=== branch_ctrl ===
branch_ctrl/final_congestion.png
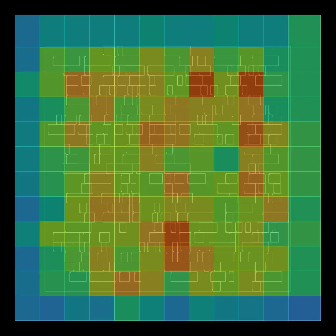

`src/rtl/branch_ctrl.sv`:
```
// EX-stage branch controller: waits for forwarded operands, resolves branches/jumps,
// issues a registered one-cycle PC redirect + flush, and keeps saturating branch statistics.
module branch_ctrl #(
   parameter int unsigned CNT_W = 16
) (
   input  logic             clk,
   input  logic             rst,
   input  logic             br_valid,
   input  logic [1:0]       op,
   input  logic [2:0]       funct3,
   input  logic             opnd_rdy,
   input  logic             BrEq,
   input  logic             BrLt,
   output logic             BrUn,
   output logic             stall,
   output logic             pc_sel,
   output logic             flush,
   output logic             br_err,
   output logic [CNT_W-1:0] branch_cnt,
   output logic [CNT_W-1:0] taken_cnt
);

   localparam logic [1:0] OP_NONE = 2'b00;
   localparam logic [1:0] OP_BR   = 2'b01;
   localparam logic [1:0] OP_JAL  = 2'b10;

   typedef enum logic [1:0] {
      S_RUN      = 2'b00,
      S_WAIT     = 2'b01,
      S_REDIRECT = 2'b10
   } state_t;

   state_t state, state_nxt;

   logic req;
   logic need_opnd;
   logic is_br;
   logic lt_m;
   logic cond_taken;
   logic cond_err;
   logic resolve;
   logic taken;

   assign BrUn = funct3[1];

   // State register
   always_ff @(posedge clk) begin
      if (rst) state <= S_RUN;
      else     state <= state_nxt;
   end

   // Next state, stall and resolution decode
   always_comb begin
      state_nxt  = state;
      stall      = 1'b0;
      resolve    = 1'b0;
      taken      = 1'b0;
      cond_taken = 1'b0;
      cond_err   = 1'b0;

      req       = br_valid && (op != OP_NONE);
      need_opnd = (op != OP_JAL);
      is_br     = (op == OP_BR);
      // BrLt is only meaningful when the operands differ; masking keeps an X out of the result
      lt_m      = BrLt & ~BrEq;

      case (funct3)
         3'b000:  cond_taken = BrEq;
         3'b001:  cond_taken = ~BrEq;
         3'b100,
         3'b110:  cond_taken = lt_m;
         3'b101,
         3'b111:  cond_taken = ~lt_m;
         default: cond_err   = 1'b1;
      endcase

      case (state)
         S_RUN, S_WAIT: begin
            if (!req) begin
               state_nxt = S_RUN;
            end else if (need_opnd && !opnd_rdy) begin
               stall     = 1'b1;
               state_nxt = S_WAIT;
            end else begin
               resolve   = 1'b1;
               taken     = is_br ? cond_taken : 1'b1;
               state_nxt = taken ? S_REDIRECT : S_RUN;
            end
         end
         S_REDIRECT: state_nxt = S_RUN;
         default:    state_nxt = S_RUN;
      endcase

      if (rst) stall = 1'b0;
   end

   // Registered redirect, error pulse and saturating statistics
   always_ff @(posedge clk) begin
      if (rst) begin
         pc_sel     <= 1'b0;
         flush      <= 1'b0;
         br_err     <= 1'b0;
         branch_cnt <= '0;
         taken_cnt  <= '0;
      end else begin
         pc_sel <= resolve && taken;
         flush  <= resolve && taken;
         br_err <= resolve && is_br && cond_err;
         if (resolve && is_br && (branch_cnt != {CNT_W{1'b1}}))
            branch_cnt <= branch_cnt + CNT_W'(1);
         if (resolve && is_br && taken && (taken_cnt != {CNT_W{1'b1}}))
            taken_cnt <= taken_cnt + CNT_W'(1);
      end
   end

endmodule

```
`config.mk`:
```
export PLATFORM = sky130hd
export DESIGN_NAME = branch_ctrl
export DESIGN_NICKNAME = d
export VERILOG_FILES = /design/src/rtl/branch_ctrl.sv
export SDC_FILE = /design/constraint.sdc
export NUM_CORES = 1
export LEC_CHECK = 0
export CELL_PAD_IN_SITES_DETAIL_PLACEMENT = 1
export CELL_PAD_IN_SITES_GLOBAL_PLACEMENT = 2
export CORE_MARGIN = 8
export CORE_UTILIZATION = 38
export CTS_CLUSTER_DIAMETER = 40
export DETAILED_ROUTE_END_ITERATION = 10
export DONT_BUFFER_PORTS = 1
export PLACE_DENSITY_LB_ADDON = 0.2
export REMOVE_ABC_BUFFERS = 1
export SLEW_MARGIN = 25
export SYNTH_ARGS = -nofsm -noshare
export SYNTH_HDL_FRONTEND = slang
export SYNTH_SLANG_ARGS = --single-unit
export TNS_END_PERCENT = 1
```
`constraint.sdc`:
```
create_clock -name clk -period 4.8 [get_ports clk]
set_clock_uncertainty 0.2 [all_clocks]
set_input_delay 0.72 -clock clk [delete_from_list [all_inputs] [get_ports clk]]
set_output_delay 0.72 -clock clk [all_outputs]
set_load 0.02 [all_outputs]
```
=== register_file_mp_flat ===
<file path="config.mk">
export PLATFORM = sky130hd
export DESIGN_NAME = register_file_mp_flat
export DESIGN_NICKNAME = d
export VERILOG_FILES = /design/src/rtl/register_file_mp_if.sv /design/src/rtl/register_file_mp.sv /design/src/flat_wrapper.sv
export SDC_FILE = /design/constraint.sdc
export NUM_CORES = 2
export LEC_CHECK = 0
export ABC_AREA = 0
export CORE_MARGIN = 3
export CORE_UTILIZATION = 50
export CTS_CLUSTER_DIAMETER = 50
export DETAILED_ROUTE_END_ITERATION = 10
export PLACE_DENSITY = 0.66
export SLEW_MARGIN = 20
export SYNTH_ARGS = -nofsm -noshare
export SYNTH_HDL_FRONTEND = slang
export SYNTH_SLANG_ARGS = --single-unit
</file>
<file path="constraint.sdc">
create_clock -name clk -period 47.6 [get_ports clk]
set_input_delay 9.52 -clock clk [delete_from_list [all_inputs] [get_ports clk]]
set_output_delay 9.52 -clock clk [all_outputs]
set_load 0.05 [all_outputs]
</file>
<file path="src/rtl/register_file_mp_if.sv">
`default_nettype none
// ============================================================================
// Module  : register_file_mp_if
// Brief   : Port bundle for register_file_mp (two read, two write, clear).
// Revision: 1.0 - initial release
// ============================================================================
interface register_file_mp_if #(
    parameter int XLEN   = 32,
    parameter int ADDR_W = 5
);
    logic              we3;
    logic [ADDR_W-1:0] a3;
    logic [XLEN-1:0]   wd3;
    logic              we4;
    logic [ADDR_W-1:0] a4;
    logic [XLEN-1:0]   wd4;
    logic [ADDR_W-1:0] a1;
    logic [ADDR_W-1:0] a2;
    logic [XLEN-1:0]   rd1;
    logic [XLEN-1:0]   rd2;
    logic              clr;
    logic              busy;

    modport master (
        output we3, a3, wd3, we4, a4, wd4, a1, a2, clr,
        input  rd1, rd2, busy
    );

    modport slave (
        input  we3, a3, wd3, we4, a4, wd4, a1, a2, clr,
        output rd1, rd2, busy
    );
endinterface
`default_nettype wire

</file>
<file path="src/rtl/register_file_mp.sv">
`default_nettype none
// ============================================================================
// Module  : register_file_mp
// Brief   : 2R/2W register file with optional zero register, write bypass
//           and a sequential bulk-clear engine.
// Revision: 1.0 - initial release
// ============================================================================
module register_file_mp #(
    parameter int XLEN     = 32,
    parameter int ADDR_W   = 5,
    parameter int DEPTH    = 32,
    parameter int ZERO_REG = 1,
    parameter int BYPASS   = 1
) (
    input  wire logic           clk,
    input  wire logic           rst,
    register_file_mp_if.slave   bus
);

    localparam logic [ADDR_W:0]   c_depth = (ADDR_W+1)'(DEPTH);
    localparam logic [ADDR_W-1:0] c_last  = ADDR_W'(DEPTH - 1);

    typedef enum logic [0:0] {
        IDLE     = 1'b0,
        CLEARING = 1'b1
    } state_t;

    state_t            r_state;
    logic [ADDR_W-1:0] r_ptr;
    logic              r_busy;
    logic [XLEN-1:0]   r_regs [DEPTH];

    logic              w_we3_ok;
    logic              w_we4_ok;
    logic              w_byp_en;

    function automatic logic in_range(input logic [ADDR_W-1:0] addr);
        return ({1'b0, addr} < c_depth);
    endfunction

    function automatic logic is_zero_reg(input logic [ADDR_W-1:0] addr);
        return (ZERO_REG != 0) && (addr == '0);
    endfunction

    // Writes are only accepted while the clear engine is idle.
    assign w_we3_ok = bus.we3 && !r_busy && in_range(bus.a3) && !is_zero_reg(bus.a3);
    assign w_we4_ok = bus.we4 && !r_busy && in_range(bus.a4) && !is_zero_reg(bus.a4);

    // Forwarding is suppressed during reset so reads stay 0 while rst is high.
    assign w_byp_en = (BYPASS != 0) && !r_busy && !rst;

    function automatic logic [XLEN-1:0] read_mux(input logic [ADDR_W-1:0] addr);
        logic [XLEN-1:0] val;
        val = '0;
        if (!in_range(addr) || is_zero_reg(addr)) begin
            val = '0;
        end else if (w_byp_en && bus.we4 && (bus.a4 == addr)) begin
            val = bus.wd4;
        end else if (w_byp_en && bus.we3 && (bus.a3 == addr)) begin
            val = bus.wd3;
        end else begin
            val = r_regs[addr];
        end
        return val;
    endfunction

    assign bus.rd1  = read_mux(bus.a1);
    assign bus.rd2  = read_mux(bus.a2);
    assign bus.busy = r_busy;

    always_ff @(posedge clk or posedge rst) begin
        if (rst) begin
            for (int i = 0; i < DEPTH; i++) begin
                r_regs[i] <= '0;
            end
        end else begin
            for (int i = 0; i < DEPTH; i++) begin
                if (r_busy) begin
                    if (r_ptr == ADDR_W'(i)) begin
                        r_regs[i] <= '0;
                    end
                end else if (w_we4_ok && (bus.a4 == ADDR_W'(i))) begin
                    // Port 4 wins an address collision.
                    r_regs[i] <= bus.wd4;
                end else if (w_we3_ok && (bus.a3 == ADDR_W'(i))) begin
                    r_regs[i] <= bus.wd3;
                end
            end
        end
    end

    always_ff @(posedge clk or posedge rst) begin
        if (rst) begin
            r_state <= IDLE;
            r_ptr   <= '0;
            r_busy  <= 1'b0;
        end else begin
            case (r_state)
                IDLE: begin
                    if (bus.clr) begin
                        r_state <= CLEARING;
                        r_ptr   <= '0;
                        r_busy  <= 1'b1;
                    end
                end
                CLEARING: begin
                    if (r_ptr == c_last) begin
                        r_state <= IDLE;
                        r_ptr   <= '0;
                        r_busy  <= 1'b0;
                    end else begin
                        r_ptr <= r_ptr + 1'b1;
                    end
                end
                default: begin
                    r_state <= IDLE;
                    r_ptr   <= '0;
                    r_busy  <= 1'b0;
                end
            endcase
        end
    end

endmodule
`default_nettype wire

</file>
<file path="src/flat_wrapper.sv">
// flat-port wrapper written by rule: the top's interface ports become plain ports
module register_file_mp_flat 
#(
    parameter int XLEN     = 32,
    parameter int ADDR_W   = 5,
    parameter int DEPTH    = 32,
    parameter int ZERO_REG = 1,
    parameter int BYPASS   = 1
)
  (clk, rst, bus_we3, bus_a3, bus_wd3, bus_we4, bus_a4, bus_wd4, bus_a1, bus_a2, bus_clr, bus_rd1, bus_rd2, bus_busy);
  register_file_mp_if #(.XLEN(XLEN), .ADDR_W(ADDR_W)) bus_i ();
  input  wire logic clk;
  input  wire logic rst;
  input wire logic [$bits(bus_i.we3)-1:0] bus_we3;
  input wire logic [$bits(bus_i.a3)-1:0] bus_a3;
  input wire logic [$bits(bus_i.wd3)-1:0] bus_wd3;
  input wire logic [$bits(bus_i.we4)-1:0] bus_we4;
  input wire logic [$bits(bus_i.a4)-1:0] bus_a4;
  input wire logic [$bits(bus_i.wd4)-1:0] bus_wd4;
  input wire logic [$bits(bus_i.a1)-1:0] bus_a1;
  input wire logic [$bits(bus_i.a2)-1:0] bus_a2;
  input wire logic [$bits(bus_i.clr)-1:0] bus_clr;
  output wire logic [$bits(bus_i.rd1)-1:0] bus_rd1;
  output wire logic [$bits(bus_i.rd2)-1:0] bus_rd2;
  output wire logic [$bits(bus_i.busy)-1:0] bus_busy;
  assign bus_i.we3 = bus_we3;
  assign bus_i.a3 = bus_a3;
  assign bus_i.wd3 = bus_wd3;
  assign bus_i.we4 = bus_we4;
  assign bus_i.a4 = bus_a4;
  assign bus_i.wd4 = bus_wd4;
  assign bus_i.a1 = bus_a1;
  assign bus_i.a2 = bus_a2;
  assign bus_i.clr = bus_clr;
  assign bus_rd1 = bus_i.rd1;
  assign bus_rd2 = bus_i.rd2;
  assign bus_busy = bus_i.busy;
  register_file_mp #(.XLEN(XLEN), .ADDR_W(ADDR_W), .DEPTH(DEPTH), .ZERO_REG(ZERO_REG), .BYPASS(BYPASS)) u_core (.clk(clk), .rst(rst), .bus(bus_i));
endmodule
</file>
=== fifo_uart_tx ===
--- src/rtl/fifo_uart_tx.sv ---
// fifo_uart_tx: drains a registered-read FIFO and sends each word as an LSB-first UART frame
`timescale 1ns/1ps
module fifo_uart_tx #(
    parameter int DATA_WIDTH   = 8,
    parameter int CLKS_PER_BIT = 16,
    parameter int PARITY_EN    = 0
) (
    input  logic                  clk,
    input  logic                  reset,
    input  logic                  tx_en,
    input  logic                  fifo_empty,
    input  logic [DATA_WIDTH-1:0] fifo_data,
    output logic                  fifo_r_en,
    output logic                  tx,
    output logic                  busy,
    output logic                  frame_done
);
    localparam int CW = $clog2(CLKS_PER_BIT);
    localparam int IW = $clog2(DATA_WIDTH) + 1;
    typedef enum logic [2:0] {IDLE, FETCH, LOAD, START, DATA, PARITY, STOP} state_t;
    state_t                state;
    logic [CW-1:0]         cnt;
    logic [IW-1:0]         idx;
    logic [DATA_WIDTH-1:0] shift;
    logic                  parity;
    logic                  bit_end;
    logic                  last_bit;
    logic [DATA_WIDTH-1:0] shift_nxt;
    assign bit_end   = cnt == CW'(CLKS_PER_BIT - 1);
    assign last_bit  = idx == IW'(DATA_WIDTH - 1);
    assign shift_nxt = shift >> 1;
    // tx is set on each transition to the level of the state being entered
    always_ff @(posedge clk or negedge reset)
        if (!reset) begin
            state      <= IDLE;
            tx         <= 1'b1;
            fifo_r_en  <= 1'b0;
            busy       <= 1'b0;
            frame_done <= 1'b0;
            shift      <= '0;
            cnt        <= '0;
            idx        <= '0;
            parity     <= 1'b0;
        end else begin
            fifo_r_en  <= 1'b0;
            frame_done <= 1'b0;
            cnt        <= (bit_end || state inside {IDLE, FETCH, LOAD}) ? '0 : cnt + CW'(1);
            case (state)
                IDLE: if (tx_en && !fifo_empty) begin
                    state     <= FETCH;
                    fifo_r_en <= 1'b1;
                    busy      <= 1'b1;
                end
                FETCH: state <= LOAD;
                LOAD: begin
                    shift  <= fifo_data;
                    parity <= ^fifo_data;
                    tx     <= 1'b0;
                    state  <= START;
                end
                START: if (bit_end) begin
                    idx   <= '0;
                    tx    <= shift[0];
                    state <= DATA;
                end
                DATA: if (bit_end) begin
                    shift <= shift_nxt;
                    idx   <= idx + IW'(1);
                    tx    <= last_bit ? ((PARITY_EN != 0) ? parity : 1'b1) : shift_nxt[0];
                    if (last_bit) state <= (PARITY_EN != 0) ? PARITY : STOP;
                end
                PARITY: if (bit_end) begin
                    tx    <= 1'b1;
                    state <= STOP;
                end
                STOP: begin
                    frame_done <= cnt == CW'(CLKS_PER_BIT - 2);
                    if (bit_end) begin
                        busy  <= 1'b0;
                        state <= IDLE;
                    end
                end
                default: begin
                    tx    <= 1'b1;
                    busy  <= 1'b0;
                    state <= IDLE;
                end
            endcase
        end
endmodule

--- config.mk ---
export PLATFORM = sky130hd
export DESIGN_NAME = fifo_uart_tx
export DESIGN_NICKNAME = d
export VERILOG_FILES = /design/src/rtl/fifo_uart_tx.sv
export SDC_FILE = /design/constraint.sdc
export NUM_CORES = 1
export LEC_CHECK = 0
export ABC_AREA = 1
export CORE_ASPECT_RATIO = 1.75
export CORE_MARGIN = 2
export CORE_UTILIZATION = 50
export DETAILED_ROUTE_END_ITERATION = 8
export GPL_TIMING_DRIVEN = 0
export MAX_ROUTING_LAYER = met4
export PLACE_DENSITY = 0.73
export SLEW_MARGIN = 15
export SYNTH_ARGS = -nofsm -noshare
export SYNTH_HDL_FRONTEND = slang
export SYNTH_SLANG_ARGS = --single-unit
--- constraint.sdc ---
create_clock -name clk -period 2.9 [get_ports clk]
set_input_delay 0.87 -clock clk [delete_from_list [all_inputs] [get_ports clk]]
set_output_delay 0.87 -clock clk [all_outputs]
set_load 0.01 [all_outputs]
=== led_seq_flat ===
--- src/rtl/led_seq_pkg.sv ---
// ---------------------------------------------------------------------------
// led_seq_pkg
// Shared definitions for the LED pattern sequencer.
//   mode_e : run-time pattern selection (rotate-left, rotate-right,
//            ping-pong, blink-all)
//   PWM_W  : width of the dimming counter and duty value used when the
//            design is built with LED_SEQ_DIM_EN
// No ports (package).
// ---------------------------------------------------------------------------
package led_seq_pkg;

  typedef enum logic [1:0] {
    MODE_ROTL  = 2'd0,
    MODE_ROTR  = 2'd1,
    MODE_PING  = 2'd2,
    MODE_BLINK = 2'd3
  } mode_e;

  localparam int PWM_W = 8;

endpackage : led_seq_pkg

--- src/rtl/led_seq_if.sv ---
// ---------------------------------------------------------------------------
// led_seq_if
// Bundles the sequencer's control inputs and LED outputs.
//   tick_in  : one-cycle step pulse from the period counter
//   run      : 1 = step on tick_in, 0 = hold pattern
//   mode     : pattern selection (see led_seq_pkg::mode_e)
//   duty     : PWM duty, only present when LED_SEQ_DIM_EN is defined
//   led_out  : LED drive, 1 = lit
//   wrap_out : one-cycle pulse when the pattern returns to its start value
// Modports: master drives the controls, slave is the sequencer.
// ---------------------------------------------------------------------------
interface led_seq_if #(
  parameter int LED_W = 4
);

  logic                            tick_in;
  logic                            run;
  logic [1:0]                      mode;
`ifdef LED_SEQ_DIM_EN
  logic [led_seq_pkg::PWM_W-1:0]   duty;
`endif
  logic [LED_W-1:0]                led_out;
  logic                            wrap_out;

`ifdef LED_SEQ_DIM_EN
  modport master (
    output tick_in, run, mode, duty,
    input  led_out, wrap_out
  );

  modport slave (
    input  tick_in, run, mode, duty,
    output led_out, wrap_out
  );
`else
  modport master (
    output tick_in, run, mode,
    input  led_out, wrap_out
  );

  modport slave (
    input  tick_in, run, mode,
    output led_out, wrap_out
  );
`endif

endinterface : led_seq_if

--- src/rtl/led_pwm_gen.sv ---
// ---------------------------------------------------------------------------
// led_pwm_gen
// Free-running 8-bit PWM counter plus duty compare. Only instantiated by
// led_seq when LED_SEQ_DIM_EN is defined.
//   sys_clk   : system clock
//   sys_rst_n : asynchronous active-low reset
//   duty      : number of cycles out of every 256 the mask is high
//   mask      : 1 while the counter is below duty
// ---------------------------------------------------------------------------
module led_pwm_gen
  import led_seq_pkg::*;
(
  input  logic             sys_clk,
  input  logic             sys_rst_n,
  input  logic [PWM_W-1:0] duty,
  output logic             mask
);

  logic [PWM_W-1:0] pwm_cnt;

  // Counter wraps naturally from 255 back to 0.
  always_ff @(posedge sys_clk or negedge sys_rst_n) begin
    if (!sys_rst_n) begin
      pwm_cnt <= '0;
    end else begin
      pwm_cnt <= pwm_cnt + 1'b1;
    end
  end

  // duty = 0 never lights; duty = 255 leaves only count 255 dark.
  assign mask = (pwm_cnt < duty);

endmodule : led_pwm_gen

--- src/rtl/led_seq.sv ---
// ---------------------------------------------------------------------------
// led_seq
// LED pattern sequencer. Steps a LED_W-wide pattern once per tick_in while
// run is high, in one of four run-time selectable modes, and pulses
// wrap_out when a step brings the pattern back to the mode's start value.
//   sys_clk   : system clock
//   sys_rst_n : asynchronous active-low reset
//   bus       : led_seq_if slave (tick_in, run, mode, [duty], led_out,
//               wrap_out)
// Optional feature: define LED_SEQ_DIM_EN to add PWM dimming. led_out then
// becomes a register of led_state gated by the PWM mask (one extra cycle
// of latency); wrap_out timing is unchanged.
// ---------------------------------------------------------------------------
module led_seq
  import led_seq_pkg::*;
#(
  parameter int LED_W = 4
) (
  input  logic      sys_clk,
  input  logic      sys_rst_n,
  led_seq_if.slave  bus
);

  logic [LED_W-1:0] led_state;
  mode_e            mode_q;
  logic             dir;
  logic             wrap_q;

  mode_e            mode_new;
  logic [LED_W-1:0] start_new;
  logic [LED_W-1:0] start_cur;
  logic [LED_W-1:0] step_next;
  logic             dir_next;
  logic             step_wrap;

  // Start value of each mode; ping-pong also starts with dir = 0.
  function automatic logic [LED_W-1:0] start_of(mode_e m);
    logic [LED_W-1:0] pat;
    case (m)
      MODE_ROTR:  pat = LED_W'(1) << (LED_W - 1);
      MODE_BLINK: pat = '1;
      default:    pat = LED_W'(1);
    endcase
    return pat;
  endfunction

  // Next pattern if a step happens this cycle, and whether that step lands
  // on the start value. Ping-pong turns around in the same step that
  // reaches an end LED, so the wrap only counts once the direction has
  // flipped back toward the MSB.
  always_comb begin
    mode_new  = mode_e'(bus.mode);
    start_new = start_of(mode_new);
    start_cur = start_of(mode_q);
    step_next = led_state;
    dir_next  = dir;
    case (mode_q)
      MODE_ROTL: step_next = {led_state[LED_W-2:0], led_state[LED_W-1]};
      MODE_ROTR: step_next = {led_state[0], led_state[LED_W-1:1]};
      MODE_PING: begin
        if (!dir) begin
          step_next = led_state << 1;
          dir_next  = step_next[LED_W-1];
        end else begin
          step_next = led_state >> 1;
          dir_next  = ~step_next[0];
        end
      end
      MODE_BLINK: step_next = ~led_state;
      default:    step_next = led_state;
    endcase
    step_wrap = (step_next == start_cur) && ((mode_q != MODE_PING) || !dir_next);
  end

  // Pattern state machine. A mode change always takes priority over a tick
  // and reloads the new mode's start value without a wrap pulse.
  always_ff @(posedge sys_clk or negedge sys_rst_n) begin
    if (!sys_rst_n) begin
      led_state <= LED_W'(1);
      mode_q    <= MODE_ROTL;
      dir       <= 1'b0;
      wrap_q    <= 1'b0;
    end else if (mode_new != mode_q) begin
      led_state <= start_new;
      mode_q    <= mode_new;
      dir       <= 1'b0;
      wrap_q    <= 1'b0;
    end else if (bus.run && bus.tick_in) begin
      led_state <= step_next;
      dir       <= dir_next;
      wrap_q    <= step_wrap;
    end else begin
      wrap_q    <= 1'b0;
    end
  end

  assign bus.wrap_out = wrap_q;

`ifdef LED_SEQ_DIM_EN
  logic             pwm_mask;
  logic [LED_W-1:0] led_q;

  led_pwm_gen u_pwm (
    .sys_clk   (sys_clk),
    .sys_rst_n (sys_rst_n),
    .duty      (bus.duty),
    .mask      (pwm_mask)
  );

  // LEDs stay dark out of reset until the first PWM compare is registered.
  always_ff @(posedge sys_clk or negedge sys_rst_n) begin
    if (!sys_rst_n) begin
      led_q <= '0;
    end else begin
      led_q <= led_state & {LED_W{pwm_mask}};
    end
  end

  assign bus.led_out = led_q;
`else
  assign bus.led_out = led_state;
`endif

endmodule : led_seq

--- src/flat_wrapper.sv ---
// flat-port wrapper written by rule: the top's interface ports become plain ports
module led_seq_flat import led_seq_pkg::*;
#(
  parameter int LED_W = 4
)
  (sys_clk, sys_rst_n, bus_tick_in, bus_run, bus_mode, bus_led_out, bus_wrap_out);
  led_seq_if #(.LED_W(LED_W)) bus_i ();
  input  logic sys_clk;
  input  logic sys_rst_n;
  input wire logic [$bits(bus_i.tick_in)-1:0] bus_tick_in;
  input wire logic [$bits(bus_i.run)-1:0] bus_run;
  input wire logic [$bits(bus_i.mode)-1:0] bus_mode;
  output wire logic [$bits(bus_i.led_out)-1:0] bus_led_out;
  output wire logic [$bits(bus_i.wrap_out)-1:0] bus_wrap_out;
  assign bus_i.tick_in = bus_tick_in;
  assign bus_i.run = bus_run;
  assign bus_i.mode = bus_mode;
  assign bus_led_out = bus_i.led_out;
  assign bus_wrap_out = bus_i.wrap_out;
  led_seq #(.LED_W(LED_W)) u_core (.sys_clk(sys_clk), .sys_rst_n(sys_rst_n), .bus(bus_i));
endmodule
--- config.mk ---
export PLATFORM = sky130hd
export DESIGN_NAME = led_seq_flat
export DESIGN_NICKNAME = d
export VERILOG_FILES = /design/src/rtl/led_seq_pkg.sv /design/src/rtl/led_seq_if.sv /design/src/rtl/led_pwm_gen.sv /design/src/rtl/led_seq.sv /design/src/flat_wrapper.sv
export SDC_FILE = /design/constraint.sdc
export NUM_CORES = 1
export LEC_CHECK = 0
export CORE_MARGIN = 2
export CORE_UTILIZATION = 25
export DETAILED_ROUTE_END_ITERATION = 7
export HOLD_SLACK_MARGIN = 0.02
export SLEW_MARGIN = 40
export SYNTH_ARGS = -nofsm -noshare
export SYNTH_HDL_FRONTEND = slang
export SYNTH_SLANG_ARGS = --single-unit
--- constraint.sdc ---
create_clock -name sys_clk -period 2.1 [get_ports sys_clk]
set_input_delay 0.63 -clock sys_clk [delete_from_list [all_inputs] [get_ports sys_clk]]
set_output_delay 0.63 -clock sys_clk [all_outputs]
set_load 0.01 [all_outputs]
register_file_mp_flat/met4.png
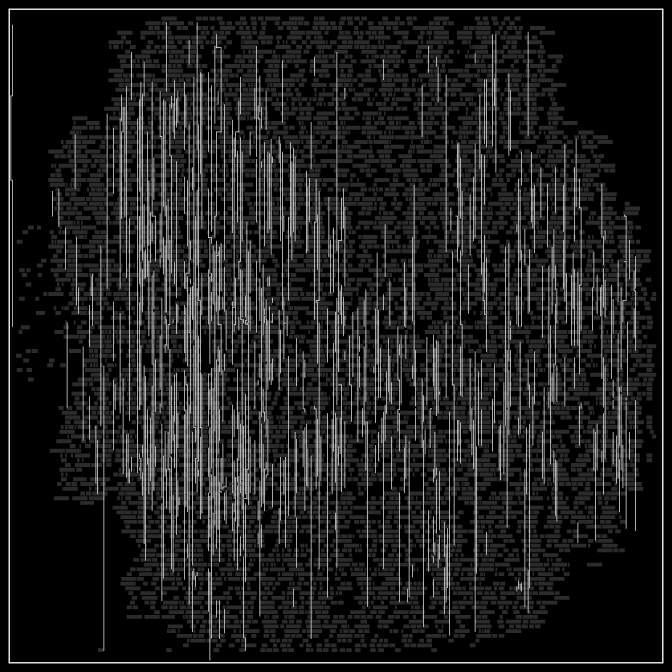
The layer holds 7.8% of the routed length. The longest straight run is 203 microns. 233 nets have wire on it.
post-detailed-routing wire length: 293000 microns
total vias in the final route: 58300

==> run summary, register_file_mp_flat <==
Notes on the physical implementation.

- The number of maximum-capacitance violations is 0, for reference.
- The clock tree from TritonCTS is built, for reference.
- In this run the power spent charging and discharging nets is 0.00116 W.
- The worst slew slack as a fraction of its limit is 19.2%, for reference.
- Net switching is 34.1% of the power.
- The most common cell after layout, fill and taps aside is mux2i_1, for reference.
- During I/O placement, the number of pins put on the boundary was approximately 150.
- The register share of total power is about two fifths, for reference.
- The count of cells resized by post-cts repair is 0, for reference.
- The register clock-pin slew on the reported worst setup and hold paths is 0.06 ns, for reference.
- The die is roughly 370 microns wide.
- The count of buffers not belonging to the clock network in the layout is 383, for reference.
- The total negative slack for setup checks is 0 ns, for reference.
- The final-layout non-clock buffer area share is 4.49%, for reference.
- Cells with a size suffix above 1 make up 20.5% of the layout.
- The count of H-tree levels built during CTS is 4, for reference.
- The area growth from synthesis to layout is 10.7%.
- The flow ran to the end, and the final reports show no timing, DRC or antenna violations.
- In the final report, the number of endpoints failing setup comes to 0.
- Based on the critical path, the design can be clocked at up to 41.1 MHz.
- Sorting the synthesized cells by area gives the leading types as dfrtp_1 (38%), mux2i_1 (18%), mux4_2 (9.7%).
- The area of the core is about 130000 sq um, for reference.
- The number of hold-repair buffers added at the cts stage is 0, for reference.
- In the final layout, flip-flops and latches take up 34.5% of the cell area.
- The total power density per cell area is 45.6 nW/um^2, for reference.
- Of the total synthesized cell area, the portion taken by XOR and XNOR cells is less than 1%.
- The final setup skew is 0.0267 ns, for reference.
==> register_file_mp_flat: metal layers <==
| layer | up-vias | wire length, microns | global-route usage, % |
|---|---|---|---|
| li1 | 22500 | - | - |
| met5 | - | 73 | 0.686 |
| met2 | 5267 | 119000 | 55.7 |
| met1 | 29100 | 108000 | 53.1 |
| met4 | 8 | 23000 | 27.7 |
| met3 | 1414 | 43100 | 17.0 |
==> register_file_mp_flat: stage by stage <==
stage / total power (W) / hold WS, ns / instances / setup WS, ns / utilization (%)
2_1_floorplan: 0.00196 / 0.460 / 6012 / 9.07 / -
3_3_place_gp: 0.00224 / 0.472 / 7330 / 23.41 / 52.2
3_5_place_dp: 0.00227 / 0.485 / 7332 / 23.32 / 52.2
4_1_cts: 0.00337 / 0.498 / 7572 / 23.31 / 55.8
5_1_grt: 0.00351 / 0.518 / 7578 / 23.08 / 55.8
6_report: 0.00341 / 0.497 / 7592 / 23.30 / 55.8
==> register_file_mp_flat: flip-flops by register name, indices dropped and copies added, names as in the netlist <==
name,cells
u_core.bus.busy,1
u_core.r_ptr,5
u_core.r_regs,1024
u_core.r_state,1
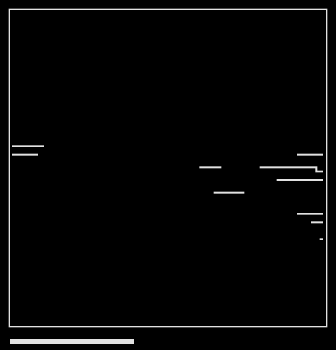
led_seq_flat/met3.png
Bar = 20 microns.
The longest straight run is 9.00 microns. 10 nets have wire on it. The layer carries 43.9 microns of wire. The wires run mostly horizontal. The layer holds 3.5% of the routed length.
met3 capacity usage during global routing: 2.98%
total vias in the final route: 510
post-detailed-routing wire length: 1250 microns

==> run summary, led_seq_flat <==
Notes on the physical implementation.

- The run finished with clean final reports.
- The ratio of routed vias to standard cells is 4.86, for reference.
- The endpoint of the worst hold-timing path is u_core.dir$_DFFE_PN0P_, for reference.
- The worst slew slack as a fraction of its limit is 75.9%, for reference.
- The number of I/O pins is 11, for reference.
- The switching power is approximately 0.00013 W, for reference.
- Once detail routing completed, the nets flagged for antenna violations numbered 0.
- The wire length of the first global-routing pass is 2210 microns, for reference.
- 0 antenna diodes ended up in the layout.
- In this run the critical register-to-register path is captured at u_core.bus.wrap_out$_DFF_PN0_.
- The switching part of the total is 29.9%, for reference.
- According to the floorplan report, the die height is 50.8 microns.
- The worst endpoint data arrival time is about 1.4 ns, for reference.
- The final critical path takes up 94.2% of the cycle.
- The area fraction in xor and xnor cells is 3.20%, for reference.
- Dividing the detail-routed wire length by the instance count gives 11.9 microns.
- STA classifies the critical path endpoint as an output pin.
- The count of unresolved DRC violations after routing is 0, for reference.
- The completed layout was analyzed and its total power is ~0.00044 W.
- The leakage power in the latest report is 0.318 nW.
- The cell type with the largest total area is dfrtp_1, for reference.
- According to the finish report, the design has a final net count of 85.
- Setup repair after global routing left no endpoint under its margin.
- Among all flip-flop cells after synthesis, the most frequent one is dfrtp_1.
- Per the layout area report, the combinational gate area comes to 317 sq um.
- The global route stage reports its total congestion overflow as 0.
- Of the total power, registers draw between 40% and 50%.
- For this run, the final setup violation count is recorded as 0.
[led_seq_flat: power groups by stage]
stage / Clock (W) / Sequential (W) / Combinational (W)
6_report: 0.000124 / 0.000188 / 0.000125
3_5_place_dp: 0 / 0.000190 / 0.000125
4_1_cts: 0.000132 / 0.000188 / 0.000126
3_3_place_gp: 0 / 0.000191 / 0.000125
5_1_grt: 0.000143 / 0.000191 / 0.000138
2_1_floorplan: 0 / 0.000189 / 0.0000693
[led_seq_flat: synthesized netlist by cell type (all sizes together), types with 3 or more instances]
library cell / number
nand2: 7
o211ai: 3
a21oi: 6
clkbuf: 3
dfrtp: 7
nor2: 3
mux2i: 3
o21ai: 6
[led_seq_flat: final cells by class]
| class | count | area share, % |
|---|---|---|
| Multi-Input combinational cell | 49 | 43.8 |
| Tap cell | 27 | 4.67 |
| Clock buffer | 4 | 3.63 |
| Sequential cell | 8 | 27.9 |
| Inverter | 2 | 1.04 |
| Timing Repair Buffer | 15 | 19.0 |
[led_seq_flat: routing by layer]
metal	routed length [microns]	vias to the layer above
met1	650	240
li1	-	258
met2	555	12
met4	0	0
met5	0	-
met3	43	0
branch_ctrl/met1.png
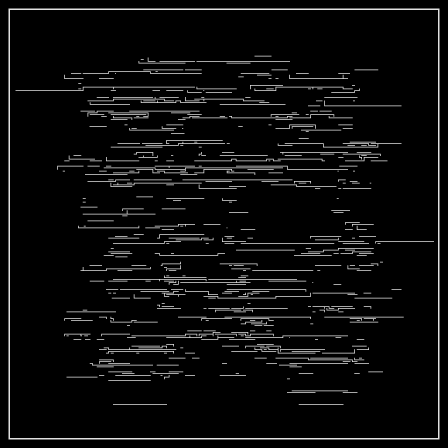
214 nets have wire on it. The layer carries 2100 microns of wire. The layer holds 44% of the routed length. The longest straight run is 22.1 microns.
global routing usage on met1: 15.6%
total vias in the final route: 1571
post-detailed-routing wire length: 4730 microns

## Picture notes: branch_ctrl/final_congestion.png
busiest layer in global routing: met2
final core utilization: 41.5%

==> run summary, branch_ctrl <==
Notes on the physical implementation.

- OpenSTA lists the critical path startpoint as branch_cnt[0]$_SDFFE_PP0P_.
- For this design the ratio of total power to cell area is 283 nW/um^2.
- The most common cell after layout, fill and taps aside is dfxtp_1, for reference.
- After clock tree synthesis, the setup repair step added 0 buffers.
- The power in the clock group is 0.000239 W, for reference.
- The script logs the ratio of routed vias to standard cells as slightly below 6.
- The number of synthesized register bits is 35, for reference.
- The timing report gives the clock slew at the launch and capture registers of the worst setup and hold paths as 0.07 ns.
- The mux share of post-synthesis cell area is 2.36%, for reference.
- The total non-filler cell area in the finished layout is 1920 sq um, for reference.
- In the final layout, the multi-input gates occupy 1030 sq um.
- The clock buffer count from CTS is 5, for reference.
- Once the floorplan was initialized, standard cells occupied roughly 39% of the core.
- The worst endpoint data arrival time is between 2 and 3 ns, for reference.
- The clock drives 35 sinks.
- In this run the tool buffered the top-level ports with 0 buffer cells.
- The share of the Yosys chip area taken by registers is just under 40%.
- The startpoint of the lowest-slack register-to-register path is branch_cnt[0]$_SDFFE_PP0P_, for reference.
- The global-route usage over all layers is 13.6%, for reference.
- The run finished with clean final reports.
- Timing would allow up to 386 MHz.
- The layout report lists the combined flip-flop and latch area as roughly 700 sq um.
- The number of standard-cell rows in the floorplan is 25, for reference.
- Looking at the clock tree report, the H-tree level count equals 2.
- The first routing iteration left 48 violations.
- The longest individual stage delay on the worst path is 0.85 ns, for reference.
- The horizontal die dimension reported for this design is 84.8 microns.
- The kind of start point of the critical path is a flop, for reference.
- The fraction of post-synthesis cell area in the top cell type by area is 38.9%, for reference.
- The core region is 4630 sq um.
- The startpoint identified for the worst hold timing path is rst.
- The synthesized area per cell is 8.37 sq um, for reference.
- The skew report gives the latency at the later pin of the worst-skew pair as 0.29 ns.
-- branch_ctrl: layout make-up --
class                           instances  share of cell area [%]
Multi-Input combinational cell        164                    53.6
Sequential cell                        35                    36.5
Clock buffer                            8                    5.22
Tap cell                               54                    3.52
Inverter                                6                    1.17
-- branch_ctrl: routing by layer --
metal	vias up	wire length, microns	part of all wire (%)	track usage (%)
met5	-	0	0	0
li1	786	-	-	-
met3	4	431	9.1	6.37
met1	746	2100	44	15.6
met4	0	37	0.78	3.88
met2	35	2160	46	21.8
-- branch_ctrl: stage by stage --
| step | std cells | hold WS, ns | util, % |
|---|---|---|---|
| 2_1_floorplan | 205 | 0.320 | - |
| 3_3_place_gp | 259 | 0.336 | 39.2 |
| 3_5_place_dp | 259 | 0.376 | 39.3 |
| 4_1_cts | 267 | 0.285 | 41.5 |
| 5_1_grt | 267 | 0.280 | 41.5 |
| 6_report | 267 | 0.294 | 41.5 |
-- branch_ctrl: Yosys cell counts (all sizes together) (4+ instances only) --
master and count:
dfxtp 35, nor2 22, a21oi 15, nand2 15, nand3 14, xnor2 13, or4 9, o21ai 8
or3 7, clkbuf 6, inv 6, nand4 6, nor3 6, nor4 6, nor2b 5, o31ai 5
buf 4, nand2b 4
fifo_uart_tx/met2.png
Bar = 10 microns.
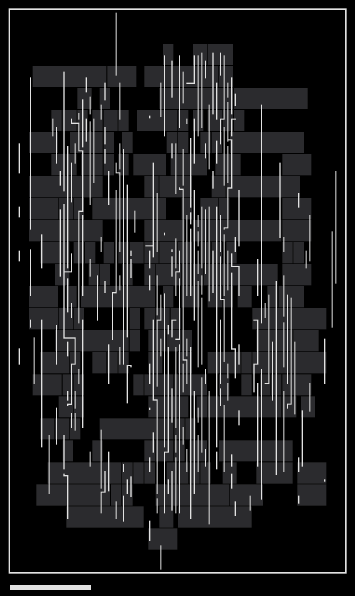
155 nets have wire on it. The layer holds 58% of the routed length. The longest straight run is 29.6 microns. The wires run mostly vertical.
M2 GR Usage: 36.5%
post-detailed-routing wire length: 2300 microns

==> run summary, fifo_uart_tx <==
Notes on the physical implementation.

- The flow ran to the end, and the final reports show no timing, DRC or antenna violations.
- The critical setup path kind is reg2out, for reference.
- Counting cells, the worst reg-to-reg path comes to 8.
- The number of cells on the critical path is 1, for reference.
- The path type of the worst min-delay path is reg2reg, for reference.
- The final-stage net count is 186, for reference.
- The largest registers in the layout are shift (8), cnt (4), idx (4).
- Summed over all combinational cells, the power is 0.0000332 W.
- Dividing the synthesized area by the synthesized cell count gives roughly 8 sq um.
- The fraction of final layout cells sized beyond drive strength 1 is roughly an eighth, for reference.
- According to the floorplan report, the die width is 41.4 microns.
- Once the clock tree was built, the resizer swapped 0 gates to a different size.
- The final power report lists total power as 0.000564 W.
- The cell count after synthesis came out at 151.
- The total power density per cell area is 389 nW/um^2, for reference.
- The count of H-tree levels built during CTS is 1, for reference.
- The max-slew violation count is 0, for reference.
- The wire length of the first global-routing pass is 4340 microns, for reference.
- The first-pass iteration count of the detailed router is 4, for reference.
- The number of antenna violations at the first check in global routing came to 0.
- The signal on the critical path passes through clkdlybuf4s50_1.
- Before CTS, the worst setup slack after placement is 0.770 ns.
- The endpoint of the worst hold-timing path is tx$_DFFE_PN1P_, for reference.
- The detailed placement HPWL is 1840 microns, for reference.
- The total non-filler cell area in the finished layout is between 1000 and 1500 sq um, for reference.
- The flip-flop count of the largest register after layout is 8, for reference.
- The final critical path takes up about three quarters of the cycle.
- The number of distinct library cell variants in the gate-level netlist after synthesis is 21, for reference.
- The worst hold path cell count is 2, for reference.
- Per Yosys stat, the portion of area used by sequential elements is 47.2%.
- Setup repair after global routing left no endpoint under its margin.
- The area of the core is about 2300 sq um, for reference.
- The fraction of post-synthesis cell area in the top cell type by area is 45.0%, for reference.
- The most common cell after layout, fill and taps aside is nand2_1, for reference.
[fifo_uart_tx: synth_stat cells]
cell,instances
nand3_2,2
o21ai_1,6
o21ai_2,1
xnor2_1,2
nand2_4,2
nor2_1,10
o21ai_0,11
buf_6,2
inv_1,16
dfstp_2,1
nand3_1,11
buf_4,1
nand2_2,4
nor3_1,2
nand2_1,48
nor2_2,2
inv_2,1
dfrtp_1,22
xor2_1,2
nor2_4,2
ha_1,3
[fifo_uart_tx: routing by layer]
layer / vias to the layer above / global-route usage (%) / wire (microns)
met5: - / - / 0
met4: 0 / 12.5 / 87
met3: 9 / 2.88 / 66
met2: 27 / 36.5 / 1330
met1: 479 / 22.9 / 819
li1: 515 / - / -
[fifo_uart_tx: area by class of cell]
cell class	instances	area, sq um
fill	219	853
sequential	23	577
multi-input combinational	108	552
timing repair buffer	15	150
inverter	17	63.8
clock buffer	4	45.0
tap	25	31.3
buffer	3	30.0
[fifo_uart_tx: kinds of logic (layout without fill, tap and decap cells)]
kind of cell	count (synthesis)	in the layout	share of synthesized area, %
simple gates	83	83	31.5
fa+ha+maj	3	3	3.07
xor+xnor	4	4	2.87
buf+inv	20	39	7.68
flops	23	23	47.2
compound gates	18	18	7.68

=== bus_arbiter_mm ===
bus_arbiter_mm/met4.png
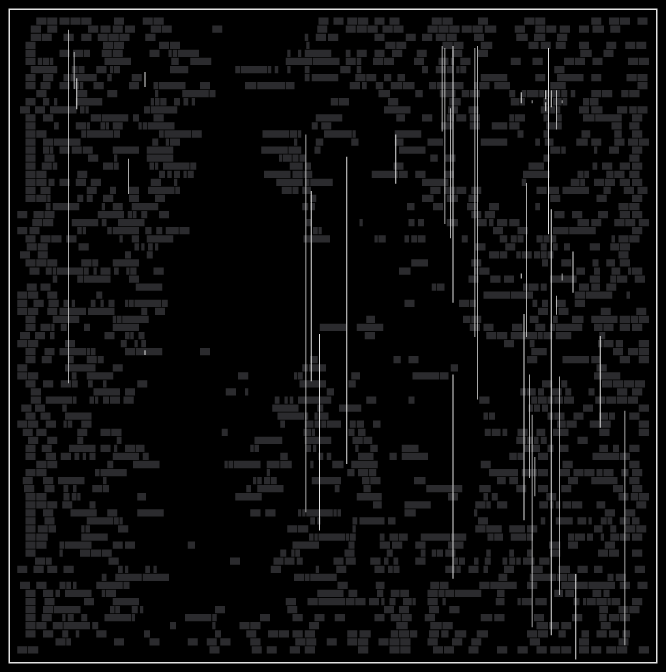

===== src/rtl/bus_pkg.sv =====
// rtl/bus_pkg.sv - shared encodings and default memory map for the bus arbiter
package bus_pkg;

    typedef enum logic {
        ST_IDLE = 1'b0,
        ST_BUSY = 1'b1
    } arb_state_e;

    // Access mode; MODE_NONE means the slave must not act on the cycle.
    localparam logic [1:0] MODE_NONE  = 2'b00;
    localparam logic [1:0] MODE_READ  = 2'b01;
    localparam logic [1:0] MODE_WRITE = 2'b10;

    // Access width.
    localparam logic [1:0] REQW_BYTE = 2'b00;
    localparam logic [1:0] REQW_HALF = 2'b01;
    localparam logic [1:0] REQW_WORD = 2'b10;

    // Default memory map, inclusive bounds.
    localparam logic [31:0] PMEM_BASE    = 32'h0000_0000;
    localparam logic [31:0] PMEM_LIMIT   = 32'h0000_1FFF;
    localparam logic [31:0] DMEM_BASE    = 32'h0000_2000;
    localparam logic [31:0] DMEM_LIMIT   = 32'h0000_3FFF;
    localparam logic [31:0] LEDS_BASE    = 32'h0000_4000;
    localparam logic [31:0] LEDS_LIMIT   = 32'h0000_4003;
    localparam logic [31:0] ICU_BASE     = 32'h0000_4010;
    localparam logic [31:0] ICU_LIMIT    = 32'h0000_401F;
    localparam logic [31:0] TIM1_BASE    = 32'h0000_4020;
    localparam logic [31:0] TIM1_LIMIT   = 32'h0000_402F;
    localparam logic [31:0] TIM2_BASE    = 32'h0000_4030;
    localparam logic [31:0] TIM2_LIMIT   = 32'h0000_403F;
    localparam logic [31:0] SYSTICK_BASE = 32'h0000_4040;
    localparam logic [31:0] SYSTICK_LIMIT= 32'h0000_404F;
    localparam logic [31:0] GPIO_BASE    = 32'h0000_4050;
    localparam logic [31:0] GPIO_LIMIT   = 32'h0000_405F;
    localparam logic [31:0] REGS_BASE    = 32'h0000_4100;
    localparam logic [31:0] REGS_LIMIT   = 32'h0000_41FF;

    localparam int NUM_DEFAULT_SLAVES = 9;

    // Region 0 sits in the least significant word.
    localparam logic [NUM_DEFAULT_SLAVES*32-1:0] DEFAULT_SLV_BASE = {
        REGS_BASE, GPIO_BASE, SYSTICK_BASE, TIM2_BASE, TIM1_BASE,
        ICU_BASE, LEDS_BASE, DMEM_BASE, PMEM_BASE
    };
    localparam logic [NUM_DEFAULT_SLAVES*32-1:0] DEFAULT_SLV_LIMIT = {
        REGS_LIMIT, GPIO_LIMIT, SYSTICK_LIMIT, TIM2_LIMIT, TIM1_LIMIT,
        ICU_LIMIT, LEDS_LIMIT, DMEM_LIMIT, PMEM_LIMIT
    };

    function automatic logic region_hit(input logic [31:0] addr,
                                        input logic [31:0] base,
                                        input logic [31:0] limit);
        return (addr >= base) && (addr <= limit);
    endfunction

endpackage


===== src/rtl/bus_addr_decoder.sv =====
// rtl/bus_addr_decoder.sv - combinational address to one-hot slave select decoder
//
// Ports:
//   addr  in   32        address to decode
//   sel   out  N_SLAVES  one-hot select of the matching region (0 on miss)
//   hit   out  1         some region matched
module bus_addr_decoder
    import bus_pkg::*;
#(
    parameter int                        N_SLAVES  = NUM_DEFAULT_SLAVES,
    parameter logic [N_SLAVES*32-1:0]    SLV_BASE  = DEFAULT_SLV_BASE,
    parameter logic [N_SLAVES*32-1:0]    SLV_LIMIT = DEFAULT_SLV_LIMIT
) (
    input  logic [31:0]         addr,
    output logic [N_SLAVES-1:0] sel,
    output logic                hit
);

    // Scanning upward and stopping at the first match gives the lowest
    // region index priority when regions overlap.
    always_comb begin
        sel = '0;
        hit = 1'b0;
        for (int i = 0; i < N_SLAVES; i++) begin
            if (!hit && region_hit(addr, SLV_BASE[i*32 +: 32], SLV_LIMIT[i*32 +: 32])) begin
                sel[i] = 1'b1;
                hit    = 1'b1;
            end
        end
    end

endmodule


===== src/rtl/bus_arbiter_mm.sv =====
// rtl/bus_arbiter_mm.sv - registered round-robin bus arbiter with memory-map decode and watchdog
//
// Ports:
//   clk, reset_n               clock, async active-low reset
//   force_en, force_idx        debug-halt override: only force_idx may be granted
//   m_req/m_addr/m_wdata/      per-master request and access fields
//   m_reqw/m_mode/m_reqs
//   m_gnt                      one-hot grant, high while the transaction is in BUSY
//   m_done, m_err, m_rdata     registered completion pulse, error pulse, read data
//   s_addr/s_wdata/s_reqw/     slave bus fields of the granted master
//   s_mode/s_reqs/s_sel
//   s_rdata, s_ready           per-slave read data and completion
module bus_arbiter_mm
    import bus_pkg::*;
#(
    parameter int                     N_MASTERS = 2,
    parameter int                     N_SLAVES  = NUM_DEFAULT_SLAVES,
    parameter logic [N_SLAVES*32-1:0] SLV_BASE  = DEFAULT_SLV_BASE,
    parameter logic [N_SLAVES*32-1:0] SLV_LIMIT = DEFAULT_SLV_LIMIT,
    parameter int                     TIMEOUT   = 15,
    parameter int                     MW        = (N_MASTERS > 1) ? $clog2(N_MASTERS) : 1
) (
    input  logic                   clk,
    input  logic                   reset_n,
    input  logic                   force_en,
    input  logic [MW-1:0]          force_idx,
    input  logic [N_MASTERS-1:0]   m_req,
    input  logic [N_MASTERS*32-1:0] m_addr,
    input  logic [N_MASTERS*32-1:0] m_wdata,
    input  logic [N_MASTERS*2-1:0] m_reqw,
    input  logic [N_MASTERS*2-1:0] m_mode,
    input  logic [N_MASTERS-1:0]   m_reqs,
    output logic [N_MASTERS-1:0]   m_gnt,
    output logic [N_MASTERS-1:0]   m_done,
    output logic [N_MASTERS-1:0]   m_err,
    output logic [31:0]            m_rdata,
    output logic [31:0]            s_addr,
    output logic [31:0]            s_wdata,
    output logic [1:0]             s_reqw,
    output logic [1:0]             s_mode,
    output logic                   s_reqs,
    output logic [N_SLAVES-1:0]    s_sel,
    input  logic [N_SLAVES*32-1:0] s_rdata,
    input  logic [N_SLAVES-1:0]    s_ready
);

    localparam int CW = (TIMEOUT > 1) ? $clog2(TIMEOUT + 1) : 1;

    arb_state_e          state, state_next;
    logic [MW-1:0]       grant_idx;
    logic [MW-1:0]       last_grant;
    logic [31:0]         lat_addr;
    logic [31:0]         lat_wdata;
    logic [1:0]          lat_reqw;
    logic [1:0]          lat_mode;
    logic                lat_reqs;
    logic [CW-1:0]       cnt;
    logic [N_MASTERS-1:0] done_q, err_q;
    logic [31:0]         rdata_q;

    logic                win;
    logic [MW-1:0]       win_idx;
    int                  rr_idx;
    logic                fin_ok, fin_err;
    logic [N_SLAVES-1:0] dec_sel;
    logic                dec_hit;
    logic                sel_ready;
    logic [31:0]         sel_rdata;

    bus_addr_decoder #(
        .N_SLAVES  (N_SLAVES),
        .SLV_BASE  (SLV_BASE),
        .SLV_LIMIT (SLV_LIMIT)
    ) u_decoder (
        .addr (lat_addr),
        .sel  (dec_sel),
        .hit  (dec_hit)
    );

    assign sel_ready = |(s_ready & dec_sel);

    always_comb begin
        sel_rdata = '0;
        for (int i = 0; i < N_SLAVES; i++) begin
            if (dec_sel[i]) begin
                sel_rdata = s_rdata[i*32 +: 32];
            end
        end
    end

    always_ff @(posedge clk or negedge reset_n) begin
        if (!reset_n) begin
            state <= ST_IDLE;
        end else begin
            state <= state_next;
        end
    end

    always_comb begin
        state_next = state;
        win        = 1'b0;
        win_idx    = '0;
        rr_idx     = 0;
        fin_ok     = 1'b0;
        fin_err    = 1'b0;
        m_gnt      = '0;
        s_addr     = '0;
        s_wdata    = '0;
        s_reqw     = '0;
        s_mode     = MODE_NONE;
        s_reqs     = 1'b0;
        s_sel      = '0;

        case (state)
            ST_IDLE: begin
                if (force_en) begin
                    // An out-of-range forced index leaves nobody eligible.
                    if ((int'(force_idx) < N_MASTERS) && m_req[force_idx]) begin
                        win     = 1'b1;
                        win_idx = force_idx;
                    end
                end else begin
                    for (int k = 1; k <= N_MASTERS; k++) begin
                        rr_idx = (int'(last_grant) + k) % N_MASTERS;
                        if (!win && m_req[rr_idx]) begin
                            win     = 1'b1;
                            win_idx = MW'(rr_idx);
                        end
                    end
                end
                if (win) begin
                    state_next = ST_BUSY;
                end
            end

            ST_BUSY: begin
                m_gnt   = N_MASTERS'(1) << grant_idx;
                s_addr  = lat_addr;
                s_wdata = lat_wdata;
                s_reqw  = lat_reqw;
                s_reqs  = lat_reqs;
                s_sel   = dec_sel;
                // A decode miss must never present a live mode to any slave.
                s_mode  = dec_hit ? lat_mode : MODE_NONE;
                if (!dec_hit) begin
                    fin_err = 1'b1;
                end else if (sel_ready) begin
                    fin_ok = 1'b1;
                end else if (cnt == CW'(TIMEOUT - 1)) begin
                    fin_err = 1'b1;
                end
                if (fin_ok || fin_err) begin
                    state_next = ST_IDLE;
                end
            end

            default: state_next = ST_IDLE;
        endcase
    end

    always_ff @(posedge clk or negedge reset_n) begin
        if (!reset_n) begin
            grant_idx  <= '0;
            last_grant <= MW'(N_MASTERS - 1);
            lat_addr   <= '0;
            lat_wdata  <= '0;
            lat_reqw   <= '0;
            lat_mode   <= MODE_NONE;
            lat_reqs   <= 1'b0;
            cnt        <= '0;
            done_q     <= '0;
            err_q      <= '0;
            rdata_q    <= '0;
        end else begin
            done_q <= '0;
            err_q  <= '0;
            if (state == ST_IDLE && win) begin
                grant_idx <= win_idx;
                lat_addr  <= m_addr[int'(win_idx)*32 +: 32];
                lat_wdata <= m_wdata[int'(win_idx)*32 +: 32];
                lat_reqw  <= m_reqw[int'(win_idx)*2 +: 2];
                lat_mode  <= m_mode[int'(win_idx)*2 +: 2];
                lat_reqs  <= m_reqs[win_idx];
            end
            if (state == ST_BUSY) begin
                if (fin_ok || fin_err) begin
                    cnt        <= '0;
                    last_grant <= grant_idx;
                    done_q     <= N_MASTERS'(1) << grant_idx;
                    err_q      <= fin_err ? (N_MASTERS'(1) << grant_idx) : '0;
                    rdata_q    <= fin_ok ? sel_rdata : 32'h0;
                end else begin
                    cnt <= cnt + 1'b1;
                end
            end
        end
    end

    assign m_done  = done_q;
    assign m_err   = err_q;
    assign m_rdata = rdata_q;

endmodule


===== config.mk =====
export PLATFORM = sky130hd
export DESIGN_NAME = bus_arbiter_mm
export DESIGN_NICKNAME = d
export VERILOG_FILES = /design/src/rtl/bus_pkg.sv /design/src/rtl/bus_addr_decoder.sv /design/src/rtl/bus_arbiter_mm.sv
export SDC_FILE = /design/constraint.sdc
export NUM_CORES = 1
export LEC_CHECK = 0
export CORE_AREA = 2 2 216 218
export DETAILED_ROUTE_END_ITERATION = 10
export DIE_AREA = 0 0 218 220
export GPL_ROUTABILITY_DRIVEN = 0
export PLACE_DENSITY = 0.45
export SLEW_MARGIN = 20
export SYNTH_ARGS = -nofsm -noshare
export SYNTH_HDL_FRONTEND = slang
export SYNTH_SLANG_ARGS = --single-unit
export TNS_END_PERCENT = 10

===== constraint.sdc =====
create_clock -name clk -period 6.35 [get_ports clk]
set_input_delay 1.27 -clock clk [delete_from_list [all_inputs] [get_ports clk]]
set_output_delay 1.27 -clock clk [all_outputs]
set_load 0.02 [all_outputs]

=== operand_stager ===
<file path="src/rtl/operand_stager.sv">
// Operand staging front-end: buffers operand sets in a FIFO, drives them one at a
// time into a combinational compute stage, and registers the settled result.
module operand_stager #(
    parameter int WIDTH  = 4,
    parameter int DEPTH  = 4,
    parameter int SETTLE = 1
) (
    input  logic                       clk,
    input  logic                       rst_n,
    input  logic                       in_valid,
    output logic                       in_ready,
    input  logic [WIDTH-1:0]           in_a,
    input  logic [WIDTH-1:0]           in_b,
    input  logic                       in_sel,
    output logic [WIDTH-1:0]           data_a,
    output logic [WIDTH-1:0]           data_b,
    output logic                       select,
    input  logic [WIDTH-1:0]           result,
    output logic                       out_valid,
    input  logic                       out_ready,
    output logic [WIDTH-1:0]           out_result,
    output logic                       out_sel,
    output logic [$clog2(DEPTH):0]     level,
    output logic                       busy
);

    localparam int PW = $clog2(DEPTH);
    localparam int LW = PW + 1;
    localparam logic [LW-1:0] FULL = LW'(DEPTH);

    typedef enum logic [1:0] {IDLE, WAIT, HOLD} state_t;

    state_t              state, next_state;
    logic [PW-1:0]       wr_ptr, rd_ptr;
    logic [2*WIDTH:0]    mem [DEPTH];
    logic [3:0]          cnt;
    logic                push, pop, capture, release_out;

    assign in_ready = (level != FULL);
    assign push     = in_valid && in_ready;

    // NOTE: every combinational output gets a default before the case so no path leaves it unassigned (no latches).
    always_comb begin
        next_state  = state;
        pop         = 1'b0;
        capture     = 1'b0;
        release_out = 1'b0;
        unique case (state)
            IDLE: begin
                if (level != '0) begin
                    pop        = 1'b1;
                    next_state = WAIT;
                end
            end
            WAIT: begin
                if (cnt == 4'd1) begin
                    capture    = 1'b1;
                    next_state = HOLD;
                end
            end
            HOLD: begin
                if (out_valid && out_ready) begin
                    release_out = 1'b1;
                    if (level != '0) begin
                        pop        = 1'b1;
                        next_state = WAIT;
                    end else begin
                        next_state = IDLE;
                    end
                end
            end
            default: next_state = IDLE;
        endcase
    end

    // NOTE: sequential state uses non-blocking assignments so all registers update from pre-edge values.
    always_ff @(posedge clk or negedge rst_n) begin
        if (!rst_n) begin
            state <= IDLE;
            busy  <= 1'b0;
        end else begin
            state <= next_state;
            busy  <= (next_state != IDLE);
        end
    end

    // NOTE: FIFO storage is not reset; the pointers and level alone decide which entries are live.
    always_ff @(posedge clk) begin
        if (push) mem[wr_ptr] <= {in_sel, in_a, in_b};
    end

    always_ff @(posedge clk or negedge rst_n) begin
        if (!rst_n) begin
            wr_ptr <= '0;
            rd_ptr <= '0;
            level  <= '0;
        end else begin
            if (push) wr_ptr <= wr_ptr + 1'b1;
            if (pop)  rd_ptr <= rd_ptr + 1'b1;
            unique case ({push, pop})
                2'b10:   level <= level + 1'b1;
                2'b01:   level <= level - 1'b1;
                default: level <= level;
            endcase
        end
    end

    // Drive registers move only on a pop, keeping the compute stage quiet through WAIT and HOLD.
    always_ff @(posedge clk or negedge rst_n) begin
        if (!rst_n) begin
            data_a <= '0;
            data_b <= '0;
            select <= 1'b0;
            cnt    <= '0;
        end else if (pop) begin
            {select, data_a, data_b} <= mem[rd_ptr];
            cnt                      <= 4'(SETTLE);
        end else if (state == WAIT) begin
            cnt <= cnt - 4'd1;
        end
    end

    always_ff @(posedge clk or negedge rst_n) begin
        if (!rst_n) begin
            out_valid  <= 1'b0;
            out_result <= '0;
            out_sel    <= 1'b0;
        end else if (capture) begin
            out_valid  <= 1'b1;
            out_result <= result;
            out_sel    <= select;
        end else if (release_out) begin
            out_valid  <= 1'b0;
        end
    end

endmodule

</file>
<file path="config.mk">
export PLATFORM = sky130hd
export DESIGN_NAME = operand_stager
export DESIGN_NICKNAME = d
export VERILOG_FILES = /design/src/rtl/operand_stager.sv
export SDC_FILE = /design/constraint.sdc
export NUM_CORES = 1
export LEC_CHECK = 0
export CAP_MARGIN = 20
export CORE_MARGIN = 5
export CORE_UTILIZATION = 35
export CTS_BUF_LIST = sky130_fd_sc_hd__clkbuf_4 sky130_fd_sc_hd__clkbuf_8
export DETAILED_ROUTE_END_ITERATION = 16
export PLACE_DENSITY_LB_ADDON = 0.3
export SYNTH_ARGS = -nofsm -noshare
export SYNTH_HDL_FRONTEND = slang
export SYNTH_SLANG_ARGS = --single-unit
</file>
<file path="constraint.sdc">
create_clock -name clk -period 2 [get_ports clk]
set_clock_uncertainty 0.1 [all_clocks]
set_input_delay 0.4 -clock clk [delete_from_list [all_inputs] [get_ports clk]]
set_output_delay 0.4 -clock clk [all_outputs]
set_load 0.01 [all_outputs]
</file>
=== vdc_host_if ===
--- config.mk ---
export PLATFORM = sky130hd
export DESIGN_NAME = vdc_host_if
export DESIGN_NICKNAME = d
export VERILOG_FILES = /design/src/rtl/vdc_host_if.sv
export SDC_FILE = /design/constraint.sdc
export NUM_CORES = 1
export LEC_CHECK = 0
export ABC_AREA = 1
export CAP_MARGIN = 5
export CORE_ASPECT_RATIO = 0.6
export CORE_MARGIN = 1
export CORE_UTILIZATION = 55
export DETAILED_ROUTE_END_ITERATION = 10
export PLACE_DENSITY_LB_ADDON = 0.25
export SYNTH_ARGS = -nofsm -noshare
export SYNTH_HDL_FRONTEND = slang
export SYNTH_SLANG_ARGS = --single-unit
--- constraint.sdc ---
create_clock -name clock -period 4.4 [get_ports clock]
set_input_delay 1.1 -clock clock [delete_from_list [all_inputs] [get_ports clock]]
set_output_delay 1.1 -clock clock [all_outputs]
set_load 0.1 [all_outputs]
--- src/rtl/vdc_host_if.sv ---
// HuC6270 host-bus interface: CPU byte accesses -> 16-bit register commits, VRAM req/ack traffic, read-to-clear IRQ status.
// Build option VDC_INC_SEL_EN: VRAM address increment selected by CR[12:11]; when undefined the increment is a fixed +1.
module vdc_host_if #(
  parameter int VRAM_AW = 16,
  parameter int REG_AW  = 5
) (
  input  logic               clock,
  input  logic               reset_n,
  input  logic               CS_n,
  input  logic               RD_n,
  input  logic               WR_n,
  input  logic [1:0]         A,
  input  logic [7:0]         DI,
  output logic [7:0]         DO,
  output logic               BUSY_n,
  output logic               IRQ_n,
  input  logic [5:0]         evt,
  output logic               vram_req,
  output logic               vram_we,
  output logic [VRAM_AW-1:0] vram_addr,
  output logic [15:0]        vram_wdata,
  input  logic [15:0]        vram_rdata,
  input  logic               vram_ack,
  output logic               reg_wr,
  output logic [REG_AW-1:0]  reg_sel,
  output logic [15:0]        reg_data
);

  typedef enum logic [1:0] {
    S_IDLE   = 2'd0,
    S_WR_REQ = 2'd1,
    S_RD_REQ = 2'd2
  } state_t;

  localparam logic [REG_AW-1:0] AR_MAWR = REG_AW'(5'h00);
  localparam logic [REG_AW-1:0] AR_MARR = REG_AW'(5'h01);
  localparam logic [REG_AW-1:0] AR_VWR  = REG_AW'(5'h02);
  localparam logic [REG_AW-1:0] AR_CR   = REG_AW'(5'h05);
  localparam logic [REG_AW-1:0] AR_DCR  = REG_AW'(5'h0F);

  state_t              r_state;
  logic                r_wr_act;
  logic                r_rd_act;
  logic [1:0]          r_rd_a;
  logic [REG_AW-1:0]   r_ar;
  logic [7:0]          r_lo;
  logic [VRAM_AW-1:0]  r_mawr;
  logic [VRAM_AW-1:0]  r_marr;
  logic [15:0]         r_vrr;
  logic [15:0]         r_cr;
  logic [15:0]         r_dcr;
  logic [5:0]          r_status;
  logic                r_irq_n;

  logic                w_wr_act;
  logic                w_rd_act;
  logic                w_wr_start;
  logic                w_rd_end;
  logic                w_commit;
  logic                w_idle;
  logic                w_vwr;
  logic                w_vrd;
  logic                w_pref;
  logic                w_stat_clr;
  logic [15:0]         w_value;
  logic [VRAM_AW-1:0]  w_value_a;
  logic [15:0]         w_cr_nxt;
  logic [15:0]         w_dcr_nxt;
  logic [5:0]          w_status_nxt;
  logic [5:0]          w_en_nxt;
  logic [VRAM_AW-1:0]  w_inc;
  logic                w_unused;

  // Each host access acts once: writes on the leading edge of the strobe, reads on the trailing edge.
  assign w_wr_act   = ~CS_n & ~WR_n;
  assign w_rd_act   = ~CS_n & ~RD_n;
  assign w_wr_start = w_wr_act & ~r_wr_act;
  assign w_rd_end   = r_rd_act & ~w_rd_act;

  assign w_commit   = w_wr_start && (A == 2'd3);
  assign w_value    = {DI, r_lo};
  assign w_value_a  = VRAM_AW'(w_value);
  assign w_idle     = (r_state == S_IDLE);
  assign w_vwr      = w_commit && (r_ar == AR_VWR) && w_idle;
  assign w_vrd      = w_commit && (r_ar == AR_MARR) && w_idle;
  assign w_pref     = w_rd_end && (r_rd_a == 2'd3) && (r_ar == AR_VWR) && w_idle && !w_wr_start;
  assign w_stat_clr = w_rd_end && (r_rd_a == 2'd0);

  assign w_cr_nxt     = (w_commit && (r_ar == AR_CR))  ? w_value : r_cr;
  assign w_dcr_nxt    = (w_commit && (r_ar == AR_DCR)) ? w_value : r_dcr;
  // A new event outranks the read-clear landing in the same cycle.
  assign w_status_nxt = (w_stat_clr ? 6'd0 : r_status) | evt;
  assign w_en_nxt     = {w_cr_nxt[3], w_dcr_nxt[1], w_dcr_nxt[0], w_cr_nxt[2], w_cr_nxt[1], w_cr_nxt[0]};

`ifdef VDC_INC_SEL_EN
  always_comb begin
    case (r_cr[12:11])
      2'd0:    w_inc = VRAM_AW'(1);
      2'd1:    w_inc = VRAM_AW'(32);
      2'd2:    w_inc = VRAM_AW'(64);
      default: w_inc = VRAM_AW'(128);
    endcase
  end
`else
  assign w_inc = VRAM_AW'(1);
`endif

  assign w_unused = ^{r_cr[15:4], r_dcr[15:2]};
  assign IRQ_n    = r_irq_n;

  always_comb begin
    DO = 8'h00;
    if (w_rd_act) begin
      case (A)
        2'd0:    DO = {1'b0, ~BUSY_n, r_status};
        2'd2:    DO = r_vrr[7:0];
        2'd3:    DO = r_vrr[15:8];
        default: DO = 8'h00;
      endcase
    end
  end

  always_ff @(posedge clock or negedge reset_n) begin
    if (!reset_n) begin
      r_state    <= S_IDLE;
      r_wr_act   <= 1'b0;
      r_rd_act   <= 1'b0;
      r_rd_a     <= 2'd0;
      r_ar       <= '0;
      r_lo       <= 8'h00;
      r_mawr     <= '0;
      r_marr     <= '0;
      r_vrr      <= 16'h0000;
      r_cr       <= 16'h0000;
      r_dcr      <= 16'h0000;
      r_status   <= 6'd0;
      r_irq_n    <= 1'b1;
      BUSY_n     <= 1'b1;
      vram_req   <= 1'b0;
      vram_we    <= 1'b0;
      vram_addr  <= '0;
      vram_wdata <= 16'h0000;
      reg_wr     <= 1'b0;
      reg_sel    <= '0;
      reg_data   <= 16'h0000;
    end else begin
      r_wr_act <= w_wr_act;
      r_rd_act <= w_rd_act;
      if (w_rd_act) r_rd_a <= A;
      r_status <= w_status_nxt;
      r_irq_n  <= ~|(w_status_nxt & w_en_nxt);
      r_cr     <= w_cr_nxt;
      r_dcr    <= w_dcr_nxt;
      reg_wr   <= w_commit;
      if (w_wr_start && (A == 2'd0)) r_ar <= DI[REG_AW-1:0];
      if (w_wr_start && (A == 2'd2)) r_lo <= DI;
      if (w_commit) begin
        reg_sel  <= r_ar;
        reg_data <= w_value;
      end
      if (w_commit && (r_ar == AR_MAWR)) r_mawr <= w_value_a;
      // A MARR load that cannot start its read keeps the loaded address un-incremented.
      if (w_commit && (r_ar == AR_MARR)) r_marr <= w_idle ? (w_value_a + w_inc) : w_value_a;
      if (w_pref) r_marr <= r_marr + w_inc;

      case (r_state)
        S_IDLE: begin
          if (w_vwr) begin
            r_state    <= S_WR_REQ;
            vram_req   <= 1'b1;
            vram_we    <= 1'b1;
            vram_addr  <= r_mawr;
            vram_wdata <= w_value;
            BUSY_n     <= 1'b0;
            r_mawr     <= r_mawr + w_inc;
          end else if (w_vrd) begin
            r_state   <= S_RD_REQ;
            vram_req  <= 1'b1;
            vram_we   <= 1'b0;
            vram_addr <= w_value_a;
            BUSY_n    <= 1'b0;
          end else if (w_pref) begin
            r_state   <= S_RD_REQ;
            vram_req  <= 1'b1;
            vram_we   <= 1'b0;
            vram_addr <= r_marr;
            BUSY_n    <= 1'b0;
          end
        end
        default: begin
          if (vram_ack) begin
            if (r_state == S_RD_REQ) r_vrr <= vram_rdata;
            r_state  <= S_IDLE;
            vram_req <= 1'b0;
            vram_we  <= 1'b0;
            BUSY_n   <= 1'b1;
          end
        end
      endcase
    end
  end

endmodule

=== mix_columns_engine ===
==> config.mk <==
export PLATFORM = sky130hd
export DESIGN_NAME = mix_columns_engine
export DESIGN_NICKNAME = d
export VERILOG_FILES = /design/src/rtl/aes_pkg.sv /design/src/rtl/mix_column_word.sv /design/src/rtl/mix_columns_engine.sv
export SDC_FILE = /design/constraint.sdc
export NUM_CORES = 1
export LEC_CHECK = 0
export ABC_AREA = 1
export CORE_MARGIN = 2
export CORE_UTILIZATION = 35
export CTS_CLUSTER_SIZE = 24
export DETAILED_ROUTE_END_ITERATION = 8
export PLACE_DENSITY_LB_ADDON = 0.2
export SLEW_MARGIN = 0
export SYNTH_ARGS = -nofsm -noshare
export SYNTH_HDL_FRONTEND = slang
export SYNTH_SLANG_ARGS = --single-unit
export TNS_END_PERCENT = 20
==> constraint.sdc <==
create_clock -name clk -period 20.8 [get_ports clk]
set_input_delay 4.16 -clock clk [delete_from_list [all_inputs] [get_ports clk]]
set_output_delay 4.16 -clock clk [all_outputs]
set_load 0.01 [all_outputs]
==> src/rtl/aes_pkg.sv <==
// Shared AES MixColumns definitions: widths, GF(2^8) multiply helpers and the engine FSM states.
// The inverse-mode multipliers are only referenced when INV_MIX_COLUMNS_EN is defined.
package aes_pkg;

    localparam int BYTE     = 8;
    localparam int WORD     = 4 * BYTE;
    localparam int SENTENCE = 4 * WORD;

    typedef enum logic [1:0] {
        IDLE,
        CALC,
        DONE
    } fsm_t;

    // Packed view of the state: index 3 is column 0 (the MSB word), index 0 is column 3.
    typedef logic [3:0][WORD-1:0] state_t;

    // Multiply by x modulo the AES polynomial 0x11B.
    function automatic logic [BYTE-1:0] gf_xtime(input logic [BYTE-1:0] b);
        return {b[BYTE-2:0], 1'b0} ^ (b[BYTE-1] ? 8'h1B : 8'h00);
    endfunction

    function automatic logic [BYTE-1:0] gf_mul2(input logic [BYTE-1:0] b);
        return gf_xtime(b);
    endfunction

    function automatic logic [BYTE-1:0] gf_mul3(input logic [BYTE-1:0] b);
        return gf_xtime(b) ^ b;
    endfunction

    function automatic logic [BYTE-1:0] gf_mul9(input logic [BYTE-1:0] b);
        return gf_xtime(gf_xtime(gf_xtime(b))) ^ b;
    endfunction

    function automatic logic [BYTE-1:0] gf_mul11(input logic [BYTE-1:0] b);
        logic [BYTE-1:0] x2;
        x2 = gf_xtime(b);
        return gf_xtime(gf_xtime(x2)) ^ x2 ^ b;
    endfunction

    function automatic logic [BYTE-1:0] gf_mul13(input logic [BYTE-1:0] b);
        logic [BYTE-1:0] x4;
        x4 = gf_xtime(gf_xtime(b));
        return gf_xtime(x4) ^ x4 ^ b;
    endfunction

    function automatic logic [BYTE-1:0] gf_mul14(input logic [BYTE-1:0] b);
        logic [BYTE-1:0] x2;
        logic [BYTE-1:0] x4;
        x2 = gf_xtime(b);
        x4 = gf_xtime(x2);
        return gf_xtime(x4) ^ x4 ^ x2;
    endfunction

endpackage

==> src/rtl/mix_column_word.sv <==
// Combinational MixColumns transform of one 32-bit column (row 0 in the MSB byte).
// With INV_MIX_COLUMNS_EN defined, inv=1 selects InvMixColumns; otherwise inv is ignored.
module mix_column_word
    import aes_pkg::*;
(
    input  logic [WORD-1:0] col_in,
    input  logic            inv,
    output logic [WORD-1:0] col_out
);

    logic [BYTE-1:0] a0, a1, a2, a3;

    assign {a0, a1, a2, a3} = col_in;

    always_comb begin
        // NOTE: col_out gets a full default first so the optional inverse branch can never infer a latch.
        col_out = {gf_mul2(a0) ^ gf_mul3(a1) ^ a2          ^ a3,
                   a0          ^ gf_mul2(a1) ^ gf_mul3(a2) ^ a3,
                   a0          ^ a1          ^ gf_mul2(a2) ^ gf_mul3(a3),
                   gf_mul3(a0) ^ a1          ^ a2          ^ gf_mul2(a3)};
`ifdef INV_MIX_COLUMNS_EN
        if (inv) begin
            col_out = {gf_mul14(a0) ^ gf_mul11(a1) ^ gf_mul13(a2) ^ gf_mul9(a3),
                       gf_mul9(a0)  ^ gf_mul14(a1) ^ gf_mul11(a2) ^ gf_mul13(a3),
                       gf_mul13(a0) ^ gf_mul9(a1)  ^ gf_mul14(a2) ^ gf_mul11(a3),
                       gf_mul11(a0) ^ gf_mul13(a1) ^ gf_mul9(a2)  ^ gf_mul14(a3)};
        end
`endif
    end

`ifndef INV_MIX_COLUMNS_EN
    logic unused_inv;
    assign unused_inv = inv;
`endif

endmodule

==> src/rtl/mix_columns_engine.sv <==
// Iterative AES MixColumns engine: COLS_PER_CYCLE columns per clock, valid/ready on both sides.
// Define INV_MIX_COLUMNS_EN to honour in_inv (InvMixColumns); otherwise every transaction is forward.
module mix_columns_engine
    import aes_pkg::*;
#(
    parameter int COLS_PER_CYCLE = 1
) (
    input  logic                clk,
    input  logic                rst,
    input  logic                in_valid,
    output logic                in_ready,
    input  logic [SENTENCE-1:0] in_state,
    input  logic                in_inv,
    output logic                out_valid,
    input  logic                out_ready,
    output logic [SENTENCE-1:0] out_state
);

    localparam logic [1:0] CNT_STEP = 2'(COLS_PER_CYCLE);
    localparam logic [1:0] CNT_LAST = 2'(4 - COLS_PER_CYCLE);

    if (COLS_PER_CYCLE != 1 && COLS_PER_CYCLE != 2 && COLS_PER_CYCLE != 4) begin : g_bad_cols
        $error("mix_columns_engine: COLS_PER_CYCLE must be 1, 2 or 4");
    end

    fsm_t            state;
    logic [1:0]      col_cnt;
    state_t          work;
    state_t          work_next;
    logic            inv_sel;
    logic            accept;
    logic            last_group;
    logic [WORD-1:0] col_src [COLS_PER_CYCLE];
    logic [WORD-1:0] col_res [COLS_PER_CYCLE];

    assign in_ready   = (state == IDLE) || (state == DONE && out_ready);
    assign accept     = in_valid && in_ready;
    assign last_group = (col_cnt == CNT_LAST);

`ifdef INV_MIX_COLUMNS_EN
    logic inv_q;

    always_ff @(posedge clk or posedge rst) begin
        if (rst) begin
            inv_q <= 1'b0;
        end else if (accept) begin
            inv_q <= in_inv;
        end
    end

    assign inv_sel = inv_q;
`else
    logic unused_inv;
    assign unused_inv = in_inv;
    assign inv_sel    = 1'b0;
`endif

    // Lane g works on column col_cnt+g; col_cnt is always a multiple of COLS_PER_CYCLE, so no lane wraps.
    for (genvar g = 0; g < COLS_PER_CYCLE; g++) begin : g_col
        assign col_src[g] = work[2'd3 - (col_cnt + 2'(g))];

        mix_column_word u_word (
            .col_in  (col_src[g]),
            .inv     (inv_sel),
            .col_out (col_res[g])
        );
    end

    always_comb begin
        work_next = work;
        for (int g = 0; g < COLS_PER_CYCLE; g++) begin
            work_next[2'd3 - (col_cnt + 2'(g))] = col_res[g];
        end
    end

    always_ff @(posedge clk or posedge rst) begin
        if (rst) begin
            // NOTE: the work register is reset too, so an abandoned transaction leaves nothing behind.
            state     <= IDLE;
            col_cnt   <= '0;
            work      <= '0;
            out_state <= '0;
            out_valid <= 1'b0;
        end else begin
            // NOTE: non-blocking assignments throughout, so every branch sees pre-edge state.
            if (accept) begin
                work    <= in_state;
                col_cnt <= '0;
            end

            case (state)
                IDLE: begin
                    if (accept) begin
                        state <= CALC;
                    end
                end
                CALC: begin
                    work    <= work_next;
                    col_cnt <= col_cnt + CNT_STEP;
                    if (last_group) begin
                        state     <= DONE;
                        out_state <= work_next;
                        out_valid <= 1'b1;
                    end
                end
                DONE: begin
                    if (out_ready) begin
                        out_valid <= 1'b0;
                        state     <= accept ? CALC : IDLE;
                    end
                end
                default: state <= IDLE;
            endcase
        end
    end

endmodule
vdc_host_if/met3.png
Bar = 50 microns.
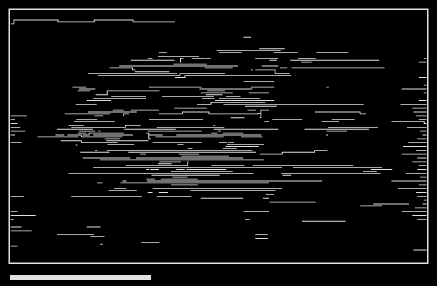
The wires run mostly horizontal. 170 nets have wire on it. The layer carries 2660 microns of wire. The longest straight run is 66.7 microns. The layer holds 13% of the routed length.
met3 capacity usage during global routing: 11.0%
total vias in the final route: 6782
post-detailed-routing wire length: 20400 microns

==> run summary, vdc_host_if <==
Notes on the physical implementation.

- The fraction of final layout cells sized beyond drive strength 1 is 9.01%, for reference.
- The worst slew slack as a fraction of its limit is a little under a third, for reference.
- The post-layout minimum cycle time is approximately 3.8 ns, for reference.
- The multi-input logic cell count is 665, for reference.
- 104 I/O pins were placed.
- The layout has 953 filler cells.
- Measured on the final layout, the clock distribution area share stands at 6.78%.
- The fraction of post-synthesis cell area in the top cell type by area is about 48%, for reference.
- Summing all multi-input logic gate instances after layout gives 3190 sq um.
- The placer's final routability congestion estimate is 0.942, for reference.
- The run finished with clean final reports.
- In this run the tool buffered the top-level ports with 103 buffer cells.
- The flip-flop and latch share of the layout cell area is 38.4%, for reference.
- Setup repair after global routing left no endpoint under its margin.
- The ratio of routed vias to standard cells is 5.72, for reference.
- Yosys reports a chip area of 7030 sq um.
- After detailed routing, the number of remaining DRC violations is 0.
[vdc_host_if: metrics by stage]
step / instances / instance area [sq um] / hold slack (ns)
2_1_floorplan: 907 / 7030 / 0.438
3_3_place_gp: 1154 / 8260 / 0.454
3_5_place_dp: 1154 / 8260 / 0.463
4_1_cts: 1186 / 8860 / 0.481
5_1_grt: 1186 / 8860 / 0.499
6_report: 1186 / 8860 / 0.479
[vdc_host_if: sequential cells by signal (all words and copies together) (netlist names)]
register,cells
BUSY_n,1
r_rd_a,2
r_wr_act,1
r_lo,8
vram_req,1
r_cr,4
vram_we,1
vram_addr,16
reg_data,16
reg_wr,1
r_mawr,16
r_state,1
IRQ_n,1
r_rd_act,1
vram_wdata,16
r_ar,5
r_dcr,2
reg_sel,5
r_status,6
r_marr,16
r_vrr,16
[vdc_host_if: layer usage]
metal	vias up	share of wire, %	track usage, %
met5	-	0	0
met3	38	13	11.0
li1	3138	-	-
met1	3203	45	47.5
met4	0	1.6	11.3
met2	403	40	45.7
[vdc_host_if: critical path, delay by kind of cell]
family,cells,cell delay (ns)
buffers and inverters,3,0.76
AND/OR/NAND/NOR,4,0.78
bus_arbiter_mm/met2.png
Bar = 50 microns.
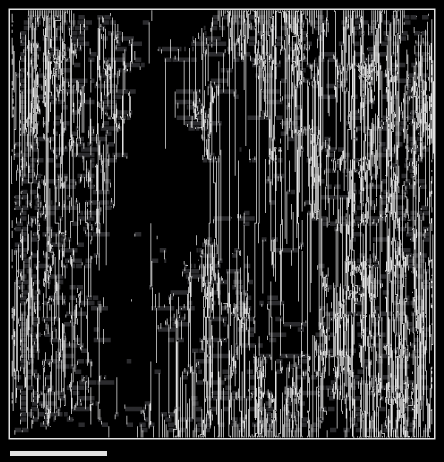
1589 nets have wire on it. The wires run mostly vertical. The layer holds 51% of the routed length.
post-detailed-routing wire length: 53900 microns
M2 GR Usage: 39.4%
total vias in the final route: 9813

## Picture notes: bus_arbiter_mm/met4.png
The longest straight run is 144 microns. 35 nets have wire on it. The wires run mostly vertical.

==> run summary, bus_arbiter_mm <==
Notes on the physical implementation.

- Global routing used 21.7% of the available tracks.
- The worst slack on hold paths is 0.493 ns, for reference.
- The number of maximum-capacitance violations recorded for the run is 0.
- The fraction of the cycle the final worst path needs is 76.3%, for reference.
- The timing report lists the critical path depth as 7 cells.
- The main flop type is dfrtp_1, for reference.
- The buffer depth of the longest clock path is 2, for reference.
- At the worst endpoint, the required time is 5.08 ns.
- The capturing point of the worst reg2reg path is m_rdata[13]$_DFFE_PN0P_, for reference.
- In this run the worst setup path begins at lat_addr[28]$_DFFE_PN0P_.
- The slowest library cell on the worst path is clkdlybuf4s50_1, for reference.
- The final-report hold violation count is 0, for reference.
- The number of enable flip-flop cells is 0, for reference.
- Hold repair after CTS inserted 0 buffers.
- The synthesized design contains 112 register bits.
- The category of the worst setup path capture point is an output pin, for reference.
- The violation count after the first detailed-routing iteration is between 500 and 600, for reference.
- For this run, the post-layout net count is about 1900.
- The detailed placer reported the number of placed instances as 2006.
- The run finished with clean final reports.
- The fraction of post-synthesis cell area in the top cell type by area is 33.2%, for reference.
- In the final routed layout, each cell accounts on average for ~27 microns.
- Measured along the y axis, the die boundary spans 220 microns.
## bus_arbiter_mm: per-layer routing
layer / track usage (%) / vias up / share of wire, %
li1: - / 4520 / -
met1: 23.2 / 4714 / 37
met2: 39.4 / 474 / 51
met3: 7.12 / 87 / 8.5
met4: 8.53 / 18 / 3.2
met5: 0 / - / 0.23
## bus_arbiter_mm: sequential cells by signal, summed over array words and instances, names as in the netlist
register,cells
lat_addr,32
lat_wdata,32
m_rdata,32
cnt,4
lat_mode,2
lat_reqw,2
m_done,2
m_err,2
grant_idx,1
last_grant,1
lat_reqs,1
state,1
## bus_arbiter_mm: cells by family (layout without fill, tap and decap cells)
logic type               Yosys count  count (layout)  share of synthesized area [%]
AND-OR/OR-AND                    291             291                           27.6
flip-flops                       112             112                           33.5
multiplexers                     104             104                           12.8
adder cells (fa/ha/maj)            2               2                          0.299
AND/OR/NAND/NOR                  298             298                           19.8
buffers and inverters            105             608                           6.07
other                              0              11                              0
## bus_arbiter_mm: final cells by class
type	count	area share, %
Antenna cell	11	0.186
Clock buffer	9	1.52
Clock inverter	7	0.489
Inverter	15	0.380
Multi-Input combinational cell	695	34.7
Sequential cell	112	18.9
Tap cell	607	5.12
Timing Repair Buffer	577	38.7
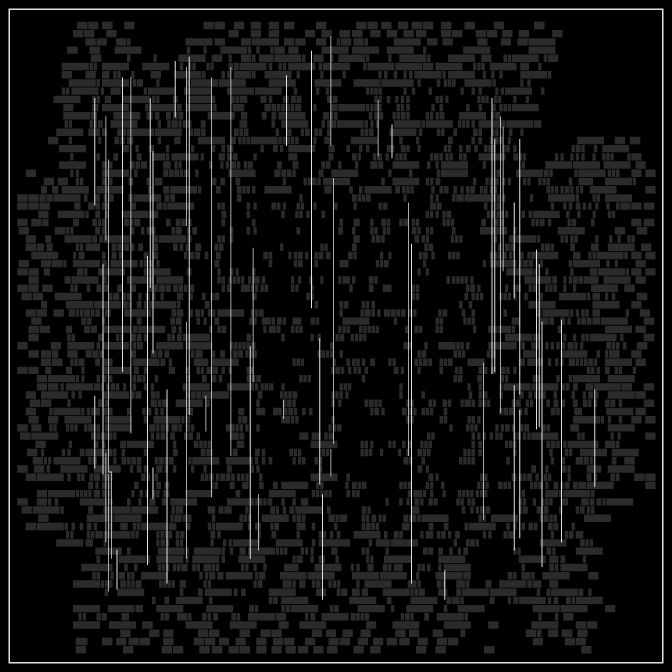
mix_columns_engine/met4.png
The wires run mostly vertical. The layer holds 4.5% of the routed length. The layer carries 3020 microns of wire. 40 nets have wire on it.
total vias in the final route: 16900
post-detailed-routing wire length: 67900 microns

==> run summary, mix_columns_engine <==
Notes on the physical implementation.

- Data on the critical path is required at its endpoint by 16.64 ns.
- Per the final timing report, the hold violations number 0.
- Sorting the synthesis cell report by count puts at the top nand2_1.
- The number of antenna violations at the first check in global routing is 1, for reference.
- The multi-input combinational area share is 41.8%, for reference.
- The flow ran to the end, and the final reports show no timing, DRC or antenna violations.
- The worst endpoint data arrival time is between 5 and 6 ns, for reference.
- The flip-flop and latch share of the layout cell area is 33.2%, for reference.
- Counting buffers and inverters, the worst setup path is 5 cells deep.
- CTS added clock buffers totalling 30.
- Clock tree synthesis found a total of approximately 260 sinks.
- The worst setup path is captured at an output pin.
- The number of I/O pins is 263, for reference.
- The mux share of post-synthesis cell area is 0%, for reference.
- The AND-OR/OR-AND share of the synthesized area is ~6.5%, for reference.
- The amount of wire on met2 after detailed routing is around 30000 microns, for reference.
- After synthesis the cells add up to 15700 sq um.
- The number of enable flip-flop cells is 0, for reference.
- The design has 261 sequential cells.
- The post-layout minimum cycle time is 10.09 ns, for reference.
mix_columns_engine: worst min path at each step:
stage / depth (start not counted) / endpoint / start / slack (ns)
final: 2 / out_state[97]$_DFFE_PP0P_ / out_state[97]$_DFFE_PP0P_ / 0.48
after global routing: 2 / out_state[108]$_DFFE_PP0P_ / out_state[108]$_DFFE_PP0P_ / 0.50
after CTS: 2 / out_state[97]$_DFFE_PP0P_ / out_state[97]$_DFFE_PP0P_ / 0.48
after detailed placement: 2 / out_state[108]$_DFFE_PP0P_ / out_state[108]$_DFFE_PP0P_ / 0.47
after global placement: 2 / out_state[97]$_DFFE_PP0P_ / out_state[97]$_DFFE_PP0P_ / 0.46
after floorplan: 2 / work[90]$_DFFE_PP0P_ / work[90]$_DFFE_PP0P_ / 0.46
mix_columns_engine: per-stage QoR:
stage,hold slack [ns],util (%)
2_1_floorplan,0.463,-
3_3_place_gp,0.464,42.2
3_5_place_dp,0.466,42.2
4_1_cts,0.482,44.4
5_1_grt,0.505,44.4
6_report,0.478,44.5
mix_columns_engine: registers in the layout, summed over array words and instances, names as in the netlist:
signal and flops:
col_cnt 2, out_state 128, work 128, out_valid 1, state 2
operand_stager/met2.png
Bar = 20 microns.
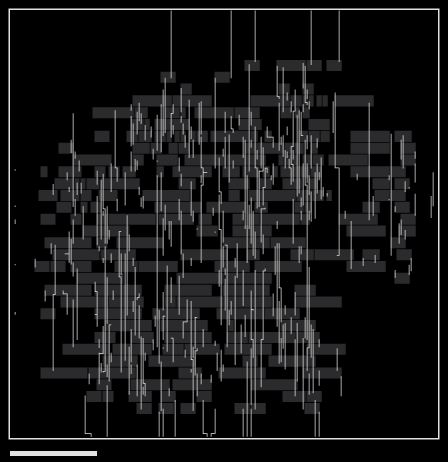
The longest straight run is 39.4 microns. The layer holds 48% of the routed length. The layer carries 2280 microns of wire. The wires run mostly vertical. 206 nets have wire on it.
total vias in the final route: 1452
post-detailed-routing wire length: 4790 microns
M2 GR Usage: 16.5%

==> run summary, operand_stager <==
Notes on the physical implementation.

- The total non-filler cell area in the finished layout is 3520 sq um, for reference.
- The flow ran to the end, but the final reports show violations.
- Per the layout report, the design carries 12 clock buffers.
- The routed wire length on met3 is 243 microns, for reference.
- The count of buffers not belonging to the clock network in the layout is ~54, for reference.
- Dividing the detail-routed wire length by the instance count gives 14.7 microns.
- For reference, the post-synthesis area per instance comes to 17.1 sq um.
- After floorplanning, the die was sized to cover 9690 sq um.
- The total setup violations reported at the end of the flow is 1, for reference.
- The clock buffer count from CTS is 9, for reference.
- The die span in x is 98.4 microns, for reference.
- The number of well taps is 102, for reference.
- The count of H-tree levels built during CTS is 3, for reference.
- The met3 demand-to-capacity share in global routing is 4.74%, for reference.
- The post-synthesis chip area from yosys is 2740 sq um, for reference.
- The final reports fail on negative setup slack.
- The synthesized instance count is approximately 160, for reference.
- Signal nets in the final route climb as high as met4.
- According to the timing report, the data required time at the worst endpoint equals 2.16 ns.
- The fraction of final layout cells sized beyond drive strength 1 is 30.8%, for reference.
- The final worst slack is -0.0538 ns, for reference.
- According to the finish report, the design has a final net count of 244.
-- operand_stager: kinds of logic (layout without fill, tap and decap cells) --
family / after synthesis / in the layout / share of synthesized area, %
buf+inv: 16 / 80 / 2.97
simple gates: 27 / 27 / 6.68
flops: 65 / 65 / 66.0
compound gates: 12 / 12 / 3.06
mux: 25 / 25 / 15.1
fa+ha+maj: 8 / 8 / 3.93
xor+xnor: 7 / 7 / 2.24
-- operand_stager: Yosys cell counts, drive strengths merged --
master	instances	share of area, %
edfxtp	36	40
dfrtp	29	27
mux2	16	7.7
inv	10	1.4
mux4	9	7.4
ha	7	3.2
o21ai	6	1.1
buf	5	1.5
nand2	5	0.69
and3	4	1.1
nand2b	4	0.91
xor2	4	1.3
xnor2	3	0.96
nand3	2	0.37
nor2b	2	0.46
nor3	2	0.96
a211o	1	0.32
a21boi	1	0.69
a21oi	1	0.18
a31oi	1	0.23
and2	1	0.32
clkbuf	1	0.14
fa	1	0.73
nand3b	1	0.27
nor2	1	0.14
nor3b	1	0.27
nor4	1	0.23
nor4b	1	0.32
o211ai	1	0.27
o21bai	1	0.27
or3	1	0.23
or3b	1	0.41

==> layout pictures side by side <==
M1 wires.
picture 1
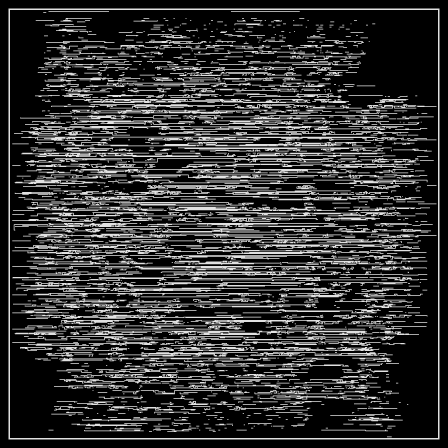
picture 2
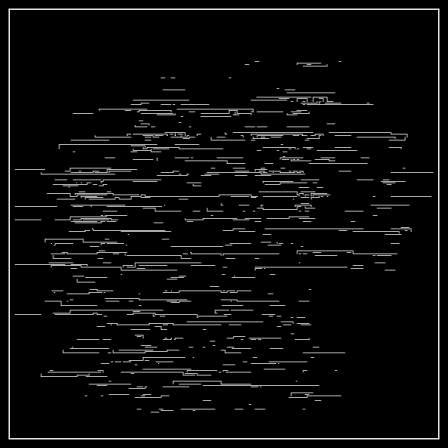
picture 3
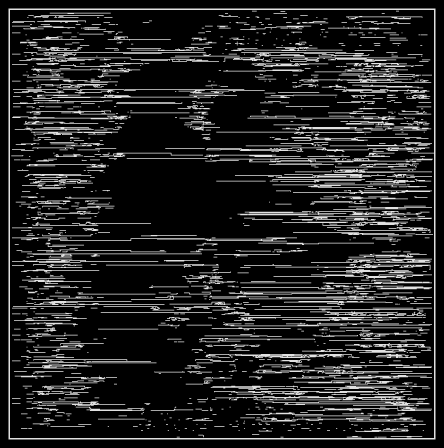
picture 4
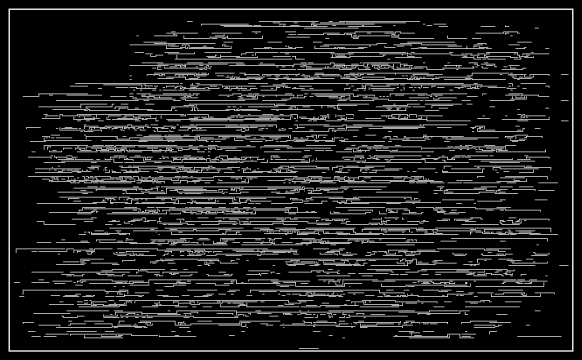
picture 3: bus_arbiter_mm
picture 2: operand_stager
picture 4: vdc_host_if
picture 1: mix_columns_engine



==> notes/layouts.md <==
Pictures saved along the way, in no particular order.

Close-up of the layout.
shot_01.png
Bar = 5 microns. Window x 11 to 31, y 54 to 74 microns. Cells in grey, sequential cells in the stronger grey; small squares are vias.
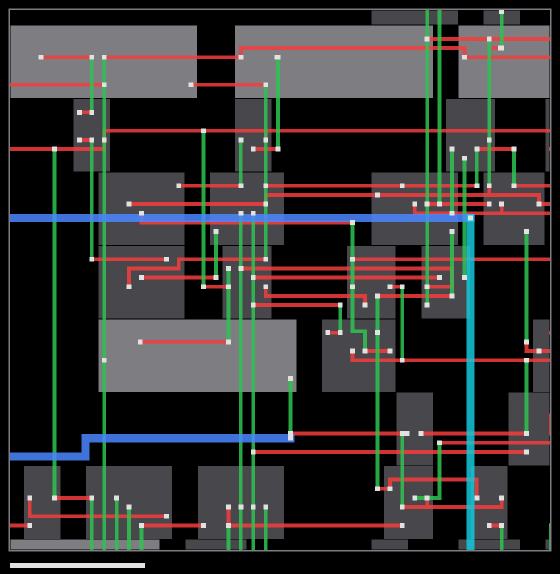
shot_02.png
Bar = 5 microns. Window x 0 to 20, y 42 to 62 microns. Cells in grey, sequential cells in the stronger grey; small squares are vias.
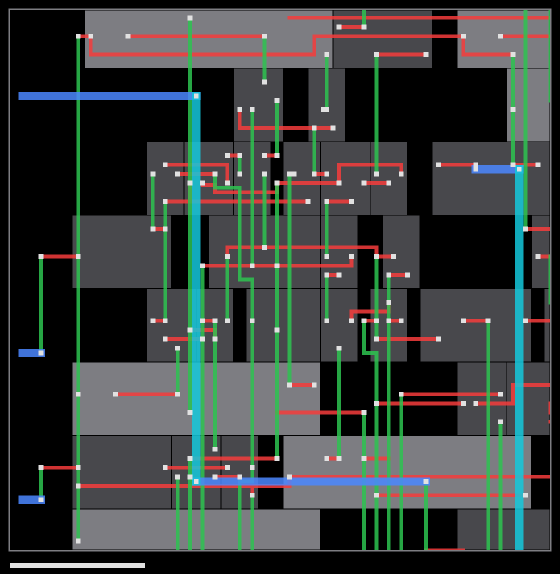
shot_03.png
Bar = 5 microns. Window x 3 to 23, y 28 to 48 microns. Cells in grey, sequential cells in the stronger grey; small squares are vias.
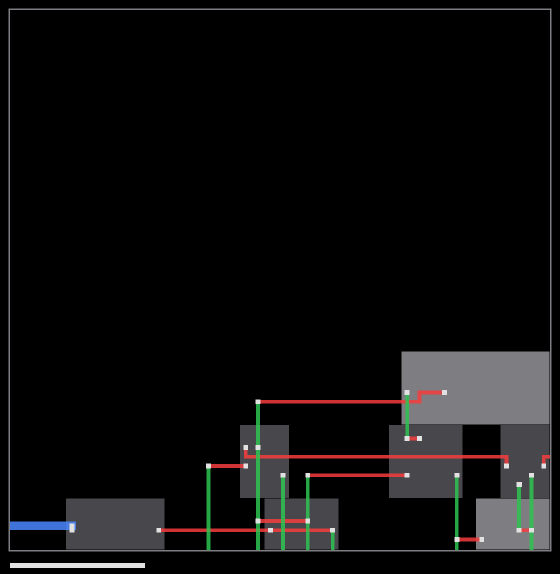
shot_04.png
Bar = 5 microns. Window x 15 to 35, y 64 to 84 microns. Cells in grey, sequential cells in the stronger grey; small squares are vias.
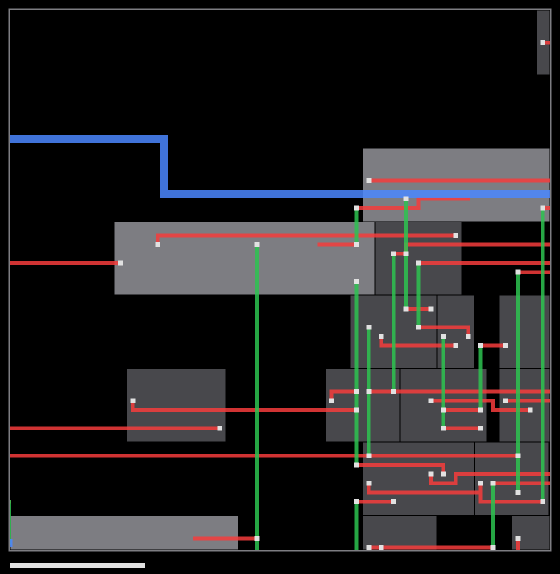
| picture | from |
|---|---|
| shot_01.png | branch_ctrl |
| shot_03.png | led_seq_flat |
| shot_04.png | operand_stager |
| shot_02.png | fifo_uart_tx |
The one with the largest die is shot_04.png.

Key to shot_03.png:
Red is met1. Green is met2. Blue is met3.
Sequential cells in the window: 1. 6 logic cells have their middle in the window. Netlist names of flops here include u_core.mode_q (1).


==> screenshots <==
M3 wires.
panel A
Bar = 20 microns.
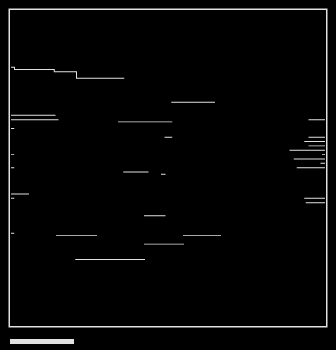
panel B
Bar = 50 microns.
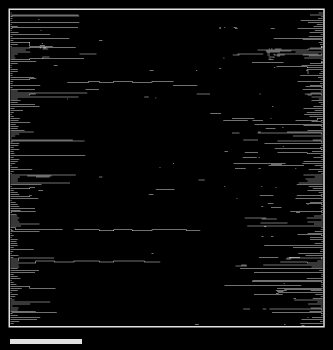
panel C
Bar = 100 microns.
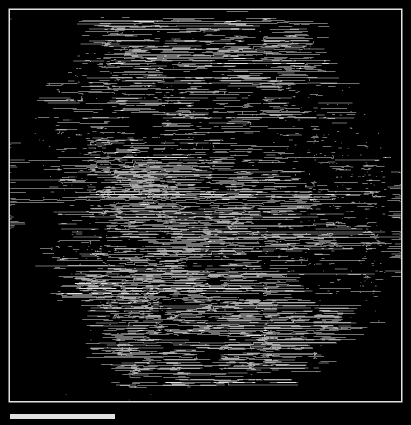
panel D
Bar = 10 microns.
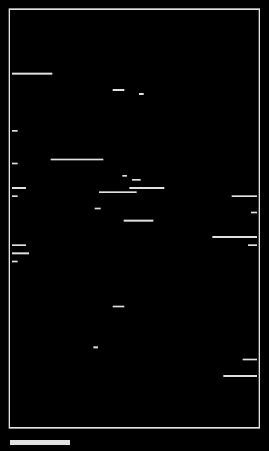
panel E
Bar = 20 microns.
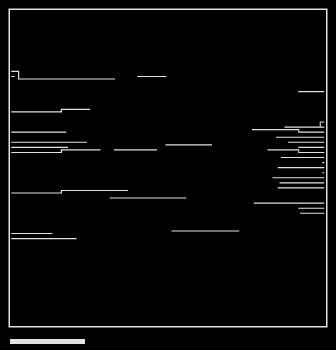
panel C: register_file_mp_flat
panel B: bus_arbiter_mm
panel D: fifo_uart_tx
panel A: operand_stager
panel E: branch_ctrl

Key to panel A:
The layer carries 243 microns of wire. The wires run mostly horizontal. 22 nets have wire on it. The longest straight run is 21.4 microns. The layer holds 5.1% of the routed length.

No activity file was given, so power comes from the tool's default toggle rates.
